######## design 1 ########
`src/rtl/imem_port_arbiter.sv`:
```
// Instruction-memory port arbiter: shares one program ROM port between
// the fetch unit and a loader, then requests a CPU restart after a load.
module imem_port_arbiter (
  input  logic        clock,
  input  logic        reset,
  input  logic [13:0] if_adr,
  output logic [31:0] if_data,
  output logic        if_stall,
  input  logic        ld_start,
  input  logic        ld_valid,
  input  logic [13:0] ld_adr,
  input  logic [31:0] ld_data,
  output logic        ld_ready,
  input  logic        ld_done,
  output logic        rom_en,
  output logic        rom_we,
  output logic [13:0] rom_adr,
  output logic [31:0] rom_din,
  input  logic [31:0] rom_dout,
  output logic        cpu_rst_req,
  output logic [14:0] ld_count,
  output logic        busy
);

  typedef enum logic [1:0] {
    RUN,
    DRAIN,
    LOAD,
    RESTART
  } state_e;

  localparam logic [14:0] CntMax = 15'h4000;

  state_e      state_q, state_d;
  logic        rcnt_q, rcnt_d;
  logic [14:0] cnt_q, cnt_d;

  always_comb begin
    state_d = state_q;
    rcnt_d  = rcnt_q;
    cnt_d   = cnt_q;
    unique case (state_q)
      RUN: begin
        if (ld_start) state_d = DRAIN;
      end
      DRAIN: begin
        cnt_d   = '0;
        state_d = LOAD;
      end
      LOAD: begin
        if (ld_valid && cnt_q != CntMax)
          cnt_d = cnt_q + 15'd1;
        if (ld_done) begin
          state_d = RESTART;
          rcnt_d  = 1'b0;
        end
      end
      RESTART: begin
        rcnt_d = 1'b1;
        if (rcnt_q) begin
          state_d = RUN;
          rcnt_d  = 1'b0;
        end
      end
      default: state_d = RUN;
    endcase
  end

  always_ff @(posedge clock) begin
    if (!reset) begin
      state_q <= RUN;
      rcnt_q  <= 1'b0;
      cnt_q   <= '0;
    end else begin
      state_q <= state_d;
      rcnt_q  <= rcnt_d;
      cnt_q   <= cnt_d;
    end
  end

  // Outputs are gated by reset so an abort never writes or pulses restart.
  logic in_run, in_load, in_rst;
  assign in_run  = reset && state_q == RUN;
  assign in_load = reset && state_q == LOAD;
  assign in_rst  = reset && state_q == RESTART;

  assign if_data     = in_run ? rom_dout : 32'h0000_0000;
  assign if_stall    = reset && state_q != RUN;
  assign busy        = reset && state_q != RUN;
  assign ld_ready    = in_load;
  assign rom_we      = in_load && ld_valid;
  assign rom_en      = in_run || (in_load && ld_valid);
  assign rom_adr     = in_load ? ld_adr : if_adr;
  assign rom_din     = ld_data;
  assign cpu_rst_req = in_rst;
  assign ld_count    = cnt_q;

endmodule
```
`config.mk`:
```
export PLATFORM = sky130hd
export DESIGN_NAME = imem_port_arbiter
export DESIGN_NICKNAME = d
export VERILOG_FILES = /design/src/rtl/imem_port_arbiter.sv
export SDC_FILE = /design/constraint.sdc
export NUM_CORES = 1
export LEC_CHECK = 0
export CAP_MARGIN = 15
export CORE_MARGIN = 8
export CORE_UTILIZATION = 31
export CTS_CLUSTER_SIZE = 25
export DETAILED_ROUTE_END_ITERATION = 16
export PLACE_DENSITY = 0.91
export SLEW_MARGIN = 30
export SYNTH_ARGS = -nofsm -noshare
export SYNTH_HDL_FRONTEND = slang
export SYNTH_SLANG_ARGS = --single-unit
```
`constraint.sdc`:
```
create_clock -name clock -period 2.7 [get_ports clock]
set_input_delay 0.27 -clock clock [delete_from_list [all_inputs] [get_ports clock]]
set_output_delay 0.27 -clock clock [all_outputs]
set_load 0.03 [all_outputs]
```
Figure 1. Track usage over the die (design 1).
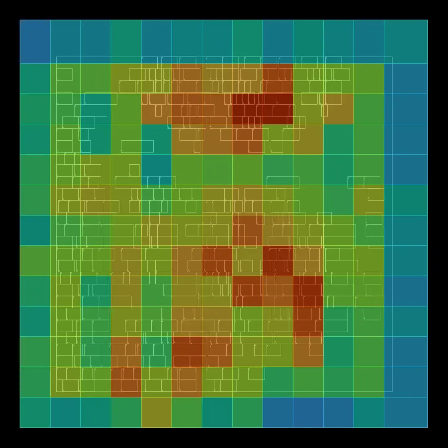
met1 Use GR: 15.5%
all-layer global routing usage: 15.2%

Figure 2. Signal wires on met1 (design 1).
Bar = 20 um. Supply wires on this layer in gray.
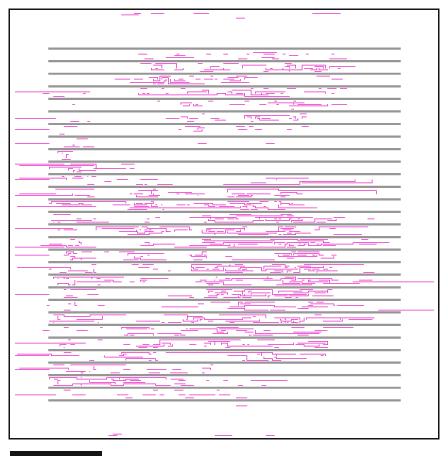
nets with wire on the layer: 368
longest straight run: 23.9 um
main direction: horizontal
share of all routed wire: 37%
wire length on this layer: 2530 um

==> flow_summary.ini <==
; physical design summary
[setup_path]
endpoint = rom_en
r2r_slack_ps = 760
worstPathMaxFanout = 7

[logic_synthesis]
adder_share_pct = 4.80
edf_count = 0
synthArstFlopShare_pct = 0

[routing]
dr.max_layer_used = met4
ant_nets = 0
wl_met2_um = 3490
drc_errors = 0

[run_status]
status = finished, final reports clean

[layout]
n_fill_cell = 561
nNonClkInverters = 9

[min_path]
worstHoldStart = ld_count[14]

[floorplanning]
placementRows = 28
==> tightest hold or removal path: cells and delay by family, from the launching register on <==
kind / cells / cell delay [ps]
mux: 1 / 60
flops: 1 / 330
simple gates: 1 / 60
==> power breakdown <==
| part | switching (mW) | internal (mW) | total (mW) |
|---|---|---|---|
| logic | 0.561 | 0.452 | 1.01 |
| clock network | 0.0974 | 0.130 | 0.227 |
| registers | 0.0179 | 0.281 | 0.299 |
==> flip-flops by register name, indices dropped and copies added (netlist names) <==
register and cells:
ld_count 15, rcnt_q 1, state_q 2

######## design 2 ########
File: src/rtl/instr_encoder_loader.sv
// Field-level instruction encoder and program-memory loader.
// Accepts one bundle per handshake, legality-checks it, packs a MIPS word and writes it.
module instr_encoder_loader #(
  parameter int ADDR_WIDTH = 8,
  parameter int BASE_ADDR  = 0
) (
  input  logic                  clk,
  input  logic                  reset,
  input  logic                  start,
  input  logic                  in_valid,
  output logic                  in_ready,
  input  logic [1:0]            fmt,
  input  logic [5:0]            opcode,
  input  logic [5:0]            funct,
  input  logic [4:0]            rs,
  input  logic [4:0]            rt,
  input  logic [4:0]            rd,
  input  logic [4:0]            shamt,
  input  logic [15:0]           imm,
  input  logic [25:0]           target,
  input  logic                  last,
  output logic                  mem_we,
  output logic [ADDR_WIDTH-1:0] mem_addr,
  output logic [31:0]           mem_wdata,
  output logic [ADDR_WIDTH:0]   instr_count,
  output logic                  busy,
  output logic                  done,
  output logic                  error,
  output logic [1:0]            err_code
);

  typedef enum logic [2:0] {IDLE, ACCEPT, ENCODE, WRITE, DONE, ERR} state_t;

  localparam logic [ADDR_WIDTH-1:0] BASE = ADDR_WIDTH'(BASE_ADDR);

  state_t state, state_nxt;

  logic [1:0]  f_fmt;
  logic [5:0]  f_op, f_funct;
  logic [4:0]  f_rs, f_rt, f_rd, f_shamt;
  logic [15:0] f_imm;
  logic [25:0] f_target;
  logic        f_last;

  logic        is_r_op, is_i_op, is_j_op, funct_ok;
  logic [1:0]  enc_err;
  logic [31:0] enc_word;
  logic [ADDR_WIDTH:0] cnt_inc;
  logic        full;

  assign is_r_op  = (f_op == 6'h00);
  assign is_i_op  = f_op inside {6'h04, 6'h05, 6'h06, 6'h08, 6'h0A, 6'h0C, 6'h0D, 6'h0F, 6'h23, 6'h2B};
  assign is_j_op  = f_op inside {6'h02, 6'h03};
  assign funct_ok = f_funct inside {6'h00, 6'h08, 6'h12, 6'h18, 6'h20, 6'h25, 6'h2A};

  // An opcode legal in some other format is a format mismatch (2); unknown everywhere is illegal (1).
  always_comb begin
    enc_err  = 2'd0;
    enc_word = 32'd0;
    case (f_fmt)
      2'd0: begin
        enc_word = {6'b0, f_rs, f_rt, f_rd, f_shamt, f_funct};
        if (!is_r_op)       enc_err = (is_i_op || is_j_op) ? 2'd2 : 2'd1;
        else if (!funct_ok) enc_err = 2'd1;
      end
      2'd1: begin
        enc_word = {f_op, f_rs, f_rt, f_imm};
        if (!is_i_op) enc_err = (is_r_op || is_j_op) ? 2'd2 : 2'd1;
      end
      2'd2: begin
        enc_word = {f_op, f_target};
        if (!is_j_op) enc_err = (is_r_op || is_i_op) ? 2'd2 : 2'd1;
      end
      default: enc_err = 2'd2;
    endcase
  end

  // Count can never exceed 2^ADDR_WIDTH, so the carry bit alone flags a full memory.
  assign cnt_inc = instr_count + 1'b1;
  assign full    = cnt_inc[ADDR_WIDTH];

  always_ff @(posedge clk) begin
    if (!reset) state <= IDLE;
    else        state <= state_nxt;
  end

  always_comb begin
    state_nxt = state;
    case (state)
      IDLE, DONE, ERR: if (start) state_nxt = ACCEPT;
      ACCEPT:          if (in_valid) state_nxt = ENCODE;
      ENCODE:          state_nxt = (enc_err != 2'd0) ? ERR : WRITE;
      WRITE:           state_nxt = f_last ? DONE : (full ? ERR : ACCEPT);
      default:         state_nxt = IDLE;
    endcase
  end

  always_comb begin
    in_ready = (state == ACCEPT);
    mem_we   = (state == WRITE);
    busy     = (state == ACCEPT) || (state == ENCODE) || (state == WRITE);
    done     = (state == DONE);
    error    = (state == ERR);
  end

  always_ff @(posedge clk) begin
    if (!reset) begin
      mem_addr    <= BASE;
      mem_wdata   <= 32'd0;
      instr_count <= '0;
      err_code    <= 2'd0;
      f_fmt       <= 2'd0;
      f_op        <= 6'd0;
      f_funct     <= 6'd0;
      f_rs        <= 5'd0;
      f_rt        <= 5'd0;
      f_rd        <= 5'd0;
      f_shamt     <= 5'd0;
      f_imm       <= 16'd0;
      f_target    <= 26'd0;
      f_last      <= 1'b0;
    end else begin
      case (state)
        IDLE, DONE, ERR: if (start) begin
          mem_addr    <= BASE;
          instr_count <= '0;
          err_code    <= 2'd0;
        end
        ACCEPT: if (in_valid) begin
          f_fmt    <= fmt;
          f_op     <= opcode;
          f_funct  <= funct;
          f_rs     <= rs;
          f_rt     <= rt;
          f_rd     <= rd;
          f_shamt  <= shamt;
          f_imm    <= imm;
          f_target <= target;
          f_last   <= last;
        end
        ENCODE: begin
          if (enc_err != 2'd0) err_code  <= enc_err;
          else                 mem_wdata <= enc_word;
        end
        WRITE: begin
          instr_count <= cnt_inc;
          mem_addr    <= mem_addr + 1'b1;
          if (!f_last && full) err_code <= 2'd3;
        end
        default: ;
      endcase
    end
  end

endmodule

File: config.mk
export PLATFORM = sky130hd
export DESIGN_NAME = instr_encoder_loader
export DESIGN_NICKNAME = d
export VERILOG_FILES = /design/src/rtl/instr_encoder_loader.sv
export SDC_FILE = /design/constraint.sdc
export NUM_CORES = 1
export LEC_CHECK = 0
export CORE_AREA = 2 2 135 137
export DETAILED_ROUTE_END_ITERATION = 7
export DIE_AREA = 0 0 137 139
export SKIP_CTS_REPAIR_TIMING = 1
export SYNTH_ARGS = -nofsm -noshare
export SYNTH_HDL_FRONTEND = slang
export SYNTH_SLANG_ARGS = --single-unit
File: constraint.sdc
create_clock -name clk -period 3.44 [get_ports clk]
set_input_delay 0.86 -clock clk [delete_from_list [all_inputs] [get_ports clk]]
set_output_delay 0.86 -clock clk [all_outputs]
set_load 0.05 [all_outputs]
Figure 3. Logic cells by family (design 2).
Bar = 50 um.
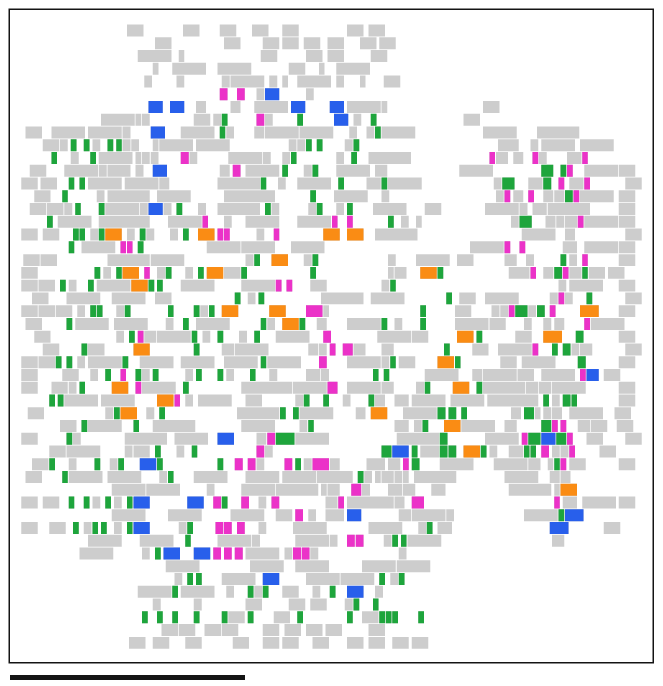
legend:
  AND-OR and OR-AND gates:
    color: blue
    cells: 24
    where: spread over the die
  NOR gates:
    color: magenta
    cells: 79
  NAND gates:
    color: green
    cells: 196
    where: spread over the die
  multiplexers:
    color: orange
    cells: 25
final cell count without fillers: 1081
logic share of the area: 35.2%
Commonest Layout Cell: nand2_1

Figure 4. Track usage over the die (design 2).
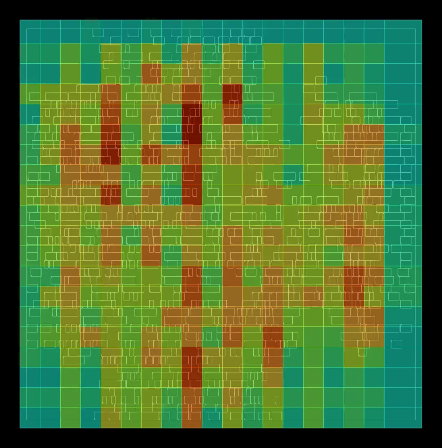
met3 Usage GRT: 5.45%
final core occ: 44.8%

==> flow_summary.ini <==
; physical design summary
[setup_path]
worstSetupStartpointType = register
critical_path_buf_inv_count = 2
critPathKind = register to primary output
worstPathMaxFanout = 11
crit_start = state[1]
end_kind = primary output

[layout]
buffers = 150
lay_top_cells = nand2_1 (172), clkdlybuf4s50_1 (136), a21oi_1 (131), dfxtp_1 (131), nor2_1 (46)
largest_cell_class = logic gates
antenna_cells = 0
n_fill_cell = 1809

[logic_synthesis]
ys_area_um2 = 5720
synthArstFlopShare_pct = 0
most_common_cell = nand2_1
yosysTopAreaCell = dfxtp_1
postSynthSeqShare_pct = 45.9
yosys-top-cells-area = dfxtp_1 (46%), a21oi_1 (11%), nand2_1 (11%), mux2i_1 (4.0%), nor2_1 (3.0%)

[run_status]
status = finished, final reports clean

[global_routing]
top_usage_layer = met2
grt_pass1_vias = 4973
grt_max_degree = 78

[floorplanning]
dieArea_um2 = 19000

[sta]
fmax_mhz = 327

[routing]
dr.max_layer_used = met5
dr.pass1.iters = 4
drc_errors = 0
wl_met3_um = 963

[placement]
place_ws_ps = 789
port_buffers = 136
routabilityCongestion = 0.783
placed_cell_area_um2 = 7280

[power]
p_total_mw = 4.16
p_clk_mw = 1.90
pwr-share-comb_pct = 14.9
power_density_nw_per_um2 = 526

[clock_tree]
clkTransAtPathRegs_ps = 60
Figure 5. Signal wires on met1 (design 2).
Bar = 50 um. Supply wires on this layer in gray.
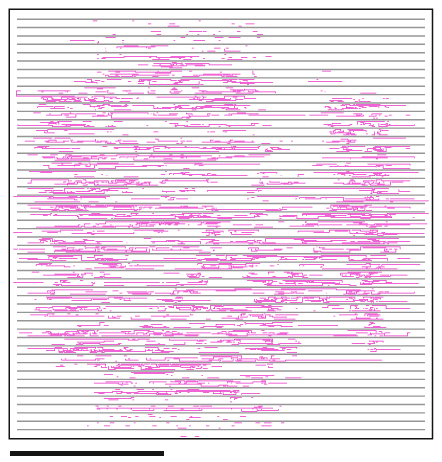
share of all routed wire: 47%
wire length on this layer: 7650 um
longest straight run: 52.0 um
main direction: horizontal
nets with wire on the layer: 825
met1 Use GR: 22.8%
detailed-route wire length: 16300 um
vias post-DR: 5369

sequential cells by signal (all words and copies together) (netlist names), 3 cells and up:
signal,flops
mem_addr,8
f_target,26
f_rt,5
f_funct,6
f_rs,5
state,3
mem_wdata,32
f_shamt,5
f_op,6
instr_count,9
f_rd,5
f_imm,16
logic make-up after synthesis:
logic type,share of synthesized area (%)
adder cells (fa/ha/maj),0.438
buffers and inverters,5.78
XOR/XNOR,0.613
flip-flops,45.9
multiplexers,4.42
AND/OR/NAND/NOR,23.0
AND-OR/OR-AND,19.9

######## design 3 ########
[config.mk]
export PLATFORM = sky130hd
export DESIGN_NAME = operand_collector
export DESIGN_NICKNAME = d
export VERILOG_FILES = /design/src/rtl/collector_pkg.sv /design/src/rtl/collector_slot.sv /design/src/rtl/operand_collector.sv
export SDC_FILE = /design/constraint.sdc
export NUM_CORES = 1
export LEC_CHECK = 0
export ABC_AREA = 1
export CAP_MARGIN = 5
export CORE_AREA = 3 3 65 73
export CTS_CLUSTER_DIAMETER = 150
export DETAILED_ROUTE_END_ITERATION = 8
export DIE_AREA = 0 0 68 76
export PLACE_DENSITY = 0.75
export SYNTH_ARGS = -nofsm -noshare
export SYNTH_HDL_FRONTEND = slang
export SYNTH_HIERARCHICAL = 1
export SYNTH_SLANG_ARGS = --single-unit
[constraint.sdc]
create_clock -name i_clk -period 4.1 [get_ports i_clk]
set_input_delay 0.82 -clock i_clk [delete_from_list [all_inputs] [get_ports i_clk]]
set_output_delay 0.82 -clock i_clk [all_outputs]
set_load 0.005 [all_outputs]
[src/rtl/collector_pkg.sv]
// Shared types and sizing helpers for the operand collector.
package collector_pkg;

  typedef enum logic [1:0] {
    OVF_OVERWRITE,
    OVF_SHIFT,
    OVF_STALL
  } ovf_mode_e;

  typedef enum logic [1:0] {
    ST_EMPTY,
    ST_FILLING,
    ST_FULL
  } state_e;

  function automatic int unsigned cnt_w(input int unsigned depth);
    return $clog2(depth + 1);
  endfunction

endpackage

[src/rtl/collector_slot.sv]
// One operand slot: data register with load enable, shift-in mux and valid bit.
module collector_slot #(
  parameter int unsigned WIDTH = 8
) (
  input  logic             i_clk,
  input  logic             i_reset,
  input  logic             i_load,
  input  logic             i_shift,
  input  logic [WIDTH-1:0] i_value,
  input  logic [WIDTH-1:0] i_next,
  input  logic             i_set_valid,
  input  logic             i_clr_valid,
  output logic [WIDTH-1:0] o_data,
  output logic             o_valid
);

  logic [WIDTH-1:0] r_data;
  logic             r_valid;

  // Set wins over clear so a combined consume+put leaves slot 0 valid.
  always_ff @(posedge i_clk) begin
    if (i_reset) begin
      r_data  <= '0;
      r_valid <= 1'b0;
    end else begin
      if (i_load) r_data <= i_shift ? i_next : i_value;
      if (i_set_valid)      r_valid <= 1'b1;
      else if (i_clr_valid) r_valid <= 1'b0;
    end
  end

  assign o_data  = r_data;
  assign o_valid = r_valid;

endmodule

[src/rtl/operand_collector.sv]
// N-slot operand capture buffer with selectable overflow policy and consume handshake.
module operand_collector
  import collector_pkg::*;
#(
  parameter int unsigned WIDTH = 8,
  parameter int unsigned DEPTH = 3,
  parameter ovf_mode_e   MODE  = OVF_OVERWRITE
) (
  input  logic                     i_clk,
  input  logic                     i_reset,
  input  logic                     i_put,
  input  logic [WIDTH-1:0]         i_value,
  output logic                     o_ready,
  input  logic                     i_consume,
  output logic [DEPTH*WIDTH-1:0]   o_slots,
  output logic [DEPTH-1:0]         o_slot_valid,
  output logic [cnt_w(DEPTH)-1:0]  o_count,
  output logic                     o_full,
  output logic                     o_done,
  output logic                     o_overflow
);

  localparam int unsigned CW = cnt_w(DEPTH);

  state_e          r_state;
  logic [CW-1:0]   r_count;
  logic            r_done;
  logic            r_overflow;

  logic             w_full;
  logic             w_accept;
  logic             w_ovf_put;
  logic [DEPTH-1:0] w_load;
  logic [DEPTH-1:0] w_shift;
  logic [DEPTH-1:0] w_set;
  logic [DEPTH-1:0] w_clr;
  logic [WIDTH-1:0] w_slot_data [DEPTH];
  logic [WIDTH-1:0] w_next_data [DEPTH];

  assign w_full    = (r_state == ST_FULL);
  assign o_ready   = !(w_full && (MODE == OVF_STALL)) || i_consume;
  assign w_accept  = i_put && o_ready;
  assign w_ovf_put = i_put && w_full && !i_consume;

  // Per-slot write/shift/valid controls.
  always_comb begin
    w_load  = '0;
    w_shift = '0;
    w_set   = '0;
    w_clr   = '0;
    for (int unsigned i = 0; i < DEPTH; i++) begin
      if (i_consume) begin
        w_clr[i] = 1'b1;
        if (i_put && (i == 0)) begin
          w_load[i] = 1'b1;
          w_set[i]  = 1'b1;
        end
      end else if (i_put && !w_full) begin
        if (CW'(i) == r_count) begin
          w_load[i] = 1'b1;
          w_set[i]  = 1'b1;
        end
      end else if (w_ovf_put) begin
        if (MODE == OVF_OVERWRITE && i == DEPTH - 1) begin
          w_load[i] = 1'b1;
        end else if (MODE == OVF_SHIFT) begin
          w_load[i]  = 1'b1;
          w_shift[i] = 1'b1;
        end
      end
    end
  end

  // Fill-state machine with registered count, done and sticky overflow.
  always_ff @(posedge i_clk) begin
    if (i_reset) begin
      r_state    <= ST_EMPTY;
      r_count    <= '0;
      r_done     <= 1'b0;
      r_overflow <= 1'b0;
    end else begin
      r_done <= w_accept;
      if (w_ovf_put) r_overflow <= 1'b1;
      if (i_consume) begin
        r_count <= i_put ? CW'(1) : '0;
        r_state <= i_put ? ST_FILLING : ST_EMPTY;
      end else begin
        case (r_state)
          ST_EMPTY: begin
            if (i_put) begin
              r_count <= CW'(1);
              r_state <= ST_FILLING;
            end
          end
          ST_FILLING: begin
            if (i_put) begin
              r_count <= r_count + CW'(1);
              r_state <= (r_count == CW'(DEPTH - 1)) ? ST_FULL : ST_FILLING;
            end
          end
          ST_FULL:  r_state <= ST_FULL;
          default:  r_state <= ST_EMPTY;
        endcase
      end
    end
  end

  for (genvar g = 0; g < DEPTH; g++) begin : g_slot
    if (g < DEPTH - 1) begin : g_mid
      assign w_next_data[g] = w_slot_data[g+1];
    end else begin : g_last
      assign w_next_data[g] = i_value;
    end

    collector_slot #(.WIDTH(WIDTH)) u_slot (
      .i_clk       (i_clk),
      .i_reset     (i_reset),
      .i_load      (w_load[g]),
      .i_shift     (w_shift[g]),
      .i_value     (i_value),
      .i_next      (w_next_data[g]),
      .i_set_valid (w_set[g]),
      .i_clr_valid (w_clr[g]),
      .o_data      (w_slot_data[g]),
      .o_valid     (o_slot_valid[g])
    );

    assign o_slots[g*WIDTH +: WIDTH] = w_slot_data[g];
  end

  assign o_count    = r_count;
  assign o_full     = w_full;
  assign o_done     = r_done;
  assign o_overflow = r_overflow;

endmodule

Figure 6. Signal wires on met1 (design 3).
Bar = 20 um. Supply wires on this layer in gray.
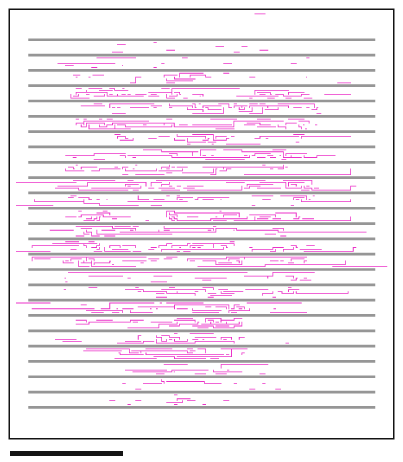
share of all routed wire: 48%
nets with wire on the layer: 292
main direction: horizontal
wire length on this layer: 1860 um
longest straight run: 31.7 um

Figure 7. Signal wires on met3 (design 3).
Bar = 20 um.
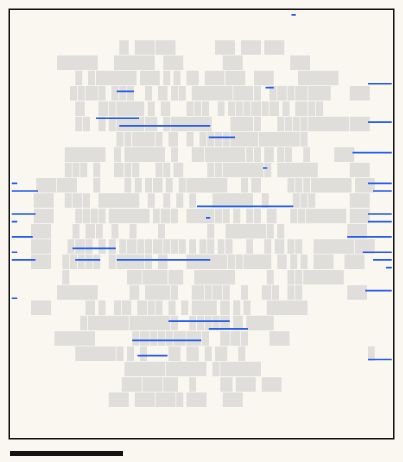
share of all routed wire: 4.7%
wire length on this layer: 183 um
nets with wire on the layer: 30
longest straight run: 16.8 um
main direction: horizontal
detailed-route wire length: 3900 um
vias post-DR: 1672
met3 Usage GRT: 4.42%

Figure 8. Track usage over the die (design 3).
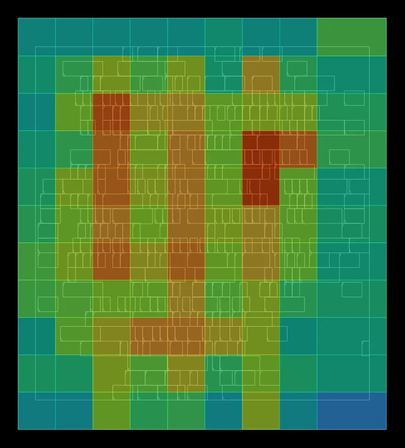
Avg WL per Cell: 10.5 um
met1 Use GR: 22.3%
all-layer global routing usage: 16.1%

==> flow_summary.ini <==
; physical design summary
[layout]
largest_cell_class = logic gates
fin_area_um2 = 2270
buffers = 46
nNonClkInverters = 41
nClkBuffers = 7
final-nonclk-buf-share_pct = 19.9
seqCellArea_um2 = 661

[clock_tree]
htree_levels = 2
clockBufferDepth = 2
cts-resized-gates = 0
cts_tree = done

[sta]
final-max-slew-violation-count = 0
fmax_mhz = 454
hold_viol_final = 0
final.setup.tns_ps = 0

[setup_path]
rr_endpoint = g_slot[0].u_slot/o_data[2]
rr_worst_depth = 8
critPathKind = register to primary output
cp_top_family = buffers and inverters

[floorplanning]
placementRows = 24
initial_utilization_pct = 44.7
die_width_um = 68
n_tap_cell = 52

[min_path]
worstHoldEndpoint = o_overflow

[power]
leakage_nw = 1.10
swShare_pct = 25.6
p_clk_mw = 0.268

[logic_synthesis]
yosys.area_share.aoi_pct = 1.81
logic_family = simple AND/OR/NAND/NOR gates
postSynthSeqShare_pct = 36.7
mux_share_pct = 0
adder_share_pct = 2.08

[global_routing]
grt_pass1_wl_um = 6510
grt.overflow.total = 0

[run_status]
status = finished, final reports clean

[placement]
placed_cells = 362
==> metal layers <==
layer  global-route usage [%]  share of wire (%)
met4                     7.16                2.2
met1                     22.3                 48
met3                     4.42                4.7
met5                        0                  0
met2                     22.9                 46
==> cells in the mapped netlist <==
library cell,number
nand2_1,83
nor2_1,49
inv_1,35
dfxtp_1,33
nand3_1,29
buf_4,8
nor2_2,8
inv_2,6
a21oi_1,5
buf_12,3
buf_6,3
ha_1,3
nor2_4,3
conb_1,2
nand2_2,2
nand4_1,2
nor3_1,1
o211ai_1,1

######## design 4 ########
[config.mk]
export PLATFORM = sky130hd
export DESIGN_NAME = output_peripherals_ctrl
export DESIGN_NICKNAME = d
export VERILOG_FILES = /design/src/rtl/output_peripherals_ctrl.sv
export SDC_FILE = /design/constraint.sdc
export NUM_CORES = 1
export LEC_CHECK = 0
export CAP_MARGIN = 20
export CORE_ASPECT_RATIO = 0.6
export CORE_MARGIN = 8
export CORE_UTILIZATION = 40
export DETAILED_ROUTE_END_ITERATION = 12
export HOLD_SLACK_MARGIN = 0.08
export PLACE_DENSITY = 0.76
export SYNTH_ARGS = -nofsm -noshare
export SYNTH_HDL_FRONTEND = slang
export SYNTH_SLANG_ARGS = --single-unit
[constraint.sdc]
create_clock -name clock -period 2.2 [get_ports clock]
set_clock_uncertainty 0.05 [all_clocks]
set_input_delay 0.55 -clock clock [delete_from_list [all_inputs] [get_ports clock]]
set_output_delay 0.55 -clock clock [all_outputs]
set_load 0.01 [all_outputs]
[src/rtl/output_peripherals_ctrl.sv]
// Four-pin output controller with static, blink (prescaled phase) and one-shot pulse
// modes, driven by a four-register write bus with registered readback.
module output_peripherals_ctrl #(
  parameter logic [15:0] RESET_PERIOD = 16'd4
) (
  input  logic        clock,
  input  logic        reset,
  input  logic        write_enable,
  input  logic [1:0]  address,
  input  logic [31:0] write_data,
  output logic [31:0] read_data,
  output logic [3:0]  output_peripherals
);

  localparam logic [1:0] ADDR_OUT    = 2'd0;
  localparam logic [1:0] ADDR_MODE   = 2'd1;
  localparam logic [1:0] ADDR_PERIOD = 2'd2;
  localparam logic [1:0] ADDR_PULSE  = 2'd3;

  logic [3:0]  r_out;
  logic [3:0]  r_mode;
  logic [15:0] r_period;
  logic [3:0]  r_pulse;
  logic [15:0] r_cnt;
  logic        r_phase;
  logic [15:0] r_pcnt;
  logic [31:0] r_read_data;
  logic [3:0]  r_drive;

  logic        w_wr_out;
  logic        w_wr_mode;
  logic        w_wr_period;
  logic        w_wr_pulse;
  logic [3:0]  w_base;
  logic [31:0] w_read_mux;
  logic        w_unused_hi;

  assign w_wr_out    = write_enable && (address == ADDR_OUT);
  assign w_wr_mode   = write_enable && (address == ADDR_MODE);
  assign w_wr_period = write_enable && (address == ADDR_PERIOD);
  assign w_wr_pulse  = write_enable && (address == ADDR_PULSE);
  assign w_unused_hi = ^write_data[31:16];

  // Blinking bits are masked during the low phase; static bits pass straight through.
  assign w_base = r_phase ? r_out : (r_out & ~r_mode);

  // NOTE: every variable driven in always_comb gets a default first so no latch is inferred.
  always_comb begin
    w_read_mux = 32'd0;
    case (address)
      ADDR_OUT:    w_read_mux = {28'd0, r_out};
      ADDR_MODE:   w_read_mux = {28'd0, r_mode};
      ADDR_PERIOD: w_read_mux = {16'd0, r_period};
      ADDR_PULSE:  w_read_mux = {28'd0, r_pulse};
      default:     w_read_mux = 32'd0;
    endcase
  end

  // NOTE: sequential state uses non-blocking assignments so every right-hand side sees
  // pre-edge values (e.g. a PULSE write reloads pcnt from the old PERIOD).
  always_ff @(posedge clock) begin
    if (reset) begin
      r_out       <= 4'd0;
      r_mode      <= 4'd0;
      r_period    <= RESET_PERIOD;
      r_pulse     <= 4'd0;
      r_cnt       <= 16'd0;
      r_phase     <= 1'b0;
      r_pcnt      <= 16'd0;
      r_read_data <= 32'd0;
      r_drive     <= 4'd0;
    end else begin
      if (w_wr_out)  r_out  <= write_data[3:0];
      if (w_wr_mode) r_mode <= write_data[3:0];

      if (w_wr_period) begin
        r_period <= write_data[15:0];
        r_cnt    <= 16'd0;
        r_phase  <= 1'b0;
      end else if (r_cnt == r_period) begin
        r_cnt   <= 16'd0;
        r_phase <= ~r_phase;
      end else begin
        r_cnt <= r_cnt + 16'd1;
      end

      if (w_wr_pulse) begin
        r_pulse <= r_pulse | write_data[3:0];
        r_pcnt  <= r_period;
      end else if (r_pulse != 4'd0) begin
        if (r_pcnt == 16'd0) r_pulse <= 4'd0;
        else                 r_pcnt  <= r_pcnt - 16'd1;
      end

      r_read_data <= w_read_mux;
      r_drive     <= w_base | r_pulse;
    end
  end

  assign read_data          = r_read_data;
  assign output_peripherals = r_drive;

endmodule
Figure 9. Track usage over the die (design 4).
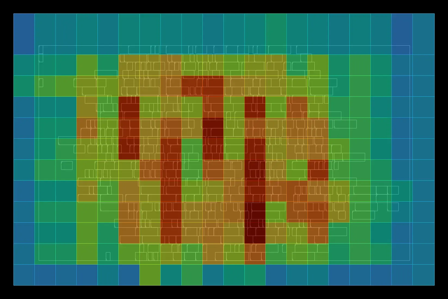
final core occ: 51.7%
Avg WL per Cell: 15.9 um
GR Util met2: 24.0%
all-layer global routing usage: 14.3%

Figure 10. Signal wires on met1 (design 4).
Bar = 50 um. Supply wires on this layer in gray.
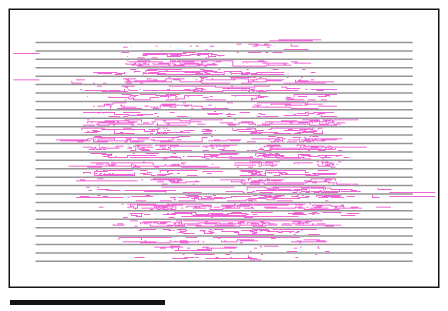
nets with wire on the layer: 428
share of all routed wire: 44%
longest straight run: 40.9 um
wire length on this layer: 3980 um
vias post-DR: 2915
detailed-route wire length: 8960 um
met1 Use GR: 16.8%

worst max-delay path by stage:
stage,slack (ps),to
4_1_cts,120,r_pcnt[10]
2_1_floorplan,270,r_pcnt[10]
3_3_place_gp,90,r_cnt[5]
3_5_place_dp,30,r_cnt[5]
6_report,130,r_pcnt[10]
5_1_grt,0.4,r_pcnt[10]
logic make-up after synthesis:
family,Yosys count,share of synthesized area [%]
XOR/XNOR,39,9.52
buffers and inverters,39,5.89
flip-flops,81,45.2
AND/OR/NAND/NOR,170,24.3
multiplexers,13,5.02
adder cells (fa/ha/maj),2,0.697
AND-OR/OR-AND,53,9.27
other,1,0.104
==> flow_summary.ini <==
; physical design summary
[global_routing]
grt.overflow.total = 0
grt_pass1_vias = 2892

[logic_synthesis]
synth_cell_type_count = 45
synth.avg_cell_area_um2 = 9.02
synthArstFlopShare_pct = 0
top_area_share_pct = 45.2
yosysTopAreaCell = dfxtp_1
syn-instance-count = 398

[routing]
dr.max_layer_used = met4
drc_errors = 0
drt-met1-wl_um = 3980

[layout]
seq_area_share_pct = 36.4
ff_count = 81
final_cells = 563
buffers = 58

[power]
swShare_pct = 25.8
top_power_group = sequential cells
p_total_mw = 3.77
p_switching_mw = 0.972
ir_drop_uv = 383
p_clk_mw = 1.59
comb_power_mw = 0.561

[setup_path]
critPathArrivalTime_ps = 2280
worstSetupStartpointType = register
rr_worst_depth = 7

[placement]
routabilityCongestion = 0.865
port_buffers = 40

[sta]
finalWorstSetupSlack_ps = 129
period_used_pct = 94.1
final.setup.tns_ps = 0
worstMarginPinSlew_ps = 566
setup_viol = 0

[min_path]
hold_depth = 1
hold_class = register to register

[floorplanning]
coreArea_um2 = 8620

[run_status]
status = finished, final reports clean

[clock_tree]
clkTransAtPathRegs_ps = 60
htree_levels = 3
cts_made_buffers = 9
cts-resized-gates = 0
cts-root-buf = clkbuf_16

######## design 5 ########
===== src/rtl/inta_sequencer.sv =====
// inta_sequencer: synchronises the PIC INT line, issues the two-pulse INTA handshake,
// captures the vector on the second pulse and hands it to the CPU with valid/ack.
module inta_sequencer #(
    parameter int PULSE_CYC = 2,
    parameter int GAP_CYC   = 2
) (
    input  logic       clk,
    input  logic       rst_n,
    input  logic       int_in,
    input  logic       cpu_ie,
    input  logic [7:0] pic_dout,
    input  logic       cpu_ack,
    output logic       inta_n,
    output logic       vec_valid,
    output logic [7:0] vec_data,
    output logic       busy,
    output logic       spurious
);
    typedef enum logic [2:0] {IDLE, P1, G1, P2, G2, HOLD} state_t;

    localparam logic [3:0] PULSE_LD = 4'(PULSE_CYC - 1);
    localparam logic [3:0] GAP_LD   = 4'(GAP_CYC - 1);

    state_t     state;
    logic [3:0] cnt;
    logic       sync1;
    logic       int_s;
    logic       spurious_pend;

    always_ff @(posedge clk or negedge rst_n) begin
        if (!rst_n) begin
            state         <= IDLE;
            cnt           <= 4'd0;
            sync1         <= 1'b0;
            int_s         <= 1'b0;
            spurious_pend <= 1'b0;
            inta_n        <= 1'b1;
            vec_valid     <= 1'b0;
            vec_data      <= 8'h00;
            busy          <= 1'b0;
            spurious      <= 1'b0;
        end else begin
            sync1 <= int_in;
            int_s <= sync1;
            case (state)
                IDLE: if (int_s && cpu_ie) begin
                    state  <= P1;
                    inta_n <= 1'b0;
                    busy   <= 1'b1;
                    cnt    <= PULSE_LD;
                end
                P1: if (cnt == 4'd0) begin
                    state  <= G1;
                    inta_n <= 1'b1;
                    cnt    <= GAP_LD;
                end else cnt <= cnt - 4'd1;
                G1: begin
                    // INT vanishing between pulses marks the vector as spurious,
                    // but the PIC still needs its second pulse.
                    if (!int_s) spurious_pend <= 1'b1;
                    if (cnt == 4'd0) begin
                        state  <= P2;
                        inta_n <= 1'b0;
                        cnt    <= PULSE_LD;
                    end else cnt <= cnt - 4'd1;
                end
                P2: if (cnt == 4'd0) begin
                    state    <= G2;
                    inta_n   <= 1'b1;
                    cnt      <= GAP_LD;
                    vec_data <= pic_dout;
                    spurious <= spurious_pend;
                end else cnt <= cnt - 4'd1;
                G2: if (cnt == 4'd0) begin
                    state     <= HOLD;
                    vec_valid <= 1'b1;
                end else cnt <= cnt - 4'd1;
                HOLD: if (cpu_ack) begin
                    state         <= IDLE;
                    vec_valid     <= 1'b0;
                    spurious      <= 1'b0;
                    spurious_pend <= 1'b0;
                    busy          <= 1'b0;
                end
                default: begin
                    state     <= IDLE;
                    inta_n    <= 1'b1;
                    vec_valid <= 1'b0;
                    busy      <= 1'b0;
                end
            endcase
        end
    end
endmodule


===== config.mk =====
export PLATFORM = sky130hd
export DESIGN_NAME = inta_sequencer
export DESIGN_NICKNAME = d
export VERILOG_FILES = /design/src/rtl/inta_sequencer.sv
export SDC_FILE = /design/constraint.sdc
export NUM_CORES = 1
export LEC_CHECK = 0
export CORE_MARGIN = 2
export CORE_UTILIZATION = 48
export DETAILED_ROUTE_END_ITERATION = 8
export GPL_TIMING_DRIVEN = 0
export MAX_ROUTING_LAYER = met4
export PLACE_DENSITY = 0.88
export RECOVER_POWER = 100
export SYNTH_ARGS = -nofsm -noshare
export SYNTH_HDL_FRONTEND = slang
export SYNTH_SLANG_ARGS = --single-unit

===== constraint.sdc =====
create_clock -name clk -period 2 [get_ports clk]
set_clock_uncertainty 0.05 [all_clocks]
set_input_delay 0.6 -clock clk [delete_from_list [all_inputs] [get_ports clk]]
set_output_delay 0.6 -clock clk [all_outputs]
set_load 0.01 [all_outputs]

Figure 11. Track usage over the die (design 5).
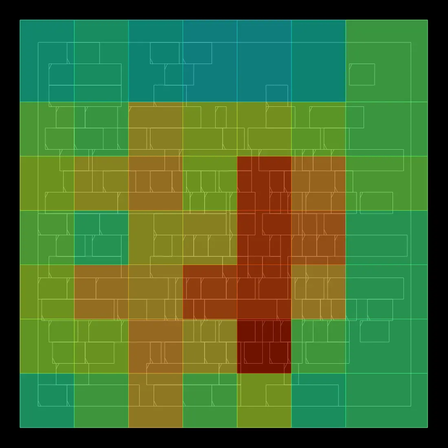
GR Util met2: 34.0%
met1 Use GR: 25.0%
Avg WL per Cell: 15.1 um
all-layer global routing usage: 20.6%

==> flow_summary.ini <==
; physical design summary
[logic_synthesis]
synth_cell_type_count = 40
postSynthSeqShare_pct = 50.3
yosysTopAreaCell = dfrtp_1
ys_warn_count = 0
top_area_share_pct = 47.9

[global_routing]
top_usage_layer = met2
grt_pass1_vias = 961
antenna_found_initial = 0

[sta]
finalWorstSetupSlack_ps = 110
worstMarginPinSlew_ps = 1000
final.setup.tns_ps = 0

[setup_path]
rr_endpoint = vec_data[0]
critPathArrivalTime_ps = 2040
critical_path_buf_inv_count = 2
crit_start = cnt[1]
required_ps = 2150
cp_num_cells = 6

[layout]
seq_area_share_pct = 38.7
seqCellArea_um2 = 552
comb_share_pct = 34.0
finalCoreUtilization_pct = 65.2
ff_count = 22
lay_top_cells = dfrtp_1 (21), clkdlybuf4s50_1 (21), o21ai_0 (9)

[floorplanning]
die_h_um = 51.8
coreArea_um2 = 2190
initial_utilization_pct = 50.1
dieArea_um2 = 2680

[power]
p_clk_mw = 0.243
comb_power_mw = 0.992
ir_drop_uv = 784
p_int_mw = 1.28

[run_status]
status = finished, final reports clean

[routing]
dr.max_layer_used = met4
dr.pass1.iters = 5
vias = 951
ant_nets = 0
drc_errors = 0

[clock_tree]
cts-root-buf = clkbuf_4
htree_levels = 1
clk_latency_ps = 310
cts_hold_buf = 0

[flow_run]
cap_violations = 0
==> logic make-up (layout without fill, tap and decap cells) <==
family | Yosys count | count (layout) | share of synthesized area, %
adder cells (fa/ha/maj) | 3 | 3 | 3.19
AND/OR/NAND/NOR | 23 | 23 | 12.4
multiplexers | 9 | 9 | 9.12
buffers and inverters | 14 | 44 | 6.04
AND-OR/OR-AND | 30 | 30 | 18.9
flip-flops | 22 | 22 | 50.3
==> flip-flops by register name, indices dropped and copies added (netlist names) <==
signal / flops
inta_n: 1
int_s: 1
vec_valid: 1
vec_data: 8
state: 3
cnt: 4
sync1: 1
spurious_pend: 1
busy: 1
spurious: 1

######## design 6 ########
Figure 12. Track usage over the die (design 6).
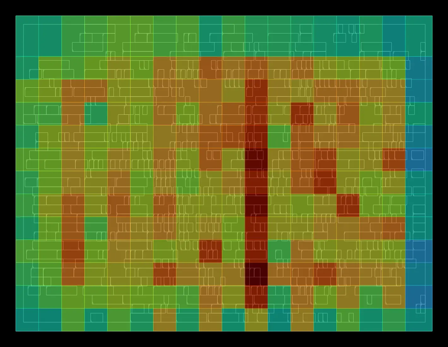
Figure 13. Signal wires on met3 (design 6).
Bar = 50 um.
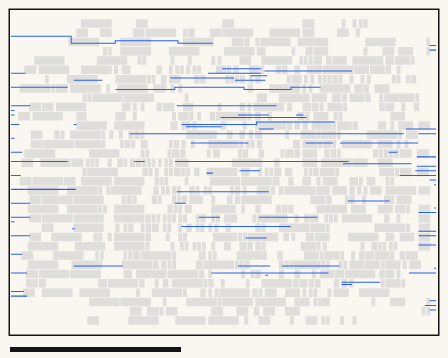
Figure 14. Logic cells by family (design 6).
Bar = 50 um.
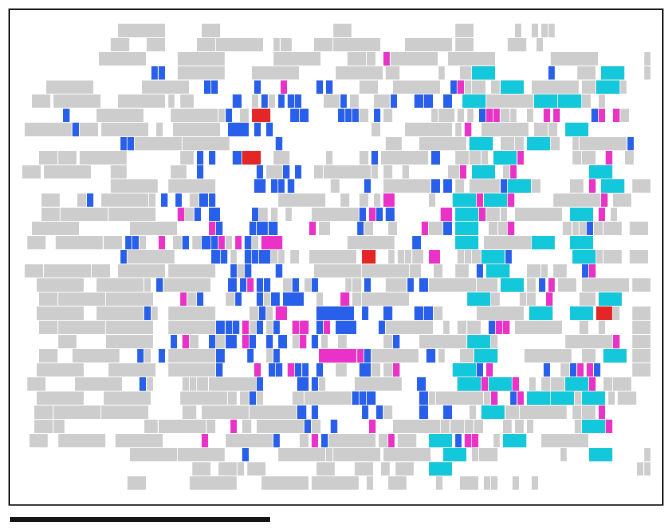
## src/rtl/irq_controller_if.sv

```systemverilog
// Register bus bundle for the interrupt controller.
// The master issues one-cycle strobes and the slave acks one cycle later.
interface irq_controller_if;
  logic        bus_req;
  logic        bus_wr;
  logic [5:0]  bus_addr;
  logic [31:0] bus_wdata;
  logic [31:0] bus_rdata;
  logic        bus_ack;

  modport master (
    output bus_req,
    output bus_wr,
    output bus_addr,
    output bus_wdata,
    input  bus_rdata,
    input  bus_ack
  );

  modport slave (
    input  bus_req,
    input  bus_wr,
    input  bus_addr,
    input  bus_wdata,
    output bus_rdata,
    output bus_ack
  );
endinterface

```

## src/rtl/irq_controller.sv

```systemverilog
// Edge-latched, fixed-priority interrupt controller.
// Software claims and completes interrupts through the register bus.
module irq_controller #(
  parameter int N_SRC = 16,
  parameter int ID_W  = 5
) (
  input  logic             clk,
  input  logic             rst,
  input  logic [N_SRC-1:0] irq_src,
  irq_controller_if.slave  bus,
  output logic             irq_out
);
  typedef enum logic {IDLE, ACTIVE} state_t;

  state_t           state_q, state_d;
  logic [N_SRC-1:0] sync1_q, sync2_q, edge_q;
  logic [N_SRC-1:0] en_q, en_d;
  logic [N_SRC-1:0] pend_q, pend_d;
  logic [N_SRC-1:0] rise, masked, win_oh, wd;
  logic [ID_W-1:0]  cur_id_q, cur_id_d, win_id;
  logic [31:0]      rdata_q, rdata_d, status;
  logic             ack_q, irq_q;
  logic             rd, wr, claim_rd, claim_wr;
  logic [1:0]       sel, acc;
  logic             unused_bits;

  assign rd       = bus.bus_req & ~bus.bus_wr;
  assign wr       = bus.bus_req & bus.bus_wr;
  assign sel      = bus.bus_addr[5:4];
  assign acc      = bus.bus_addr[3:2];
  assign wd       = bus.bus_wdata[N_SRC-1:0];
  assign claim_rd = rd & (sel == 2'd2);
  assign claim_wr = wr & (sel == 2'd2);

  assign rise   = sync2_q & ~edge_q;
  assign masked = pend_q & en_q;
  // Isolate lowest set bit: lowest index wins.
  assign win_oh = masked & (-masked);

  assign unused_bits = ^{bus.bus_addr[1:0],
                         bus.bus_wdata[31:N_SRC]};

  always_comb begin
    win_id = '0;
    for (int i = N_SRC - 1; i >= 0; i--)
      if (masked[i]) win_id = ID_W'(i + 1);
  end

  always_comb begin
    status = '0;
    status[8] = (state_q == ACTIVE);
    status[ID_W-1:0] = cur_id_q;
  end

  always_comb begin
    en_d     = en_q;
    pend_d   = pend_q;
    state_d  = state_q;
    cur_id_d = cur_id_q;
    rdata_d  = rdata_q;

    if (wr && sel == 2'd0) begin
      unique case (acc)
        2'd0:    en_d = wd;
        2'd1:    en_d = en_q | wd;
        2'd2:    en_d = en_q & ~wd;
        default: en_d = en_q ^ wd;
      endcase
    end

    if (wr && sel == 2'd1) begin
      unique case (acc)
        2'd0:    pend_d = pend_q & wd;
        2'd1:    pend_d = pend_q;
        default: pend_d = pend_q & ~wd;
      endcase
    end

    if (claim_rd && state_q == IDLE && |masked) begin
      pend_d   = pend_d & ~win_oh;
      state_d  = ACTIVE;
      cur_id_d = win_id;
    end

    if (claim_wr && state_q == ACTIVE &&
        bus.bus_wdata[ID_W-1:0] == cur_id_q) begin
      state_d  = IDLE;
      cur_id_d = '0;
    end

    // New edges override any clear in the same cycle.
    pend_d = pend_d | rise;

    if (rd) begin
      unique case (sel)
        2'd0:    rdata_d = 32'(en_q);
        2'd1:    rdata_d = 32'(pend_q);
        2'd2:    rdata_d = (state_q == IDLE) ?
                           32'(win_id) : '0;
        default: rdata_d = status;
      endcase
    end
  end

  always_ff @(posedge clk or posedge rst) begin
    if (rst) begin
      sync1_q  <= '0;
      sync2_q  <= '0;
      edge_q   <= '0;
      en_q     <= '0;
      pend_q   <= '0;
      state_q  <= IDLE;
      cur_id_q <= '0;
      rdata_q  <= '0;
      ack_q    <= 1'b0;
      irq_q    <= 1'b0;
    end else begin
      sync1_q  <= irq_src;
      sync2_q  <= sync1_q;
      edge_q   <= sync2_q;
      en_q     <= en_d;
      pend_q   <= pend_d;
      state_q  <= state_d;
      cur_id_q <= cur_id_d;
      rdata_q  <= rdata_d;
      ack_q    <= bus.bus_req;
      irq_q    <= (state_q == IDLE) && (|masked);
    end
  end

  assign bus.bus_rdata = rdata_q;
  assign bus.bus_ack   = ack_q;
  assign irq_out       = irq_q;
endmodule

```

## src/flat_wrapper.sv

```systemverilog
// flat-port wrapper written by rule: the top's interface ports become plain ports
module irq_controller_flat 
#(
  parameter int N_SRC = 16,
  parameter int ID_W  = 5
)
  (clk, rst, irq_src, irq_out, bus_bus_req, bus_bus_wr, bus_bus_addr, bus_bus_wdata, bus_bus_rdata, bus_bus_ack);
  irq_controller_if bus_i ();
  input  logic clk;
  input  logic rst;
  input  logic [N_SRC-1:0] irq_src;
  output logic irq_out;
  input wire logic [$bits(bus_i.bus_req)-1:0] bus_bus_req;
  input wire logic [$bits(bus_i.bus_wr)-1:0] bus_bus_wr;
  input wire logic [$bits(bus_i.bus_addr)-1:0] bus_bus_addr;
  input wire logic [$bits(bus_i.bus_wdata)-1:0] bus_bus_wdata;
  output wire logic [$bits(bus_i.bus_rdata)-1:0] bus_bus_rdata;
  output wire logic [$bits(bus_i.bus_ack)-1:0] bus_bus_ack;
  assign bus_i.bus_req = bus_bus_req;
  assign bus_i.bus_wr = bus_bus_wr;
  assign bus_i.bus_addr = bus_bus_addr;
  assign bus_i.bus_wdata = bus_bus_wdata;
  assign bus_bus_rdata = bus_i.bus_rdata;
  assign bus_bus_ack = bus_i.bus_ack;
  irq_controller #(.N_SRC(N_SRC), .ID_W(ID_W)) u_core (.clk(clk), .rst(rst), .irq_src(irq_src), .bus(bus_i), .irq_out(irq_out));
endmodule
```

## config.mk

```make
export PLATFORM = sky130hd
export DESIGN_NAME = irq_controller_flat
export DESIGN_NICKNAME = d
export VERILOG_FILES = /design/src/rtl/irq_controller_if.sv /design/src/rtl/irq_controller.sv /design/src/flat_wrapper.sv
export SDC_FILE = /design/constraint.sdc
export NUM_CORES = 1
export LEC_CHECK = 0
export ABC_AREA = 1
export CAP_MARGIN = 20
export CORE_ASPECT_RATIO = 0.75
export CORE_MARGIN = 2
export CORE_UTILIZATION = 49
export DETAILED_ROUTE_END_ITERATION = 16
export PLACE_DENSITY_LB_ADDON = 0.2
export SLEW_MARGIN = 20
export SYNTH_ARGS = -nofsm -noshare
export SYNTH_HDL_FRONTEND = slang
export SYNTH_SLANG_ARGS = --single-unit
export TNS_END_PERCENT = 5
```

## constraint.sdc

```tcl
create_clock -name clk -period 7.6 [get_ports clk]
set_input_delay 1.14 -clock clk [delete_from_list [all_inputs] [get_ports clk]]
set_output_delay 1.14 -clock clk [all_outputs]
set_load 0.01 [all_outputs]
```

==> flow_summary.ini <==
; physical design summary
[run_status]
status = finished, final reports clean

[logic_synthesis]
yosysTopAreaCell = dfrtp_1
ys_warn_count = 0
common_cells = nand2_1 (128), dfrtp_1 (104), inv_1 (77), nor2_1 (64), ha_1 (48)

[power]
seq_power_mw = 0.681
p_total_mw = 1.49
p_clk_mw = 0.465
p_seq_share_pct = 45.7

[setup_path]
crit_start = bus_bus_addr[2]
end_kind = register
worstPathMaxFanout = 19
worstSetupStartpointType = input port
critPathKind = input port to register
critPathMaxStageDelay_ps = 900

[sta]
finalWorstSetupSlack_ps = 4100
final.setup.tns_ps = 0

[routing]
vias = 4237
drt-met1-wl_um = 6480
wl_um = 13000
drtIter0Drc = 386

[layout]
seq_area_share_pct = 40.9
seqCellArea_um2 = 2600
final_nets = 786

[floorplanning]
initial_utilization_pct = 49.9

[global_routing]
antenna_found_initial = 0
grt_max_degree = 66

[clock_tree]
cts_tree = done

[placement]
routabilityCongestion = 0.917
About Figure 12:
met3 Usage GRT: 5.33%
GR Util met2: 34.3%
final core occ: 58.6%

About Figure 13:
main direction: horizontal
wire length on this layer: 920 um
nets with wire on the layer: 69
longest straight run: 80.0 um

About Figure 14:
legend:
  NAND gates:
    color: blue
    cells: 172
  NOR gates:
    color: magenta
    cells: 72
  AND-OR and OR-AND gates:
    color: red
    cells: 4
  adder and majority cells:
    color: cyan
    cells: 48
    where: a column on the right

## routing by layer
| metal | vias to the layer above | track usage [%] |
|---|---|---|
| li1 | 2096 | - |
| met4 | 0 | 6.20 |
| met3 | 11 | 5.33 |
| met2 | 118 | 34.3 |
| met1 | 2012 | 35.0 |
| met5 | - | 0 |
## worst register-to-register path, delay by kind of cell (launching register included)
family | cells | cell delay [ps]
AND/OR/NAND/NOR | 11 | 1090
flip-flops | 1 | 450
buffers and inverters | 2 | 180

######## design 7 ########
--- config.mk ---
export PLATFORM = sky130hd
export DESIGN_NAME = gshare_predictor
export DESIGN_NICKNAME = d
export VERILOG_FILES = /design/src/rtl/gshare_predictor.sv
export SDC_FILE = /design/constraint.sdc
export NUM_CORES = 1
export LEC_CHECK = 0
export ABC_CLOCK_PERIOD_IN_PS = 3700
export CORE_MARGIN = 5
export CORE_UTILIZATION = 53
export DETAILED_ROUTE_END_ITERATION = 6
export PLACE_DENSITY = 0.82
export SETUP_SLACK_MARGIN = 0.5
export SLEW_MARGIN = 0
export SYNTH_ARGS = -nofsm -noshare
export SYNTH_HDL_FRONTEND = slang
export SYNTH_SLANG_ARGS = --single-unit
--- constraint.sdc ---
create_clock -name clk -period 3.7 [get_ports clk]
set_input_delay 0.37 -clock clk [delete_from_list [all_inputs] [get_ports clk]]
set_output_delay 0.37 -clock clk [all_outputs]
set_load 0.01 [all_outputs]
--- src/rtl/gshare_predictor.sv ---
// gshare direction predictor: PC^history indexed 2-bit counters, speculative GHR with
// architectural recovery. Define GSHARE_STATS_EN to build the resolved/miss counters.
module gshare_predictor #(
  parameter int         IDX_W   = 6,
  parameter int         GHR_W   = 4,
  parameter logic [1:0] RST_CNT = 2'b01
) (
  input  logic             clk,
  input  logic             rst,
  input  logic             f_valid,
  input  logic [31:0]      f_inst,
  input  logic [31:0]      f_pc,
  output logic             pred_is_br,
  output logic             pred_taken,
  output logic [31:0]      pred_target,
  output logic [31:0]      pred_fallthru,
  output logic [IDX_W-1:0] pred_idx,
  input  logic             r_valid,
  input  logic [IDX_W-1:0] r_idx,
  input  logic             r_taken,
  input  logic             r_pred,
  output logic             mispredict,
  output logic [31:0]      stat_br,
  output logic [31:0]      stat_miss
);

  localparam int         DEPTH     = 1 << IDX_W;
  localparam logic [6:0] OP_BRANCH = 7'b1100011;

  logic [1:0]       counters [DEPTH];
  logic [GHR_W-1:0] spec_ghr;
  logic [GHR_W-1:0] arch_ghr;
  logic [GHR_W-1:0] spec_next;
  logic [GHR_W-1:0] arch_shift;
  logic [IDX_W-1:0] ghr_ext;
  logic [IDX_W-1:0] idx;
  logic [31:0]      b_imm;
  logic             resolve_miss;

  // History is zero-extended so GHR_W == IDX_W needs no zero-width replication.
  always_comb begin
    ghr_ext = '0;
    ghr_ext[GHR_W-1:0] = spec_ghr;
  end

  assign idx           = f_pc[IDX_W+1:2] ^ ghr_ext;
  assign pred_idx      = idx;
  assign pred_is_br    = f_valid && (f_inst[6:0] == OP_BRANCH);
  assign pred_taken    = pred_is_br && counters[idx][1];
  assign b_imm         = {{19{f_inst[31]}}, f_inst[31], f_inst[7], f_inst[30:25], f_inst[11:8], 1'b0};
  assign pred_fallthru = f_pc + 32'd4;
  assign pred_target   = pred_taken ? (f_pc + b_imm) : pred_fallthru;
  assign resolve_miss  = r_valid && (r_taken != r_pred);

  // A mispredicting resolve means the current fetch is wrong-path, so recovery wins.
  always_comb begin
    arch_shift    = arch_ghr << 1;
    arch_shift[0] = r_taken;
    spec_next     = spec_ghr;
    if (resolve_miss) begin
      spec_next = arch_shift;
    end else if (pred_is_br) begin
      spec_next    = spec_ghr << 1;
      spec_next[0] = pred_taken;
    end
  end

  always_ff @(posedge clk) begin
    if (!rst) begin
      spec_ghr   <= '0;
      arch_ghr   <= '0;
      mispredict <= 1'b0;
    end else begin
      spec_ghr   <= spec_next;
      mispredict <= resolve_miss;
      if (r_valid) begin
        arch_ghr <= arch_shift;
      end
    end
  end

  always_ff @(posedge clk) begin
    if (!rst) begin
      for (int i = 0; i < DEPTH; i++) begin
        counters[i] <= RST_CNT;
      end
    end else if (r_valid) begin
      if (r_taken && (counters[r_idx] != 2'b11)) begin
        counters[r_idx] <= counters[r_idx] + 2'd1;
      end else if (!r_taken && (counters[r_idx] != 2'b00)) begin
        counters[r_idx] <= counters[r_idx] - 2'd1;
      end
    end
  end

`ifdef GSHARE_STATS_EN
  logic [31:0] br_count;
  logic [31:0] miss_count;

  always_ff @(posedge clk) begin
    if (!rst) begin
      br_count   <= '0;
      miss_count <= '0;
    end else begin
      if (r_valid) begin
        br_count <= br_count + 32'd1;
      end
      if (resolve_miss) begin
        miss_count <= miss_count + 32'd1;
      end
    end
  end

  assign stat_br   = br_count;
  assign stat_miss = miss_count;
`else
  assign stat_br   = 32'd0;
  assign stat_miss = 32'd0;
`endif

endmodule

Figure 15. Track usage over the die (design 7).
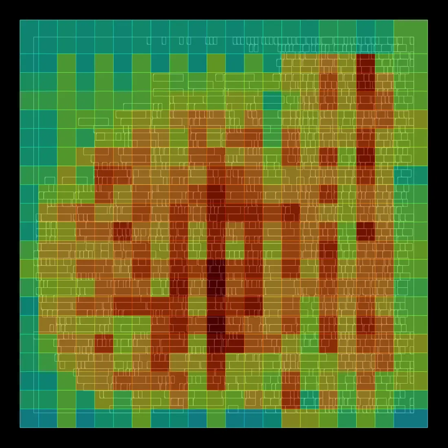
all-layer global routing usage: 27.5%
GR peak layer: met2
met3 Usage GRT: 5.75%

Figure 16. Signal wires on met1 (design 7).
Bar = 50 um. Supply wires on this layer in gray.
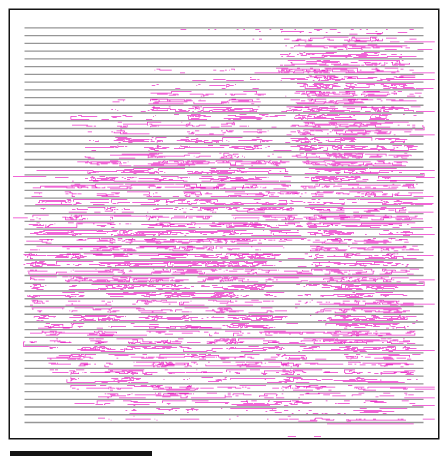
main direction: horizontal
wire length on this layer: 11500 um

==> flow_summary.ini <==
; physical design summary
[layout]
lay_top_cells = buf_4 (149), edfxtp_1 (128), nand2_1 (122)
regMostFlops = counters
final-clk-cell-share_pct = 4.42
drive_gt1_share_pct = 25.1
comb_cells = 861
finalCoreUtilization_pct = 70.0

[logic_synthesis]
synth_stat.cells = 1102
synth_cell_type_count = 71
syn-instance-count = 1102
ff_type = edfxtp_1

[sta]
setup_viol = 18
finalWorstSetupSlack_ps = -108

[setup_path]
required_ps = 3330
worstSetupStartpointType = register

[clock_tree]
cts_hold_buf = 0
cts_tree = done
postCtsSetupBuffers = 10

[floorplanning]
coreArea_um2 = 19500

[power]
power_density_nw_per_um2 = 347
seq_power_mw = 1.74

[routing]
post_drt_wl_per_cell_um = 19.6

[run_status]
violations = setup timing
status = complete, but fails checks
Figure 17. Logic cells by family (design 7).
Bar = 50 um.
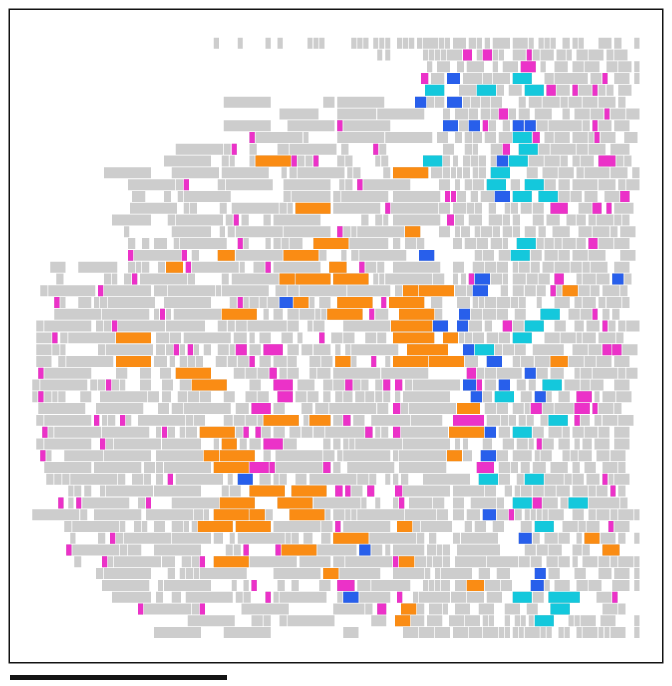
legend:
  AND-OR and OR-AND gates:
    color: blue
    cells: 33
    where: a column on the right
  adder and majority cells:
    color: cyan
    cells: 32
    where: a column on the right
  NOR gates:
    color: magenta
    cells: 132
    where: spread over the die
  multiplexers:
    color: orange
    cells: 63

synthesized netlist by cell type (11+ instances only):
cell and number:
a22oi_1 13, clkbuf_1 37, and3_1 13, edfxtp_1 128
a21oi_1 56, inv_1 24, nand2b_1 15, o21ai_0 97
mux2i_1 18, nand3_1 80, xnor2_1 25, a21o_1 11
buf_2 21, o31ai_1 11, nor2_1 95, nor3_1 19
buf_4 81, xor2_1 26, ha_1 31, mux4_2 30
nand2_1 123, o211ai_1 11
layer usage:
layer | part of all wire, % | track usage, %
met4 | 4.1 | 11.3
met5 | 0 | 0
met2 | 49 | 47.4
met3 | 11 | 5.75
met1 | 36 | 33.6

######## design 8 ########
Figure 18. Signal wires on met3 (design 8).
Bar = 20 um.
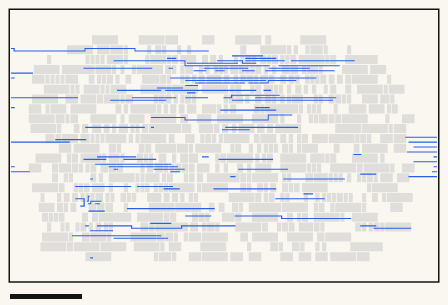
## src/rtl/lighthouse_ootx_decoder.sv

```systemverilog
// OOTX frame decoder: preamble hunt, stuff-bit framing, length/payload extraction, CRC32 check.
// Optional macro LIGHTHOUSE_OOTX_CRC_EN builds the CRC32 datapath; otherwise crc_ok reads 1.
module lighthouse_ootx_decoder #(
  parameter int unsigned MAX_LEN  = 64,
  parameter int unsigned PREAMBLE = 17
) (
  input  logic        clk,
  input  logic        reset,
  input  logic        bit_strobe,
  input  logic        bit_value,
  output logic [7:0]  data,
  output logic        data_strobe,
  output logic [15:0] length,
  output logic        frame_start,
  output logic        frame_done,
  output logic        crc_ok,
  output logic        error
);

  localparam int unsigned ZW = $clog2(PREAMBLE + 1);
  localparam logic [ZW-1:0] PRE_CNT   = ZW'(PREAMBLE);
  localparam logic [15:0]   MAX_LEN_W = 16'(MAX_LEN);

  typedef enum logic [1:0] {StHunt, StLen, StPayload, StCrc} state_e;

  state_e        state_q, state_d;
  logic [ZW-1:0] zero_cnt_q, zero_cnt_d;
  logic [4:0]    bit_idx_q, bit_idx_d;
  logic [15:0]   word_q, word_d;
  logic [15:0]   byte_cnt_q, byte_cnt_d;
  logic          crc_half_q, crc_half_d;
  logic [7:0]    data_q, data_d;
  logic [15:0]   length_q, length_d;
  logic          data_strobe_q, data_strobe_d;
  logic          frame_start_q, frame_start_d;
  logic          frame_done_q, frame_done_d;
  logic          crc_ok_q, crc_ok_d;
  logic          error_q, error_d;

  logic [15:0]   new_word;
  logic [7:0]    byte_val;
  logic [15:0]   len_field;

  assign new_word  = {word_q[14:0], bit_value};
  assign byte_val  = {word_q[6:0], bit_value};
  // Length field is little-endian: byte A (first received, bits 15:8) is the low byte.
  assign len_field = {word_q[7:0], word_q[15:8]};

`ifdef LIGHTHOUSE_OOTX_CRC_EN
  logic [31:0] crc_q, crc_d;
  logic [31:0] crc_rx_q, crc_rx_d;

  function automatic logic [31:0] crc32_byte(input logic [31:0] c, input logic [7:0] b);
    logic [31:0] r;
    r = c ^ {24'h0, b};
    for (int i = 0; i < 8; i++) begin
      r = r[0] ? ((r >> 1) ^ 32'hEDB88320) : (r >> 1);
    end
    return r;
  endfunction
`endif

  always_comb begin
    state_d       = state_q;
    zero_cnt_d    = zero_cnt_q;
    bit_idx_d     = bit_idx_q;
    word_d        = word_q;
    byte_cnt_d    = byte_cnt_q;
    crc_half_d    = crc_half_q;
    data_d        = data_q;
    length_d      = length_q;
    crc_ok_d      = crc_ok_q;
    data_strobe_d = 1'b0;
    frame_start_d = 1'b0;
    frame_done_d  = 1'b0;
    error_d       = 1'b0;
`ifdef LIGHTHOUSE_OOTX_CRC_EN
    crc_d         = crc_q;
    crc_rx_d      = crc_rx_q;
`endif
    if (bit_strobe) begin
      if (state_q == StHunt) begin
        if (!bit_value) begin
          if (zero_cnt_q < PRE_CNT) zero_cnt_d = zero_cnt_q + 1'b1;
        end else if (zero_cnt_q >= PRE_CNT) begin
          state_d    = StLen;
          bit_idx_d  = '0;
          zero_cnt_d = '0;
        end else begin
          zero_cnt_d = '0;
        end
      end else if (bit_idx_q == 5'd16) begin
        bit_idx_d = '0;
        if (!bit_value) begin
          // A bad stuff bit is a zero and may start the next preamble.
          error_d    = 1'b1;
          state_d    = StHunt;
          zero_cnt_d = ZW'(1);
        end else begin
          unique case (state_q)
            StLen: begin
              if (len_field > MAX_LEN_W) begin
                error_d    = 1'b1;
                state_d    = StHunt;
                zero_cnt_d = '0;
              end else begin
                frame_start_d = 1'b1;
                length_d      = len_field;
                crc_ok_d      = 1'b0;
                byte_cnt_d    = '0;
                crc_half_d    = 1'b0;
                state_d       = (len_field == 16'd0) ? StCrc : StPayload;
`ifdef LIGHTHOUSE_OOTX_CRC_EN
                crc_d         = 32'hFFFFFFFF;
`endif
              end
            end
            StPayload: begin
              if (byte_cnt_q == length_q) begin
                state_d    = StCrc;
                crc_half_d = 1'b0;
              end
            end
            StCrc: begin
              if (crc_half_q) begin
                frame_done_d = 1'b1;
                state_d      = StHunt;
                zero_cnt_d   = '0;
`ifdef LIGHTHOUSE_OOTX_CRC_EN
                crc_ok_d     = (crc_rx_q == ~crc_q);
`else
                crc_ok_d     = 1'b1;
`endif
              end else begin
                crc_half_d = 1'b1;
              end
            end
            default: ;
          endcase
        end
      end else begin
        word_d    = new_word;
        bit_idx_d = bit_idx_q + 5'd1;
        if (bit_idx_q == 5'd7 || bit_idx_q == 5'd15) begin
          // Pad byte of an odd-length payload is neither streamed nor hashed.
          if (state_q == StPayload && byte_cnt_q < length_q) begin
            data_d        = byte_val;
            data_strobe_d = 1'b1;
            byte_cnt_d    = byte_cnt_q + 16'd1;
`ifdef LIGHTHOUSE_OOTX_CRC_EN
            crc_d         = crc32_byte(crc_q, byte_val);
`endif
          end
`ifdef LIGHTHOUSE_OOTX_CRC_EN
          if (state_q == StCrc) crc_rx_d = {byte_val, crc_rx_q[31:8]};
`endif
        end
      end
    end
  end

  always_ff @(posedge clk) begin
    if (reset) begin
      state_q       <= StHunt;
      zero_cnt_q    <= '0;
      bit_idx_q     <= '0;
      word_q        <= '0;
      byte_cnt_q    <= '0;
      crc_half_q    <= 1'b0;
      data_q        <= '0;
      length_q      <= '0;
      data_strobe_q <= 1'b0;
      frame_start_q <= 1'b0;
      frame_done_q  <= 1'b0;
      crc_ok_q      <= 1'b0;
      error_q       <= 1'b0;
`ifdef LIGHTHOUSE_OOTX_CRC_EN
      crc_q         <= '0;
      crc_rx_q      <= '0;
`endif
    end else begin
      state_q       <= state_d;
      zero_cnt_q    <= zero_cnt_d;
      bit_idx_q     <= bit_idx_d;
      word_q        <= word_d;
      byte_cnt_q    <= byte_cnt_d;
      crc_half_q    <= crc_half_d;
      data_q        <= data_d;
      length_q      <= length_d;
      data_strobe_q <= data_strobe_d;
      frame_start_q <= frame_start_d;
      frame_done_q  <= frame_done_d;
      crc_ok_q      <= crc_ok_d;
      error_q       <= error_d;
`ifdef LIGHTHOUSE_OOTX_CRC_EN
      crc_q         <= crc_d;
      crc_rx_q      <= crc_rx_d;
`endif
    end
  end

  assign data        = data_q;
  assign data_strobe = data_strobe_q;
  assign length      = length_q;
  assign frame_start = frame_start_q;
  assign frame_done  = frame_done_q;
  assign crc_ok      = crc_ok_q;
  assign error       = error_q;

endmodule

```

## config.mk

```make
export PLATFORM = sky130hd
export DESIGN_NAME = lighthouse_ootx_decoder
export DESIGN_NICKNAME = d
export VERILOG_FILES = /design/src/rtl/lighthouse_ootx_decoder.sv
export SDC_FILE = /design/constraint.sdc
export NUM_CORES = 1
export LEC_CHECK = 0
export ABC_AREA = 1
export CORE_ASPECT_RATIO = 0.6
export CORE_MARGIN = 5
export CORE_UTILIZATION = 55
export DETAILED_ROUTE_END_ITERATION = 6
export GPL_TIMING_DRIVEN = 0
export HOLD_SLACK_MARGIN = 0.06
export PLACE_DENSITY = 0.76
export SLEW_MARGIN = 10
export SYNTH_ARGS = -nofsm -noshare
export SYNTH_HDL_FRONTEND = slang
export SYNTH_SLANG_ARGS = --single-unit
```

## constraint.sdc

```tcl
create_clock -name clk -period 2.2 [get_ports clk]
set_input_delay 0.44 -clock clk [delete_from_list [all_inputs] [get_ports clk]]
set_output_delay 0.44 -clock clk [all_outputs]
set_load 0.01 [all_outputs]
```

==> flow_summary.ini <==
; physical design summary
[logic_synthesis]
synth_stat.cells = 542
top_area_share_pct = 38.4
yosys.area_share.aoi_pct = 13.2
synth_flops = 74
adder_share_pct = 7.13
postSynthSeqShare_pct = 38.4
common_cells = nand2_1 (108), dfxtp_1 (74), nor2_1 (72), inv_1 (64)

[routing]
drt-met1-wl_um = 4740

[sta]
worstMarginPinSlew_ps = 629
period_minus_slack_ps = 2040
rsz0062_at_grt = yes
clock_skew_ps = 5.34

[floorplanning]
dieArea_um2 = 8850
io_pins = 33
placementRows = 23

[setup_path]
required_ps = 2460
end_kind = register
cp_num_cells = 10
rr_worst_depth = 10
crit_chain = inv_1, ha_1, nand2_1, nor3_4, buf_4, nor3_4, inv_2, nor2_8, nand2_4, o22ai_1
r2r_slack_ps = 160

[min_path]
hold_class = register to register
worstHoldStart = length[10]

[clock_tree]
postCtsSetupBuffers = 0
clk_latency_ps = 340
clock_sinks = 74

[layout]
fin_area_um2 = 4580
final_nets = 612
final_cells = 677

[placement]
dp_hpwl_um = 7260
placed_cell_area_um2 = 4290
place_ws_ps = -126
routabilityCongestion = 0.919

[global_routing]
grt_pass1_vias = 3436
grt_max_degree = 12

[power]
ir_drop_uv = 458

[run_status]
status = finished, final reports clean
## Picture notes: Figure 18
longest straight run: 40.0 um
share of all routed wire: 11%
nets with wire on the layer: 73
wire length on this layer: 1080 um
main direction: horizontal
detailed-route wire length: 9840 um
met3 Usage GRT: 9.01%
vias post-DR: 3782

## state kept, by name (all words and copies together), names as in the netlist, 2 cells and up
name and count:
state_q 2, length 16, bit_idx_q 5, zero_cnt_q 5, data 8, word_q 16
byte_cnt_q 16
## cell type report
cell class	count	area [um2]
Inverter	69	262
Clock inverter	3	15.0
Clock buffer	12	256
Buffer	15	91.3
Multi-Input combinational cell	384	2040
Fill cell	591	2160
Sequential cell	74	1480
Tap cell	87	109
Timing Repair Buffer	33	328
## report_power, final
group / switching (mW) / internal [mW]
combinational: 0.0524 / 0.0224
sequential: 0.00392 / 1.34
clock: 0.543 / 0.812
total: 0.599 / 2.18

######## design 9 ########
Figure 19. Track usage over the die (design 9).
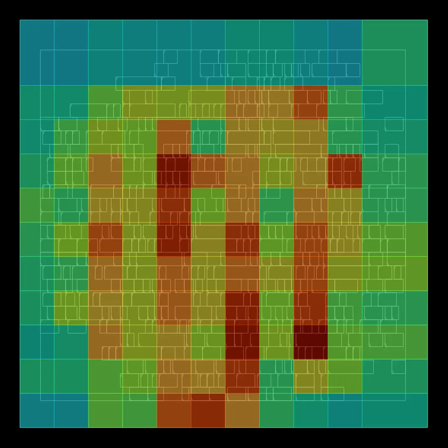
Figure 20. Layout detail (design 9).
Bar = 10 um. Window x 42 to 82, y 1 to 41 um. Cells in gray, sequential cells in the stronger gray; small squares are vias.
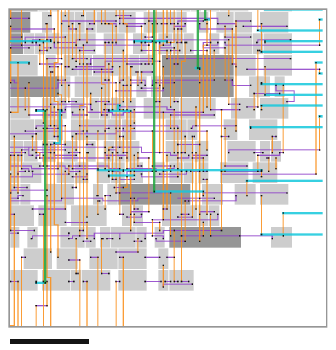
Figure 21. Signal wires on met3 (design 9).
Bar = 20 um.
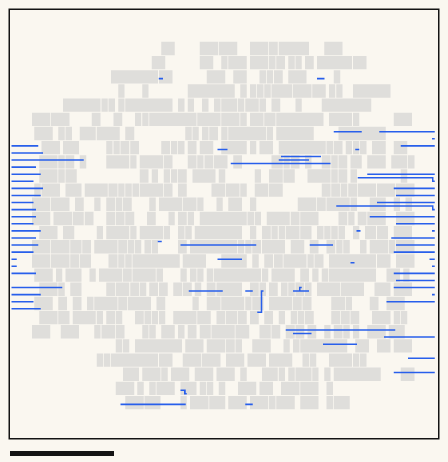
[src/rtl/logic_pkg.sv]
// rtl/logic_pkg.sv - shared opcodes, width and state encoding for the logic-op arbiter
// Contents: OP_* opcode constants, WIDTH_W datapath width, state_e slot state.
package logic_pkg;

    localparam int WIDTH_W = 16;

    localparam logic [1:0] OP_NOT = 2'b00;
    localparam logic [1:0] OP_AND = 2'b01;
    localparam logic [1:0] OP_OR  = 2'b10;
    localparam logic [1:0] OP_XOR = 2'b11;

    // Result slot: EMPTY holds nothing, FULL presents rsp_valid=1.
    typedef enum logic {
        EMPTY = 1'b0,
        FULL  = 1'b1
    } state_e;

endpackage

[src/rtl/logic16.sv]
// rtl/logic16.sv - combinational 16-bit bitwise unit (NOT/AND/OR/XOR)
// Ports:
//   op : operation code (OP_NOT, OP_AND, OP_OR, OP_XOR)
//   a  : operand a
//   b  : operand b, ignored for OP_NOT
//   y  : result
module logic16
    import logic_pkg::*;
(
    input  logic [1:0]         op,
    input  logic [WIDTH_W-1:0] a,
    input  logic [WIDTH_W-1:0] b,
    output logic [WIDTH_W-1:0] y
);

    always_comb begin
        y = '0;
        case (op)
            OP_NOT:  y = ~a;
            OP_AND:  y = a & b;
            OP_OR:   y = a | b;
            OP_XOR:  y = a ^ b;
            default: y = '0;
        endcase
    end

endmodule

[src/rtl/logic_op_arbiter.sv]
// rtl/logic_op_arbiter.sv - round-robin arbiter sharing one logic16 between two requesters
// Optional feature macro: LOGIC_OP_ARBITER_STATS_EN (per-requester grant counters).
// Ports:
//   clk, rst_n                 : clock, asynchronous active-low reset
//   reqN_valid/ready           : request handshake for requester N (ready is combinational)
//   reqN_op, reqN_a, reqN_b    : operation and operands for requester N
//   rsp_valid/ready            : response handshake, result held until accepted
//   rsp_data, rsp_id           : registered result and the requester that issued it
//   stats_clr                  : (STATS_EN) synchronous clear of both grant counters
//   grant0_cnt, grant1_cnt     : (STATS_EN) saturating grant counts per requester
module logic_op_arbiter
    import logic_pkg::*;
#(
    parameter int WIDTH = WIDTH_W
)
(
    input  logic             clk,
    input  logic             rst_n,
    input  logic             req0_valid,
    output logic             req0_ready,
    input  logic [1:0]       req0_op,
    input  logic [WIDTH-1:0] req0_a,
    input  logic [WIDTH-1:0] req0_b,
    input  logic             req1_valid,
    output logic             req1_ready,
    input  logic [1:0]       req1_op,
    input  logic [WIDTH-1:0] req1_a,
    input  logic [WIDTH-1:0] req1_b,
`ifdef LOGIC_OP_ARBITER_STATS_EN
    input  logic             stats_clr,
    output logic [15:0]      grant0_cnt,
    output logic [15:0]      grant1_cnt,
`endif
    output logic             rsp_valid,
    input  logic             rsp_ready,
    output logic [WIDTH-1:0] rsp_data,
    output logic             rsp_id
);

    state_e           state_q, state_d;
    logic             rr_q, rr_d;
    logic [WIDTH-1:0] data_q, data_d;
    logic             id_q, id_d;

    logic             free;
    logic             grant0, grant1;
    logic [1:0]       sel_op;
    logic [WIDTH-1:0] sel_a, sel_b, alu_y;

    assign rsp_valid = (state_q == FULL);
    assign rsp_data  = data_q;
    assign rsp_id    = id_q;

    // Slot can take a new result when empty or when the held one leaves this cycle.
    assign free = (state_q == EMPTY) | (rsp_valid & rsp_ready);

    // rst_n gating keeps both readies low while reset is held, since the
    // cleared state alone would otherwise look like a free slot.
    assign grant0 = rst_n & free & req0_valid & (~req1_valid | ~rr_q);
    assign grant1 = rst_n & free & req1_valid & (~req0_valid |  rr_q);

    assign req0_ready = grant0;
    assign req1_ready = grant1;

    assign sel_op = grant1 ? req1_op : req0_op;
    assign sel_a  = grant1 ? req1_a  : req0_a;
    assign sel_b  = grant1 ? req1_b  : req0_b;

    logic16 u_logic16 (
        .op (sel_op),
        .a  (sel_a),
        .b  (sel_b),
        .y  (alu_y)
    );

    always_comb begin
        state_d = state_q;
        rr_d    = rr_q;
        data_d  = data_q;
        id_d    = id_q;
        if (grant0 | grant1) begin
            state_d = FULL;
            data_d  = alu_y;
            id_d    = grant1;
            rr_d    = ~grant1;  // the requester just served loses the next tie
        end else if (rsp_valid & rsp_ready) begin
            state_d = EMPTY;
        end
    end

    always_ff @(posedge clk or negedge rst_n) begin
        if (!rst_n) begin
            state_q <= EMPTY;
            rr_q    <= 1'b0;
            data_q  <= '0;
            id_q    <= 1'b0;
        end else begin
            state_q <= state_d;
            rr_q    <= rr_d;
            data_q  <= data_d;
            id_q    <= id_d;
        end
    end

`ifdef LOGIC_OP_ARBITER_STATS_EN
    logic [15:0] cnt0_q, cnt0_d, cnt1_q, cnt1_d;

    assign grant0_cnt = cnt0_q;
    assign grant1_cnt = cnt1_q;

    always_comb begin
        cnt0_d = cnt0_q;
        cnt1_d = cnt1_q;
        if (stats_clr) begin
            cnt0_d = '0;
            cnt1_d = '0;
        end else begin
            if (grant0 && cnt0_q != 16'hFFFF) cnt0_d = cnt0_q + 16'd1;
            if (grant1 && cnt1_q != 16'hFFFF) cnt1_d = cnt1_q + 16'd1;
        end
    end

    always_ff @(posedge clk or negedge rst_n) begin
        if (!rst_n) begin
            cnt0_q <= '0;
            cnt1_q <= '0;
        end else begin
            cnt0_q <= cnt0_d;
            cnt1_q <= cnt1_d;
        end
    end
`endif

endmodule

[config.mk]
export PLATFORM = sky130hd
export DESIGN_NAME = logic_op_arbiter
export DESIGN_NICKNAME = d
export VERILOG_FILES = /design/src/rtl/logic_pkg.sv /design/src/rtl/logic16.sv /design/src/rtl/logic_op_arbiter.sv
export SDC_FILE = /design/constraint.sdc
export NUM_CORES = 1
export LEC_CHECK = 0
export ABC_AREA = 1
export ABC_CLOCK_PERIOD_IN_PS = 2700
export CORE_MARGIN = 4
export CORE_UTILIZATION = 45
export CTS_CLUSTER_SIZE = 20
export DETAILED_ROUTE_END_ITERATION = 16
export GPL_ROUTABILITY_DRIVEN = 0
export PLACE_DENSITY = 0.9
export SLEW_MARGIN = 20
export SYNTH_ARGS = -nofsm -noshare
export SYNTH_HDL_FRONTEND = slang
export SYNTH_SLANG_ARGS = --single-unit
export TNS_END_PERCENT = 10
[constraint.sdc]
create_clock -name clk -period 2.7 [get_ports clk]
set_clock_uncertainty 0.1 [all_clocks]
set_input_delay 0.27 -clock clk [delete_from_list [all_inputs] [get_ports clk]]
set_output_delay 0.27 -clock clk [all_outputs]
set_load 0.1 [all_outputs]
==> flow_summary.ini <==
; physical design summary
[layout]
fin_area_um2 = 3500
n_fill_cell = 460
lay_top_count = nand2_1
combGateArea_um2 = 1580

[sta]
fmax_mhz = 431

[flow_run]
cap_violations = 0

[clock_tree]
cts-resized-gates = 0
postCtsSetupBuffers = 0

[logic_synthesis]
synthArstFlopShare_pct = 100
top_area_share_pct = 19.2
edf_count = 0
ys_area_um2 = 2480

[routing]
wl_um = 6510

[run_status]
status = finished, final reports clean

[setup_path]
end_kind = register
required_ps = 2750
critical_path_buf_inv_count = 4
critPathArrivalTime_ps = 2370

[placement]
place_ws_ps = 101

[min_path]
worstHoldEndpoint = rsp_data[2]
Notes on Figure 19 above:
met3 Usage GRT: 1.63%
final core occ: 67.3%
met1 Use GR: 23.2%
all-layer global routing usage: 20.3%
GR Util met2: 38.1%

Notes on Figure 20 above:
legend:
  met3:
    color: cyan
  met4:
    color: green
  met2:
    color: orange
  met1:
    color: purple
netlist names of flops here include: `rsp_data` (5)
sequential cells in the window: 5
most frequent: nand2_1 (26), inv_1 (23), clkdlybuf4s50_1 (19)
cells with their middle in the window: 132

Notes on Figure 21 above:
share of all routed wire: 6.5%
wire length on this layer: 424 um
main direction: horizontal
nets with wire on the layer: 65

-- worst register-to-register path, delay by kind of cell, from the launching register on --
family          cells  cell delay, ps
compound gates      3             370
buf+inv             4             430
simple gates        5             600
flops               1             400
fa+ha+maj           1             190
-- power breakdown --
part | internal, mW | total, mW | switching, mW
clock | 0.105 | 0.203 | 0.0984
combinational | 0.434 | 1.58 | 1.14
sequential | 0.385 | 0.447 | 0.0615
total | 0.924 | 2.23 | 1.30
-- registers in the layout (all words and copies together), names as in the netlist --
signal / count
rr_q: 1
rsp_id: 1
rsp_valid: 1
rsp_data: 16

######## design 10 ########
`config.mk`:
```
export PLATFORM = sky130hd
export DESIGN_NAME = tl_ul_source_arbiter
export DESIGN_NICKNAME = d
export VERILOG_FILES = /design/src/rtl/tl_ul_source_arbiter.sv
export SDC_FILE = /design/constraint.sdc
export NUM_CORES = 1
export LEC_CHECK = 0
export ABC_AREA = 1
export CAP_MARGIN = 40
export CORE_AREA = 2 2 156 158
export CTS_CLUSTER_SIZE = 20
export DETAILED_ROUTE_END_ITERATION = 7
export DIE_AREA = 0 0 158 160
export GPL_TIMING_DRIVEN = 0
export SLEW_MARGIN = 20
export SYNTH_ARGS = -nofsm -noshare
export SYNTH_HDL_FRONTEND = slang
export SYNTH_SLANG_ARGS = --single-unit
```
`constraint.sdc`:
```
create_clock -name clock -period 2.03 [get_ports clock]
set_clock_uncertainty 0.15 [all_clocks]
set_input_delay 0.609 -clock clock [delete_from_list [all_inputs] [get_ports clock]]
set_output_delay 0.609 -clock clock [all_outputs]
set_load 0.02 [all_outputs]
```
`src/rtl/tl_ul_source_arbiter.sv`:
```
// Two-master TL-UL arbiter: round-robin on channel A, upstream source remapped onto a
// small pool of downstream IDs, channel D routed back to the owner with its source restored.
module tl_ul_source_arbiter #(
  parameter int unsigned IDS = 4,
  localparam int unsigned DSRC_W = $clog2(IDS)
) (
  input  logic              clock,
  input  logic              reset_n,
  input  logic              m0_a_valid,
  input  logic [2:0]        m0_a_opcode,
  input  logic [2:0]        m0_a_param,
  input  logic [2:0]        m0_a_size,
  input  logic [4:0]        m0_a_source,
  input  logic [31:0]       m0_a_address,
  input  logic [3:0]        m0_a_mask,
  input  logic [31:0]       m0_a_data,
  output logic              m0_a_ready,
  input  logic              m1_a_valid,
  input  logic [2:0]        m1_a_opcode,
  input  logic [2:0]        m1_a_param,
  input  logic [2:0]        m1_a_size,
  input  logic [4:0]        m1_a_source,
  input  logic [31:0]       m1_a_address,
  input  logic [3:0]        m1_a_mask,
  input  logic [31:0]       m1_a_data,
  output logic              m1_a_ready,
  output logic              m0_d_valid,
  output logic [2:0]        m0_d_opcode,
  output logic [1:0]        m0_d_param,
  output logic [2:0]        m0_d_size,
  output logic [4:0]        m0_d_source,
  output logic              m0_d_denied,
  output logic [31:0]       m0_d_data,
  output logic              m0_d_corrupt,
  input  logic              m0_d_ready,
  output logic              m1_d_valid,
  output logic [2:0]        m1_d_opcode,
  output logic [1:0]        m1_d_param,
  output logic [2:0]        m1_d_size,
  output logic [4:0]        m1_d_source,
  output logic              m1_d_denied,
  output logic [31:0]       m1_d_data,
  output logic              m1_d_corrupt,
  input  logic              m1_d_ready,
  output logic              dn_a_valid,
  output logic [2:0]        dn_a_opcode,
  output logic [2:0]        dn_a_param,
  output logic [2:0]        dn_a_size,
  output logic [DSRC_W-1:0] dn_a_source,
  output logic [31:0]       dn_a_address,
  output logic [3:0]        dn_a_mask,
  output logic [31:0]       dn_a_data,
  input  logic              dn_a_ready,
  input  logic              dn_d_valid,
  input  logic [2:0]        dn_d_opcode,
  input  logic [1:0]        dn_d_param,
  input  logic [2:0]        dn_d_size,
  input  logic [DSRC_W-1:0] dn_d_source,
  input  logic              dn_d_denied,
  input  logic [31:0]       dn_d_data,
  input  logic              dn_d_corrupt,
  output logic              dn_d_ready,
  output logic [IDS-1:0]    busy,
  output logic              err_orphan
);

  logic              rr;
  logic              lock;
  logic              lock_owner;
  logic [DSRC_W-1:0] lock_src;
  logic              tbl_owner [IDS];
  logic [4:0]        tbl_src   [IDS];

  logic              grant;
  logic              have_free;
  logic [DSRC_W-1:0] free_id;
  logic              a_fire;
  logic              d_hit;
  logic              d_owner;
  logic [4:0]        d_src;
  logic              d_fire;
  logic [IDS-1:0]    busy_nxt;

  // Lowest-index free downstream ID
  always_comb begin
    free_id = '0;
    for (int i = int'(IDS) - 1; i >= 0; i--) begin
      if (!busy[i]) free_id = DSRC_W'(i);
    end
  end

  assign have_free = ~&busy;

  always_comb begin
    if (lock)                          grant = lock_owner;
    else if (m0_a_valid ^ m1_a_valid)  grant = m1_a_valid;
    else                               grant = rr;
  end

  assign dn_a_valid   = (grant ? m1_a_valid : m0_a_valid) & have_free;
  assign dn_a_opcode  = grant ? m1_a_opcode  : m0_a_opcode;
  assign dn_a_param   = grant ? m1_a_param   : m0_a_param;
  assign dn_a_size    = grant ? m1_a_size    : m0_a_size;
  assign dn_a_address = grant ? m1_a_address : m0_a_address;
  assign dn_a_mask    = grant ? m1_a_mask    : m0_a_mask;
  assign dn_a_data    = grant ? m1_a_data    : m0_a_data;
  // A stalled request keeps the ID it was first offered with, even if a lower one frees up
  assign dn_a_source  = lock ? lock_src : free_id;

  assign a_fire     = dn_a_valid & dn_a_ready;
  assign m0_a_ready = ~grant & dn_a_ready & have_free;
  assign m1_a_ready =  grant & dn_a_ready & have_free;

  assign d_hit   = busy[dn_d_source];
  assign d_owner = tbl_owner[dn_d_source];
  assign d_src   = tbl_src[dn_d_source];

  assign m0_d_valid   = dn_d_valid & d_hit & ~d_owner;
  assign m1_d_valid   = dn_d_valid & d_hit &  d_owner;
  assign m0_d_source  = d_src;
  assign m1_d_source  = d_src;
  assign m0_d_opcode  = dn_d_opcode;
  assign m1_d_opcode  = dn_d_opcode;
  assign m0_d_param   = dn_d_param;
  assign m1_d_param   = dn_d_param;
  assign m0_d_size    = dn_d_size;
  assign m1_d_size    = dn_d_size;
  assign m0_d_denied  = dn_d_denied;
  assign m1_d_denied  = dn_d_denied;
  assign m0_d_data    = dn_d_data;
  assign m1_d_data    = dn_d_data;
  assign m0_d_corrupt = dn_d_corrupt;
  assign m1_d_corrupt = dn_d_corrupt;

  // Orphan responses are swallowed so a stray D can never wedge the downstream port
  assign dn_d_ready = d_hit ? (d_owner ? m1_d_ready : m0_d_ready) : 1'b1;
  assign d_fire     = dn_d_valid & dn_d_ready & d_hit;

  always_comb begin
    busy_nxt = busy;
    if (d_fire) busy_nxt[dn_d_source] = 1'b0;
    if (a_fire) busy_nxt[dn_a_source] = 1'b1;
  end

  always_ff @(posedge clock) begin
    if (!reset_n) begin
      busy       <= '0;
      rr         <= 1'b0;
      lock       <= 1'b0;
      lock_owner <= 1'b0;
      lock_src   <= '0;
      err_orphan <= 1'b0;
    end else begin
      busy <= busy_nxt;
      if (a_fire) begin
        rr   <= ~grant;
        lock <= 1'b0;
      end else if (dn_a_valid) begin
        lock       <= 1'b1;
        lock_owner <= grant;
        lock_src   <= dn_a_source;
      end
      if (dn_d_valid & ~d_hit) err_orphan <= 1'b1;
    end
  end

  // Source table needs no reset: entries are only read while their busy bit is set
  always_ff @(posedge clock) begin
    if (a_fire) begin
      tbl_owner[dn_a_source] <= grant;
      tbl_src[dn_a_source]   <= grant ? m1_a_source : m0_a_source;
    end
  end

endmodule

```
==> flow_summary.ini <==
; physical design summary
[logic_synthesis]
synthArstFlopShare_pct = 0
common_cells = nand2_1 (294), buf_4 (97), edfxtp_1 (24), nor2_1 (23), inv_1 (22)
yosysTopAreaCell = nand2_1
synth_stat.cells = 530

[min_path]
worstHoldStart = err_orphan

[floorplanning]
die_h_um = 160
die_width_um = 158

[placement]
placed_cell_area_um2 = 7750
routabilityCongestion = 0.787
place_ws_ps = -1530

[run_status]
violations = setup timing
status = complete, but fails checks

[power]
p_int_mw = 3.04
power_density_nw_per_um2 = 509

[layout]
final_cells = 1274

[clock_tree]
htree_levels = 2
cts_tree = done
postCtsSetupBuffers = 31

[setup_path]
cp_num_cells = 12
rr_worst_depth = 10
worstPathMaxFanout = 5
critPathArrivalTime_ps = 1780

[sta]
setup_viol = 93
finalWorstSetupSlack_ps = -506
-- area by class of cell --
class | count | area [um2]
fillers | 2474 | 14300
well taps | 324 | 405
clock buffers | 5 | 125
repair buffers | 411 | 4340
clock inverters | 2 | 33.8
inverters | 25 | 116
multi-input cells | 363 | 2500
plain buffers | 108 | 1050
flip-flops and latches | 34 | 926
diodes | 2 | 5.00
-- state kept, by name, summed over array words and instances, names as in the netlist --
signal,count
busy,4
err_orphan,1
lock,1
lock_owner,1
lock_src,2
rr,1
tbl_owner,4
tbl_src,20
Figure 22. Signal wires on met1 (design 10).
Bar = 50 um. Supply wires on this layer in gray.
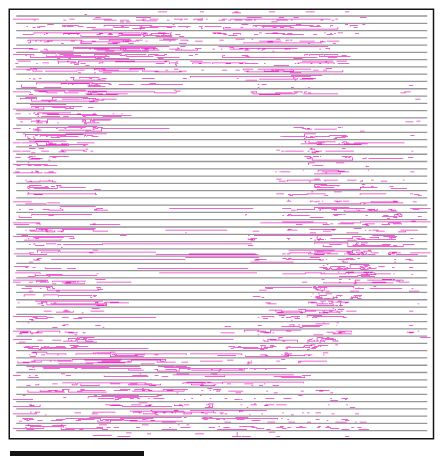
share of all routed wire: 38%
wire length on this layer: 7300 um


######## design 11 ########
### config.mk
export PLATFORM = sky130hd
export DESIGN_NAME = hyperbus_burst_arb
export DESIGN_NICKNAME = d
export VERILOG_FILES = /design/src/rtl/hyperbus_burst_arb.sv
export SDC_FILE = /design/constraint.sdc
export NUM_CORES = 1
export LEC_CHECK = 0
export CORE_ASPECT_RATIO = 1.5
export CORE_MARGIN = 2
export CORE_UTILIZATION = 45
export CTS_CLUSTER_SIZE = 8
export DETAILED_ROUTE_END_ITERATION = 8
export PLACE_DENSITY = 0.83
export SLEW_MARGIN = 20
export SYNTH_ARGS = -nofsm -noshare
export SYNTH_HDL_FRONTEND = slang
export SYNTH_SLANG_ARGS = --single-unit
### constraint.sdc
create_clock -name clk_i -period 15.62 [get_ports clk_i]
set_clock_uncertainty 0.2 [all_clocks]
set_input_delay 4.686 -clock clk_i [delete_from_list [all_inputs] [get_ports clk_i]]
set_output_delay 4.686 -clock clk_i [all_outputs]
set_load 0.01 [all_outputs]
### src/rtl/hyperbus_burst_arb.sv
// HyperBus burst front end: round-robin port arbitration, chip-map range
// check, and splitting of each burst into MaxSegLen-aligned segments, with
// one completion per burst once every issued segment has reported done.
module hyperbus_burst_arb #(
  parameter int                   NumPorts  = 2,
  parameter int                   NumChips  = 2,
  parameter int                   AddrWidth = 32,
  parameter int                   LenWidth  = 8,
  parameter logic [AddrWidth-1:0] ChipBase  = 'h0,
  parameter int                   ChipSpace = 'h1000,
  parameter int                   MaxSegLen = 16,
  localparam int PortW = (NumPorts > 1) ? $clog2(NumPorts) : 1,
  localparam int ChipW = (NumChips > 1) ? $clog2(NumChips) : 1,
  localparam int OffW  = $clog2(ChipSpace),
  localparam int SegW  = $clog2(MaxSegLen)
) (
  input  logic                               clk_i,
  input  logic                               rst_ni,
  input  logic [NumPorts-1:0]                req_valid_i,
  output logic [NumPorts-1:0]                req_ready_o,
  input  logic [NumPorts-1:0][AddrWidth-1:0] req_addr_i,
  input  logic [NumPorts-1:0][LenWidth-1:0]  req_len_i,
  input  logic [NumPorts-1:0]                req_write_i,
  output logic                               seg_valid_o,
  input  logic                               seg_ready_i,
  output logic [ChipW-1:0]                   seg_chip_o,
  output logic [OffW-1:0]                    seg_addr_o,
  output logic [SegW-1:0]                    seg_len_o,
  output logic                               seg_write_o,
  output logic [PortW-1:0]                   seg_port_o,
  output logic                               seg_last_o,
  input  logic                               seg_done_i,
  output logic                               done_valid_o,
  output logic [PortW-1:0]                   done_port_o,
  output logic                               done_err_o
);

  localparam int RemW = LenWidth + 1;
  localparam int WW   = (RemW > SegW + 1) ? RemW : SegW + 1;
  localparam int OutW = $clog2(((2**LenWidth) + MaxSegLen - 1) / MaxSegLen + 2);
  localparam logic [AddrWidth:0] Span = (AddrWidth+1)'(NumChips * ChipSpace);

  typedef enum logic [1:0] {IDLE, SPLIT, WAIT, ERR} state_e;

  state_e               state_q;
  logic [PortW-1:0]     rr_q, grant;
  logic                 grant_vld, accept, a_err, seg_hs, dn;
  int                   idx;
  logic [AddrWidth-1:0] rel_q, src_rel, a_addr;
  logic [LenWidth-1:0]  a_len;
  logic [AddrWidth:0]   a_last;
  logic [RemW-1:0]      rem_q, src_rem;
  logic [WW-1:0]        cur_words, src_words;
  logic [OutW-1:0]      out_q, out_d;

  // words that fit before the next MaxSegLen boundary, capped by what is left
  function automatic logic [WW-1:0] seg_words(input logic [SegW-1:0] rel_lo,
                                              input logic [RemW-1:0] rem);
    logic [WW-1:0] room;
    room = WW'(MaxSegLen) - WW'(rel_lo);
    return (WW'(rem) < room) ? WW'(rem) : room;
  endfunction

  // round-robin pick: first valid port at or after the pointer
  always_comb begin
    grant     = '0;
    grant_vld = 1'b0;
    idx       = 0;
    for (int i = 0; i < NumPorts; i++) begin
      idx = int'(rr_q) + i;
      if (idx >= NumPorts) idx = idx - NumPorts;
      if (!grant_vld && req_valid_i[idx]) begin
        grant     = PortW'(idx);
        grant_vld = 1'b1;
      end
    end
  end

  // ready only in IDLE, one-hot on the granted port
  always_comb begin
    req_ready_o = '0;
    if (rst_ni && state_q == IDLE && grant_vld) req_ready_o[grant] = 1'b1;
  end

  assign accept = |req_ready_o;
  assign a_addr = req_addr_i[grant];
  assign a_len  = req_len_i[grant];
  assign a_last = {1'b0, a_addr - ChipBase} + (AddrWidth+1)'(a_len);
  assign a_err  = (a_addr < ChipBase) || (a_last >= Span);
  assign seg_hs = seg_valid_o && seg_ready_i;
  assign dn     = seg_done_i && (out_q != '0);

  assign cur_words = seg_words(rel_q[SegW-1:0], rem_q);
  assign src_words = seg_words(src_rel[SegW-1:0], src_rem);

  // next segment source: the fresh burst in IDLE, else the cursor advanced past the current segment
  always_comb begin
    src_rel = rel_q + AddrWidth'(cur_words);
    src_rem = rem_q - RemW'(cur_words);
    if (state_q == IDLE) begin
      src_rel = a_addr - ChipBase;
      src_rem = RemW'(a_len) + RemW'(1);
    end
  end

  // outstanding segments; a done that coincides with an issue cancels out
  always_comb begin
    out_d = out_q;
    if (seg_hs && !dn) out_d = out_q + OutW'(1);
    else if (!seg_hs && dn) out_d = out_q - OutW'(1);
  end

  // burst FSM with registered segment and completion outputs
  always_ff @(posedge clk_i) begin
    if (!rst_ni) begin
      state_q      <= IDLE;
      rr_q         <= '0;
      out_q        <= '0;
      rel_q        <= '0;
      rem_q        <= '0;
      seg_valid_o  <= 1'b0;
      seg_chip_o   <= '0;
      seg_addr_o   <= '0;
      seg_len_o    <= '0;
      seg_write_o  <= 1'b0;
      seg_port_o   <= '0;
      seg_last_o   <= 1'b0;
      done_valid_o <= 1'b0;
      done_port_o  <= '0;
      done_err_o   <= 1'b0;
    end else begin
      out_q        <= out_d;
      done_valid_o <= 1'b0;
      done_port_o  <= '0;
      done_err_o   <= 1'b0;
      case (state_q)
        IDLE: if (accept) begin
          rr_q        <= (grant == PortW'(NumPorts - 1)) ? '0 : grant + PortW'(1);
          seg_write_o <= req_write_i[grant];
          seg_port_o  <= grant;
          if (a_err) begin
            state_q      <= ERR;
            done_valid_o <= 1'b1;
            done_err_o   <= 1'b1;
            done_port_o  <= grant;
          end else begin
            state_q     <= SPLIT;
            rel_q       <= src_rel;
            rem_q       <= src_rem;
            seg_valid_o <= 1'b1;
            seg_chip_o  <= ChipW'(src_rel >> OffW);
            seg_addr_o  <= src_rel[OffW-1:0];
            seg_len_o   <= SegW'(src_words - WW'(1));
            seg_last_o  <= (src_words == WW'(src_rem));
          end
        end
        SPLIT: if (seg_hs) begin
          if (seg_last_o) begin
            state_q     <= WAIT;
            seg_valid_o <= 1'b0;
            seg_last_o  <= 1'b0;
          end else begin
            rel_q      <= src_rel;
            rem_q      <= src_rem;
            seg_chip_o <= ChipW'(src_rel >> OffW);
            seg_addr_o <= src_rel[OffW-1:0];
            seg_len_o  <= SegW'(src_words - WW'(1));
            seg_last_o <= (src_words == WW'(src_rem));
          end
        end
        WAIT: if (out_d == '0) begin
          state_q      <= IDLE;
          done_valid_o <= 1'b1;
          done_port_o  <= seg_port_o;
        end
        ERR:     state_q <= IDLE;
        default: state_q <= IDLE;
      endcase
    end
  end

endmodule

Figure 23. Layout detail (design 11).
Bar = 10 um. Window x 48 to 88, y 13 to 53 um. Cells in gray, sequential cells in the stronger gray; small squares are vias.
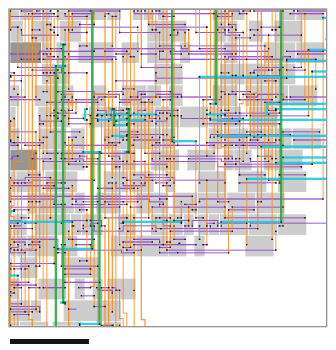
legend:
  met1:
    color: purple
  met2:
    color: orange
  met3:
    color: cyan
  met4:
    color: green
cells with their middle in the window: 116
netlist names of flops here include: `rem_q` (1)
sequential cells in the window: 1
most frequent: clkdlybuf4s50_1 (20), nand2_1 (16), nand3_1 (8)

==> flow_summary.ini <==
; physical design summary
[setup_path]
r2r_slack_ps = 9590
rr_endpoint = seg_len_o[2]
critPathMaxStageDelay_ps = 1000
end_kind = primary output
cp_num_cells = 6
crit_chain = clkdlybuf4s50_1, nor2_1, nor2_1, nand2_1, nor2_1, clkdlybuf4s50_1

[sta]
maxSlewHeadroom_pct = 26.7
final-max-slew-violation-count = 0
worstMarginPinSlew_ps = 1090

[layout]
largest_register_ffs = 11
n_fill_cell = 1013
comb_cells = 572
antenna_cells = 0

[logic_synthesis]
edf_count = 0
synthArstFlopShare_pct = 0
ys_area_um2 = 4990
most_common_cell = nand2_1
synth_area_um2 = 4990

[floorplanning]
io_pins = 114
die_h_um = 133

[run_status]
status = finished, final reports clean

[routing]
ant_nets = 0
vias_per_cell = 6.09

[power]
p_clk_mw = 0.136
pwr-share-clk_pct = 28.6
comb_power_mw = 0.219

[min_path]
worstHoldEndpoint = rem_q[1]
[cell families after synthesis]
group | Yosys count | share of synthesized area [%]
compound gates | 182 | 25.8
xor+xnor | 37 | 6.49
fa+ha+maj | 39 | 10.2
buf+inv | 64 | 5.74
flops | 41 | 16.4
mux | 42 | 8.75
other cells | 1 | 0.0751
simple gates | 268 | 26.5
[layer usage]
metal	share of wire, %	vias to the layer above
met2	52	262
met4	5.9	0
li1	-	2676
met3	6.3	84
met1	36	2576
met5	0	-

######## design 12 ########
Figure 24. Signal wires on met1 (design 12).
Bar = 20 um. Supply wires on this layer in gray.
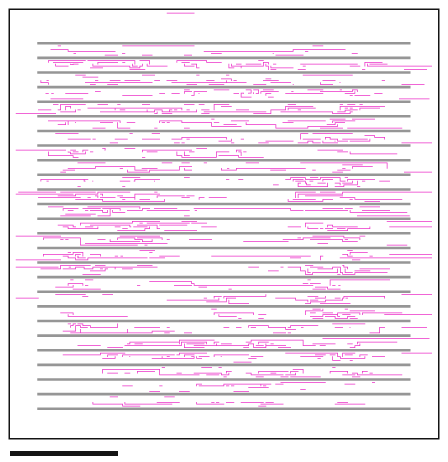
Figure 25. Layout detail (design 12).
Bar = 10 um. Window x 40 to 80, y 0 to 40 um. Cells in gray, sequential cells in the stronger gray; small squares are vias.
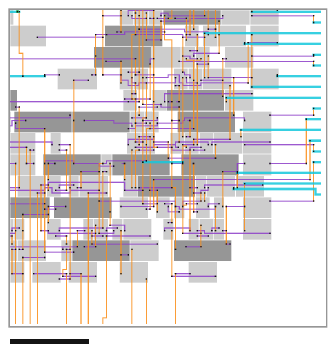
### src/rtl/mem_port_if.sv
// Core-side request/response channel of mem_port.
// master = core (fetch/LSU), slave = mem_port.
interface mem_port_if #(
  parameter int WORD_SIZE = 16,
  parameter int ADDR_SIZE = 16
) ();
  logic                 req_valid;
  logic                 req_ready;
  logic                 req_we;
  logic [ADDR_SIZE-1:0] req_addr;
  logic [WORD_SIZE-1:0] req_wdata;
  logic                 rsp_valid;
  logic                 rsp_ready;
  logic [WORD_SIZE-1:0] rsp_rdata;
  logic                 rsp_err;

  modport master (
    output req_valid, req_we, req_addr, req_wdata,
    output rsp_ready,
    input  req_ready, rsp_valid, rsp_rdata, rsp_err
  );

  modport slave (
    input  req_valid, req_we, req_addr, req_wdata,
    input  rsp_ready,
    output req_ready, rsp_valid, rsp_rdata, rsp_err
  );
endinterface

### src/rtl/mem_port.sv
// mem_port: single-outstanding bus master for the shared word memory.
// Ports: clk, reset (sync, active-high), core (mem_port_if.slave
// req/rsp handshake), mem_r_en/mem_w_en/mem_addr/mem_w_data strobes
// out, mem_r_data in (negedge-registered by memory), busy.
// Optional: define MEM_PORT_BOUNDS_EN to reject addresses > ADDR_LIMIT.
module mem_port #(
  parameter int WORD_SIZE = 16,
  parameter int ADDR_SIZE = 16,
  parameter logic [ADDR_SIZE-1:0] ADDR_LIMIT = {ADDR_SIZE{1'b1}}
) (
  input  logic                 clk,
  input  logic                 reset,
  mem_port_if.slave            core,
  output logic                 mem_r_en,
  output logic                 mem_w_en,
  output logic [ADDR_SIZE-1:0] mem_addr,
  output logic [WORD_SIZE-1:0] mem_w_data,
  input  logic [WORD_SIZE-1:0] mem_r_data,
  output logic                 busy
);

  localparam logic [1:0] IDLE   = 2'd0;
  localparam logic [1:0] ACCESS = 2'd1;
  localparam logic [1:0] RESP   = 2'd2;

`ifdef MEM_PORT_BOUNDS_EN
  localparam bit BOUNDS_EN = 1'b1;
`else
  localparam bit BOUNDS_EN = 1'b0;
`endif

  logic [1:0]           state;
  logic                 ready_q;
  logic                 valid_q;
  logic [WORD_SIZE-1:0] rdata_q;
  logic                 err_q;
  logic                 accept;
  logic                 oob;

  assign accept = core.req_valid && ready_q;
  assign oob    = BOUNDS_EN &&
                  (core.req_addr > ADDR_LIMIT);

  assign core.req_ready = ready_q;
  assign core.rsp_valid = valid_q;
  assign core.rsp_rdata = rdata_q;
  assign core.rsp_err   = err_q;
  assign busy           = (state != IDLE);

  // req_ready is registered so it reads 0 during reset
  // and rises on the first edge after release.
  always_ff @(posedge clk) begin
    if (reset) begin
      state      <= IDLE;
      ready_q    <= 1'b0;
      valid_q    <= 1'b0;
      rdata_q    <= '0;
      err_q      <= 1'b0;
      mem_r_en   <= 1'b0;
      mem_w_en   <= 1'b0;
      mem_addr   <= '0;
      mem_w_data <= '0;
    end else begin
      case (state)
        IDLE: begin
          ready_q <= 1'b1;
          if (accept) begin
            ready_q <= 1'b0;
            if (oob) begin
              // Rejected: no strobe, answer at once.
              state   <= RESP;
              valid_q <= 1'b1;
              err_q   <= 1'b1;
              rdata_q <= '0;
            end else begin
              state    <= ACCESS;
              mem_addr <= core.req_addr;
              mem_r_en <= !core.req_we;
              mem_w_en <= core.req_we;
              if (core.req_we)
                mem_w_data <= core.req_wdata;
            end
          end
        end
        ACCESS: begin
          // Memory updated r_data on the mid-cycle negedge;
          // writes echo the stored word.
          state    <= RESP;
          mem_r_en <= 1'b0;
          mem_w_en <= 1'b0;
          valid_q  <= 1'b1;
          err_q    <= 1'b0;
          rdata_q  <= mem_r_data;
        end
        RESP: begin
          if (core.rsp_ready) begin
            state   <= IDLE;
            valid_q <= 1'b0;
            err_q   <= 1'b0;
            ready_q <= 1'b1;
          end
        end
        default: begin
          state    <= IDLE;
          ready_q  <= 1'b0;
          valid_q  <= 1'b0;
          mem_r_en <= 1'b0;
          mem_w_en <= 1'b0;
        end
      endcase
    end
  end

endmodule

### src/flat_wrapper.sv
// flat-port wrapper written by rule: the top's interface ports become plain ports
module mem_port_flat 
#(
  parameter int WORD_SIZE = 16,
  parameter int ADDR_SIZE = 16,
  parameter logic [ADDR_SIZE-1:0] ADDR_LIMIT = {ADDR_SIZE{1'b1}}
)
  (clk, reset, mem_r_en, mem_w_en, mem_addr, mem_w_data, mem_r_data, busy, core_req_valid, core_req_we, core_req_addr, core_req_wdata, core_rsp_ready, core_req_ready, core_rsp_valid, core_rsp_rdata, core_rsp_err);
  mem_port_if #(.WORD_SIZE(WORD_SIZE), .ADDR_SIZE(ADDR_SIZE)) core_i ();
  input  logic clk;
  input  logic reset;
  output logic mem_r_en;
  output logic mem_w_en;
  output logic [ADDR_SIZE-1:0] mem_addr;
  output logic [WORD_SIZE-1:0] mem_w_data;
  input  logic [WORD_SIZE-1:0] mem_r_data;
  output logic busy;
  input wire logic [$bits(core_i.req_valid)-1:0] core_req_valid;
  input wire logic [$bits(core_i.req_we)-1:0] core_req_we;
  input wire logic [$bits(core_i.req_addr)-1:0] core_req_addr;
  input wire logic [$bits(core_i.req_wdata)-1:0] core_req_wdata;
  input wire logic [$bits(core_i.rsp_ready)-1:0] core_rsp_ready;
  output wire logic [$bits(core_i.req_ready)-1:0] core_req_ready;
  output wire logic [$bits(core_i.rsp_valid)-1:0] core_rsp_valid;
  output wire logic [$bits(core_i.rsp_rdata)-1:0] core_rsp_rdata;
  output wire logic [$bits(core_i.rsp_err)-1:0] core_rsp_err;
  assign core_i.req_valid = core_req_valid;
  assign core_i.req_we = core_req_we;
  assign core_i.req_addr = core_req_addr;
  assign core_i.req_wdata = core_req_wdata;
  assign core_i.rsp_ready = core_rsp_ready;
  assign core_req_ready = core_i.req_ready;
  assign core_rsp_valid = core_i.rsp_valid;
  assign core_rsp_rdata = core_i.rsp_rdata;
  assign core_rsp_err = core_i.rsp_err;
  mem_port #(.WORD_SIZE(WORD_SIZE), .ADDR_SIZE(ADDR_SIZE), .ADDR_LIMIT(ADDR_LIMIT)) u_core (.clk(clk), .reset(reset), .core(core_i), .mem_r_en(mem_r_en), .mem_w_en(mem_w_en), .mem_addr(mem_addr), .mem_w_data(mem_w_data), .mem_r_data(mem_r_data), .busy(busy));
endmodule
### config.mk
export PLATFORM = sky130hd
export DESIGN_NAME = mem_port_flat
export DESIGN_NICKNAME = d
export VERILOG_FILES = /design/src/rtl/mem_port_if.sv /design/src/rtl/mem_port.sv /design/src/flat_wrapper.sv
export SDC_FILE = /design/constraint.sdc
export NUM_CORES = 1
export LEC_CHECK = 0
export CORE_MARGIN = 5
export CORE_UTILIZATION = 42
export CTS_CLUSTER_SIZE = 10
export DETAILED_ROUTE_END_ITERATION = 6
export PLACE_DENSITY = 0.85
export SYNTH_ARGS = -nofsm -noshare
export SYNTH_HDL_FRONTEND = slang
export SYNTH_SLANG_ARGS = --single-unit
### constraint.sdc
create_clock -name clk -period 1.8 [get_ports clk]
set_input_delay 0.54 -clock clk [delete_from_list [all_inputs] [get_ports clk]]
set_output_delay 0.54 -clock clk [all_outputs]
set_load 0.01 [all_outputs]
==> flow_summary.ini <==
; physical design summary
[layout]
lay_top_cells = clkdlybuf4s50_1 (102), nand2_1 (64), dfxtp_1 (53)
area_growth_pct = 57.4
lay_top_count = clkdlybuf4s50_1
antenna_cells = 0
comb_share_pct = 24.6
seq_area_share_pct = 33.8
nClkBuffers = 6
ff_count = 54

[power]
power_density_nw_per_um2 = 724
swShare_pct = 24.2
p_switching_mw = 0.562
ir_drop_uv = 403
pwr-share-clk_pct = 27.1

[routing]
post_drt_wl_per_cell_um = 13.8
vias = 1985
wl_met2_um = 2800
ant_nets = 0
drc_errors = 0

[placement]
port_buffers = 105
routabilityCongestion = 0.765
place_ws_ps = -149

[floorplanning]
initial_utilization_pct = 43.1
n_tap_cell = 67
die_h_um = 79.6

[sta]
period_used_pct = 97.6
finalWorstSetupSlack_ps = 42.3
setup_viol = 0
final-max-slew-violation-count = 0
hold_viol_final = 0

[global_routing]
top_usage_layer = met2
grt_pass1_vias = 1908
grt.total_usage_pct = 17.6

[clock_tree]
clock_sinks = 54
clk_latency_ps = 300
htree_levels = 2

[logic_synthesis]
ys_warn_count = 0
adder_share_pct = 0
mux_share_pct = 0.492
postSynthSeqShare_pct = 53.1

[setup_path]
rr_endpoint = u_core.core.rsp_rdata[14]
critPathMaxStageDelay_ps = 550
end_kind = primary output

[run_status]
status = finished, final reports clean
## Picture notes: Figure 24
share of all routed wire: 43%
longest straight run: 22.1 um
wire length on this layer: 2420 um

## Picture notes: Figure 25
legend:
  met4:
    color: green
  met3:
    color: cyan
  met2:
    color: orange
  met1:
    color: purple
sequential cells in the window: 15
netlist names of flops here include: `u_core.mem_addr` (8), `u_core.mem_w_data` (7)
cells with their middle in the window: 88
most frequent: clkdlybuf4s50_1 (30), dfxtp_1 (15), nand2_1 (14)

through the flow:
step,util [%],cell area [um2],total power [mW],cells
2_1_floorplan,-,2040,1.48,245
3_3_place_gp,66.1,3120,1.71,405
3_5_place_dp,66.1,3120,1.72,405
4_1_cts,67.8,3200,2.35,412
5_1_grt,67.8,3200,2.44,412
6_report,67.8,3200,2.32,412
Yosys cell counts (4+ instances only):
library cell,n
nand3_1,16
buf_2,8
dfxtp_1,54
nand2_1,64
a21oi_1,51
buf_6,4
clkbuf_1,6
o21ai_0,16
nor2_1,5

######## design 13 ########
### src/rtl/hilo_divider_if.sv
// ============================================================================
// hilo_divider_if : EX-stage request/result bundle for the HI/LO divider
// Revision        : 1.0
// ============================================================================
`default_nettype none

interface hilo_divider_if #(
    parameter int DATA_W = 32
);
    logic              start;
    logic              signed_div;
    logic              annul;
    logic [DATA_W-1:0] op_a;
    logic [DATA_W-1:0] op_b;
    logic              stall_req;
    logic              done;
    logic [DATA_W-1:0] result_hi;
    logic [DATA_W-1:0] result_lo;

    modport master (
        output start, signed_div, annul, op_a, op_b,
        input  stall_req, done, result_hi, result_lo
    );

    modport slave (
        input  start, signed_div, annul, op_a, op_b,
        output stall_req, done, result_hi, result_lo
    );
endinterface

`default_nettype wire

### src/rtl/hilo_divider.sv
// ============================================================================
// hilo_divider : multi-cycle radix-2 restoring DIV/DIVU, quotient->LO, rem->HI
// Optional     : DIV_EARLY_OUT_EN skips iteration when |op_a| < |op_b|
// Revision     : 1.0
// ============================================================================
`default_nettype none

module hilo_divider #(
    parameter int DATA_W = 32
) (
    input  wire logic        clk,
    input  wire logic        rst,
    hilo_divider_if.slave    bus
);
    localparam int CNT_W = (DATA_W > 1) ? $clog2(DATA_W) : 1;
    localparam logic [CNT_W-1:0] C_LAST = CNT_W'(DATA_W - 1);

    typedef enum logic [1:0] {
        S_IDLE   = 2'd0,
        S_ZERO   = 2'd1,
        S_DIV    = 2'd2,
        S_FINISH = 2'd3
    } state_t;

    state_t            r_state, w_next;
    logic [CNT_W-1:0]  r_cnt;
    logic [DATA_W-1:0] r_rem, r_quo, r_divisor, r_opa;
    logic [DATA_W-1:0] r_hi, r_lo;
    logic              r_sdiv, r_sa, r_sb, r_done;

    logic              w_accept, w_b_zero, w_short;
    logic [DATA_W-1:0] w_abs_a, w_abs_b;
    logic [DATA_W:0]   w_shift;
    logic              w_ge;
    logic [DATA_W-1:0] w_sub, w_rem_nx, w_quo_nx;
    logic              w_neg_q, w_neg_r;

    assign w_accept = bus.start & ~bus.annul;
    assign w_b_zero = (bus.op_b == '0);
    assign w_abs_a  = (bus.signed_div & bus.op_a[DATA_W-1]) ? -bus.op_a : bus.op_a;
    assign w_abs_b  = (bus.signed_div & bus.op_b[DATA_W-1]) ? -bus.op_b : bus.op_b;

`ifdef DIV_EARLY_OUT_EN
    logic r_early;
    assign w_short = w_b_zero | (w_abs_a < w_abs_b);
`else
    assign w_short = w_b_zero;
`endif

    // Partial remainder is always below the divisor, so the shifted value
    // fits DATA_W+1 bits and a successful subtract fits back in DATA_W.
    assign w_shift  = {r_rem, r_quo[DATA_W-1]};
    assign w_ge     = (w_shift >= {1'b0, r_divisor});
    assign w_sub    = w_shift[DATA_W-1:0] - r_divisor;
    assign w_rem_nx = w_ge ? w_sub : w_shift[DATA_W-1:0];
    assign w_quo_nx = {r_quo[DATA_W-2:0], w_ge};
    assign w_neg_q  = r_sdiv & (r_sa ^ r_sb);
    assign w_neg_r  = r_sdiv & r_sa;

    always_ff @(posedge clk or negedge rst) begin
        if (!rst) r_state <= S_IDLE;
        else      r_state <= w_next;
    end

    always_comb begin
        w_next = r_state;
        case (r_state)
            S_IDLE:   if (w_accept) w_next = w_short ? S_ZERO : S_DIV;
            S_ZERO:   w_next = S_FINISH;
            S_DIV:    if (r_cnt == C_LAST) w_next = S_FINISH;
            S_FINISH: if (!bus.start) w_next = S_IDLE;
            default:  w_next = S_IDLE;
        endcase
        if (bus.annul) w_next = S_IDLE;
    end

    always_ff @(posedge clk or negedge rst) begin
        if (!rst) begin
            r_cnt     <= '0;
            r_rem     <= '0;
            r_quo     <= '0;
            r_divisor <= '0;
            r_opa     <= '0;
            r_hi      <= '0;
            r_lo      <= '0;
            r_sdiv    <= 1'b0;
            r_sa      <= 1'b0;
            r_sb      <= 1'b0;
            r_done    <= 1'b0;
`ifdef DIV_EARLY_OUT_EN
            r_early   <= 1'b0;
`endif
        end else if (bus.annul) begin
            r_done <= 1'b0;
        end else begin
            case (r_state)
                S_IDLE: if (bus.start) begin
                    r_sdiv    <= bus.signed_div;
                    r_sa      <= bus.op_a[DATA_W-1];
                    r_sb      <= bus.op_b[DATA_W-1];
                    r_opa     <= bus.op_a;
                    r_divisor <= w_abs_b;
                    r_quo     <= w_abs_a;
                    r_rem     <= '0;
                    r_cnt     <= '0;
`ifdef DIV_EARLY_OUT_EN
                    r_early   <= ~w_b_zero;
`endif
                end
                S_ZERO: begin
                    r_done <= 1'b1;
                    r_hi   <= r_opa;
`ifdef DIV_EARLY_OUT_EN
                    r_lo   <= r_early ? '0 : '1;
`else
                    r_lo   <= '1;
`endif
                end
                S_DIV: begin
                    r_rem <= w_rem_nx;
                    r_quo <= w_quo_nx;
                    r_cnt <= r_cnt + CNT_W'(1);
                    if (r_cnt == C_LAST) begin
                        r_done <= 1'b1;
                        r_lo   <= w_neg_q ? -w_quo_nx : w_quo_nx;
                        r_hi   <= w_neg_r ? -w_rem_nx : w_rem_nx;
                    end
                end
                S_FINISH: if (!bus.start) r_done <= 1'b0;
                default: r_done <= 1'b0;
            endcase
        end
    end

    assign bus.stall_req = ((r_state == S_IDLE) & w_accept) |
                           (r_state == S_DIV) | (r_state == S_ZERO);
    assign bus.done      = r_done;
    assign bus.result_hi = r_hi;
    assign bus.result_lo = r_lo;

endmodule

`default_nettype wire

### src/flat_wrapper.sv
// flat-port wrapper written by rule: the top's interface ports become plain ports
module hilo_divider_flat 
#(
    parameter int DATA_W = 32
)
  (clk, rst, bus_start, bus_signed_div, bus_annul, bus_op_a, bus_op_b, bus_stall_req, bus_done, bus_result_hi, bus_result_lo);
  hilo_divider_if #(.DATA_W(DATA_W)) bus_i ();
  input  wire logic clk;
  input  wire logic rst;
  input wire logic [$bits(bus_i.start)-1:0] bus_start;
  input wire logic [$bits(bus_i.signed_div)-1:0] bus_signed_div;
  input wire logic [$bits(bus_i.annul)-1:0] bus_annul;
  input wire logic [$bits(bus_i.op_a)-1:0] bus_op_a;
  input wire logic [$bits(bus_i.op_b)-1:0] bus_op_b;
  output wire logic [$bits(bus_i.stall_req)-1:0] bus_stall_req;
  output wire logic [$bits(bus_i.done)-1:0] bus_done;
  output wire logic [$bits(bus_i.result_hi)-1:0] bus_result_hi;
  output wire logic [$bits(bus_i.result_lo)-1:0] bus_result_lo;
  assign bus_i.start = bus_start;
  assign bus_i.signed_div = bus_signed_div;
  assign bus_i.annul = bus_annul;
  assign bus_i.op_a = bus_op_a;
  assign bus_i.op_b = bus_op_b;
  assign bus_stall_req = bus_i.stall_req;
  assign bus_done = bus_i.done;
  assign bus_result_hi = bus_i.result_hi;
  assign bus_result_lo = bus_i.result_lo;
  hilo_divider #(.DATA_W(DATA_W)) u_core (.clk(clk), .rst(rst), .bus(bus_i));
endmodule
### config.mk
export PLATFORM = sky130hd
export DESIGN_NAME = hilo_divider_flat
export DESIGN_NICKNAME = d
export VERILOG_FILES = /design/src/rtl/hilo_divider_if.sv /design/src/rtl/hilo_divider.sv /design/src/flat_wrapper.sv
export SDC_FILE = /design/constraint.sdc
export NUM_CORES = 1
export LEC_CHECK = 0
export CAP_MARGIN = 15
export CORE_MARGIN = 5
export CORE_UTILIZATION = 52
export DETAILED_ROUTE_END_ITERATION = 12
export PLACE_DENSITY = 0.71
export SLEW_MARGIN = 40
export SYNTH_ARGS = -nofsm -noshare
export SYNTH_HDL_FRONTEND = slang
export SYNTH_SLANG_ARGS = --single-unit
### constraint.sdc
create_clock -name clk -period 10.37 [get_ports clk]
set_input_delay 2.074 -clock clk [delete_from_list [all_inputs] [get_ports clk]]
set_output_delay 2.074 -clock clk [all_outputs]
set_load 0.05 [all_outputs]
Figure 26. Signal wires on met1 (design 13).
Bar = 50 um. Supply wires on this layer in gray.
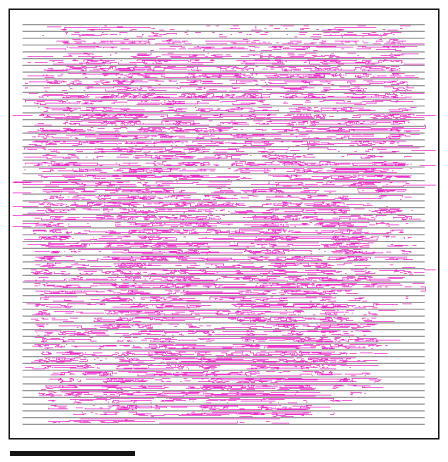
nets with wire on the layer: 1754
longest straight run: 80.0 um

Figure 27. Layout detail (design 13).
Bar = 10 um. Window x 109 to 149, y 23 to 63 um. Cells in gray, sequential cells in the stronger gray; small squares are vias.
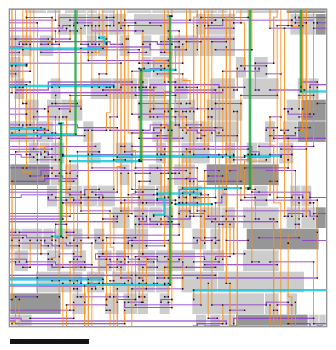
legend:
  met2:
    color: orange
  met1:
    color: purple
  met4:
    color: green
  met3:
    color: cyan
most frequent: nand2_1 (26), a21oi_1 (15), o21ai_0 (15)
sequential cells in the window: 5
netlist names of flops here include: `u_core.r_rem` (3), `u_core.r_divisor` (2)
cells with their middle in the window: 134

==> flow_summary.ini <==
; physical design summary
[logic_synthesis]
synth.avg_cell_area_um2 = 8.03
postSynthSeqShare_pct = 37.1
logic_family = simple AND/OR/NAND/NOR gates
synth_cell_type_count = 83
adder_share_pct = 4.01
ys_warn_count = 0

[layout]
final-nonclk-buf-share_pct = 8.92
nClkBuffers = 33
combGateArea_um2 = 8020
drive_gt1_share_pct = 4.74

[global_routing]
grt.total_usage_pct = 27.9
grt_pass1_wl_um = 66300

[clock_tree]
cts-resized-gates = 0
cts_hold_buf = 0

[floorplanning]
die_h_um = 172
die_width_um = 172

[run_status]
status = finished, final reports clean

[routing]
drc_errors = 0
vias = 12800
post_drt_wl_per_cell_um = 19.6

[sta]
finalWorstSetupSlack_ps = 4400
fmax_mhz = 167
period_minus_slack_ps = 5970
worstMarginPinSlew_ps = 818

[setup_path]
r2r_slack_ps = 4400
critPathMaxStageDelay_ps = 670

[placement]
placed_cells = 2087
[per-layer routing]
layer | GRT usage, % | up-vias | part of all wire (%)
met5 | 0 | - | 0
met3 | 4.05 | 61 | 6.5
met2 | 43.4 | 395 | 45
met4 | 6.39 | 0 | 2.1
met1 | 41.4 | 6218 | 46
li1 | - | 6098 | -


==> layout pictures side by side <==
Layout detail.
panel A
Bar = 10 um. Window x 74 to 114, y 4 to 44 um. Cells in gray, sequential cells in the stronger gray; small squares are vias.
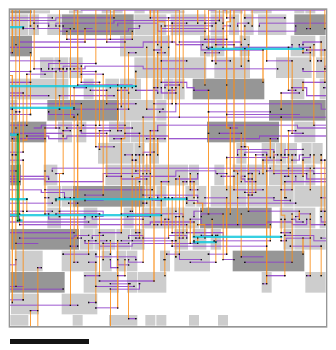
panel B
Bar = 10 um. Window x 98 to 138, y 20 to 60 um. Cells in gray, sequential cells in the stronger gray; small squares are vias.
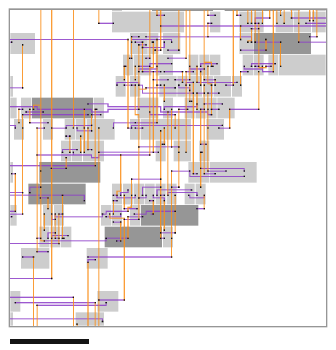
panel C
Bar = 10 um. Window x 69 to 109, y 0 to 40 um. Cells in gray, sequential cells in the stronger gray; small squares are vias.
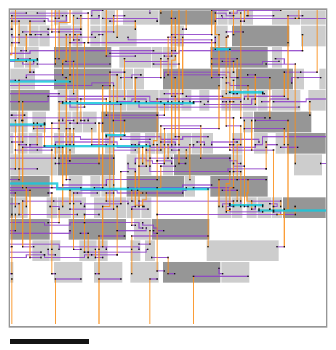
panel D
Bar = 10 um. Window x 93 to 133, y 18 to 58 um. Cells in gray, sequential cells in the stronger gray; small squares are vias.
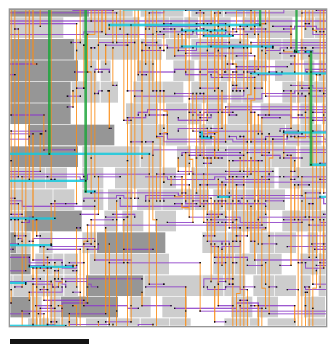
panel E
Bar = 10 um. Window x 84 to 124, y 2 to 42 um. Cells in gray, sequential cells in the stronger gray; small squares are vias.
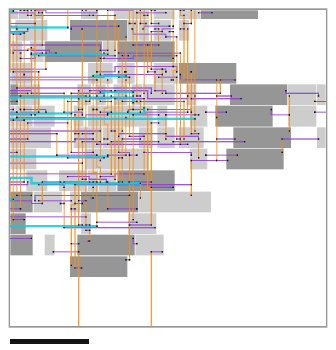
panel F
Bar = 10 um. Window x 28 to 68, y 0 to 40 um. Cells in gray, sequential cells in the stronger gray; small squares are vias.
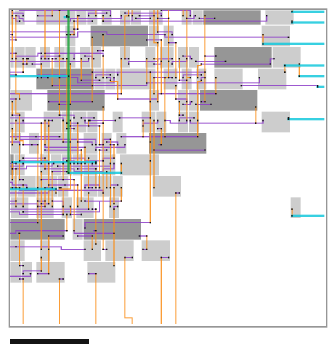
panel F: design 3
panel C: design 8
panel A: design 6
panel B: design 10
panel D: design 7
panel E: design 4
The one with the smallest die is panel F.

Key to panel B:
legend:
  met2:
    color: orange
  met1:
    color: purple
sequential cells in the window: 6
netlist names of flops here include: `lock_src` (2)
cells with their middle in the window: 81
most frequent: nand2_1 (17), nor2_1 (16), inv_1 (11)


==> notes/layouts.md <==
Pictures saved along the way, in no particular order.

Signal wires on met3.
picture 1
Bar = 50 um.
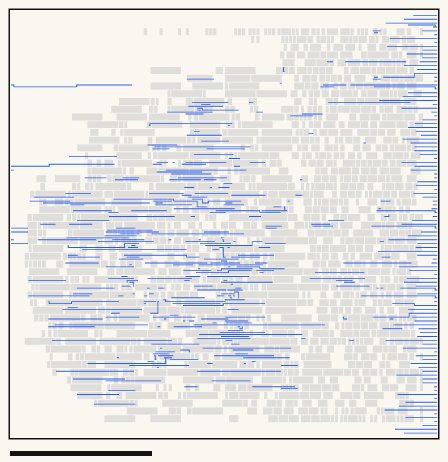
picture 2
Bar = 20 um.
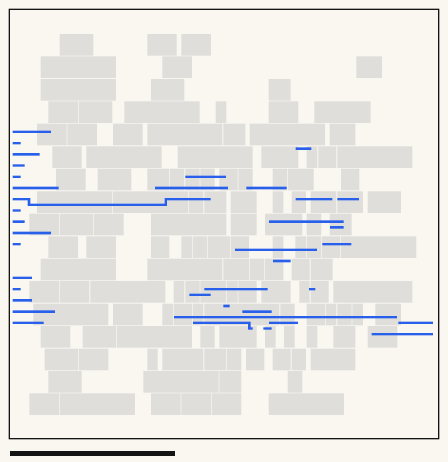
picture 3
Bar = 50 um.
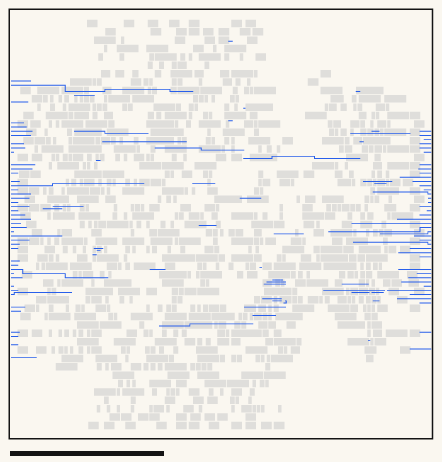
picture 4
Bar = 50 um.
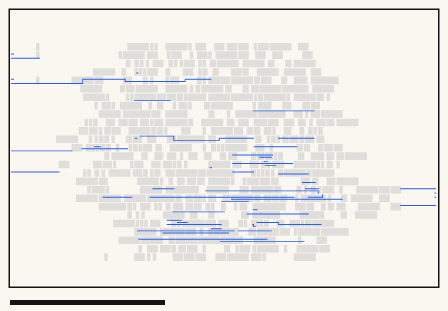
picture 5
Bar = 20 um.
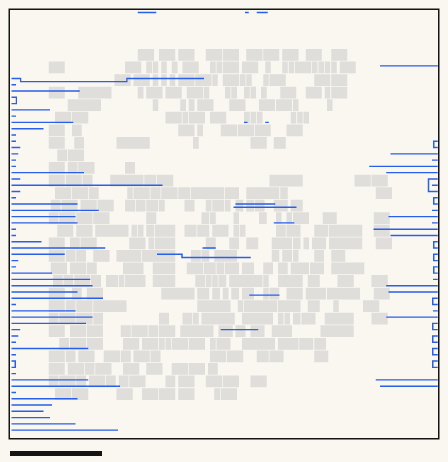
picture 6
Bar = 20 um.
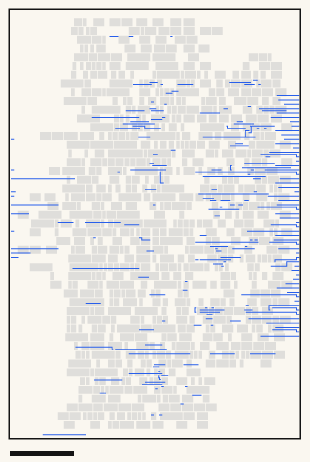
Of these, smallest die: picture 2
Of these, largest die: picture 1
| from | picture |
|---|---|
| design 4 | picture 4 |
| design 7 | picture 1 |
| design 11 | picture 6 |
| design 1 | picture 5 |
| design 2 | picture 3 |
| design 5 | picture 2 |

Key to picture 6:
longest straight run: 31.3 um
nets with wire on the layer: 149
wire length on this layer: 1050 um
share of all routed wire: 6.3%

Power and IR drop assume default switching activity.
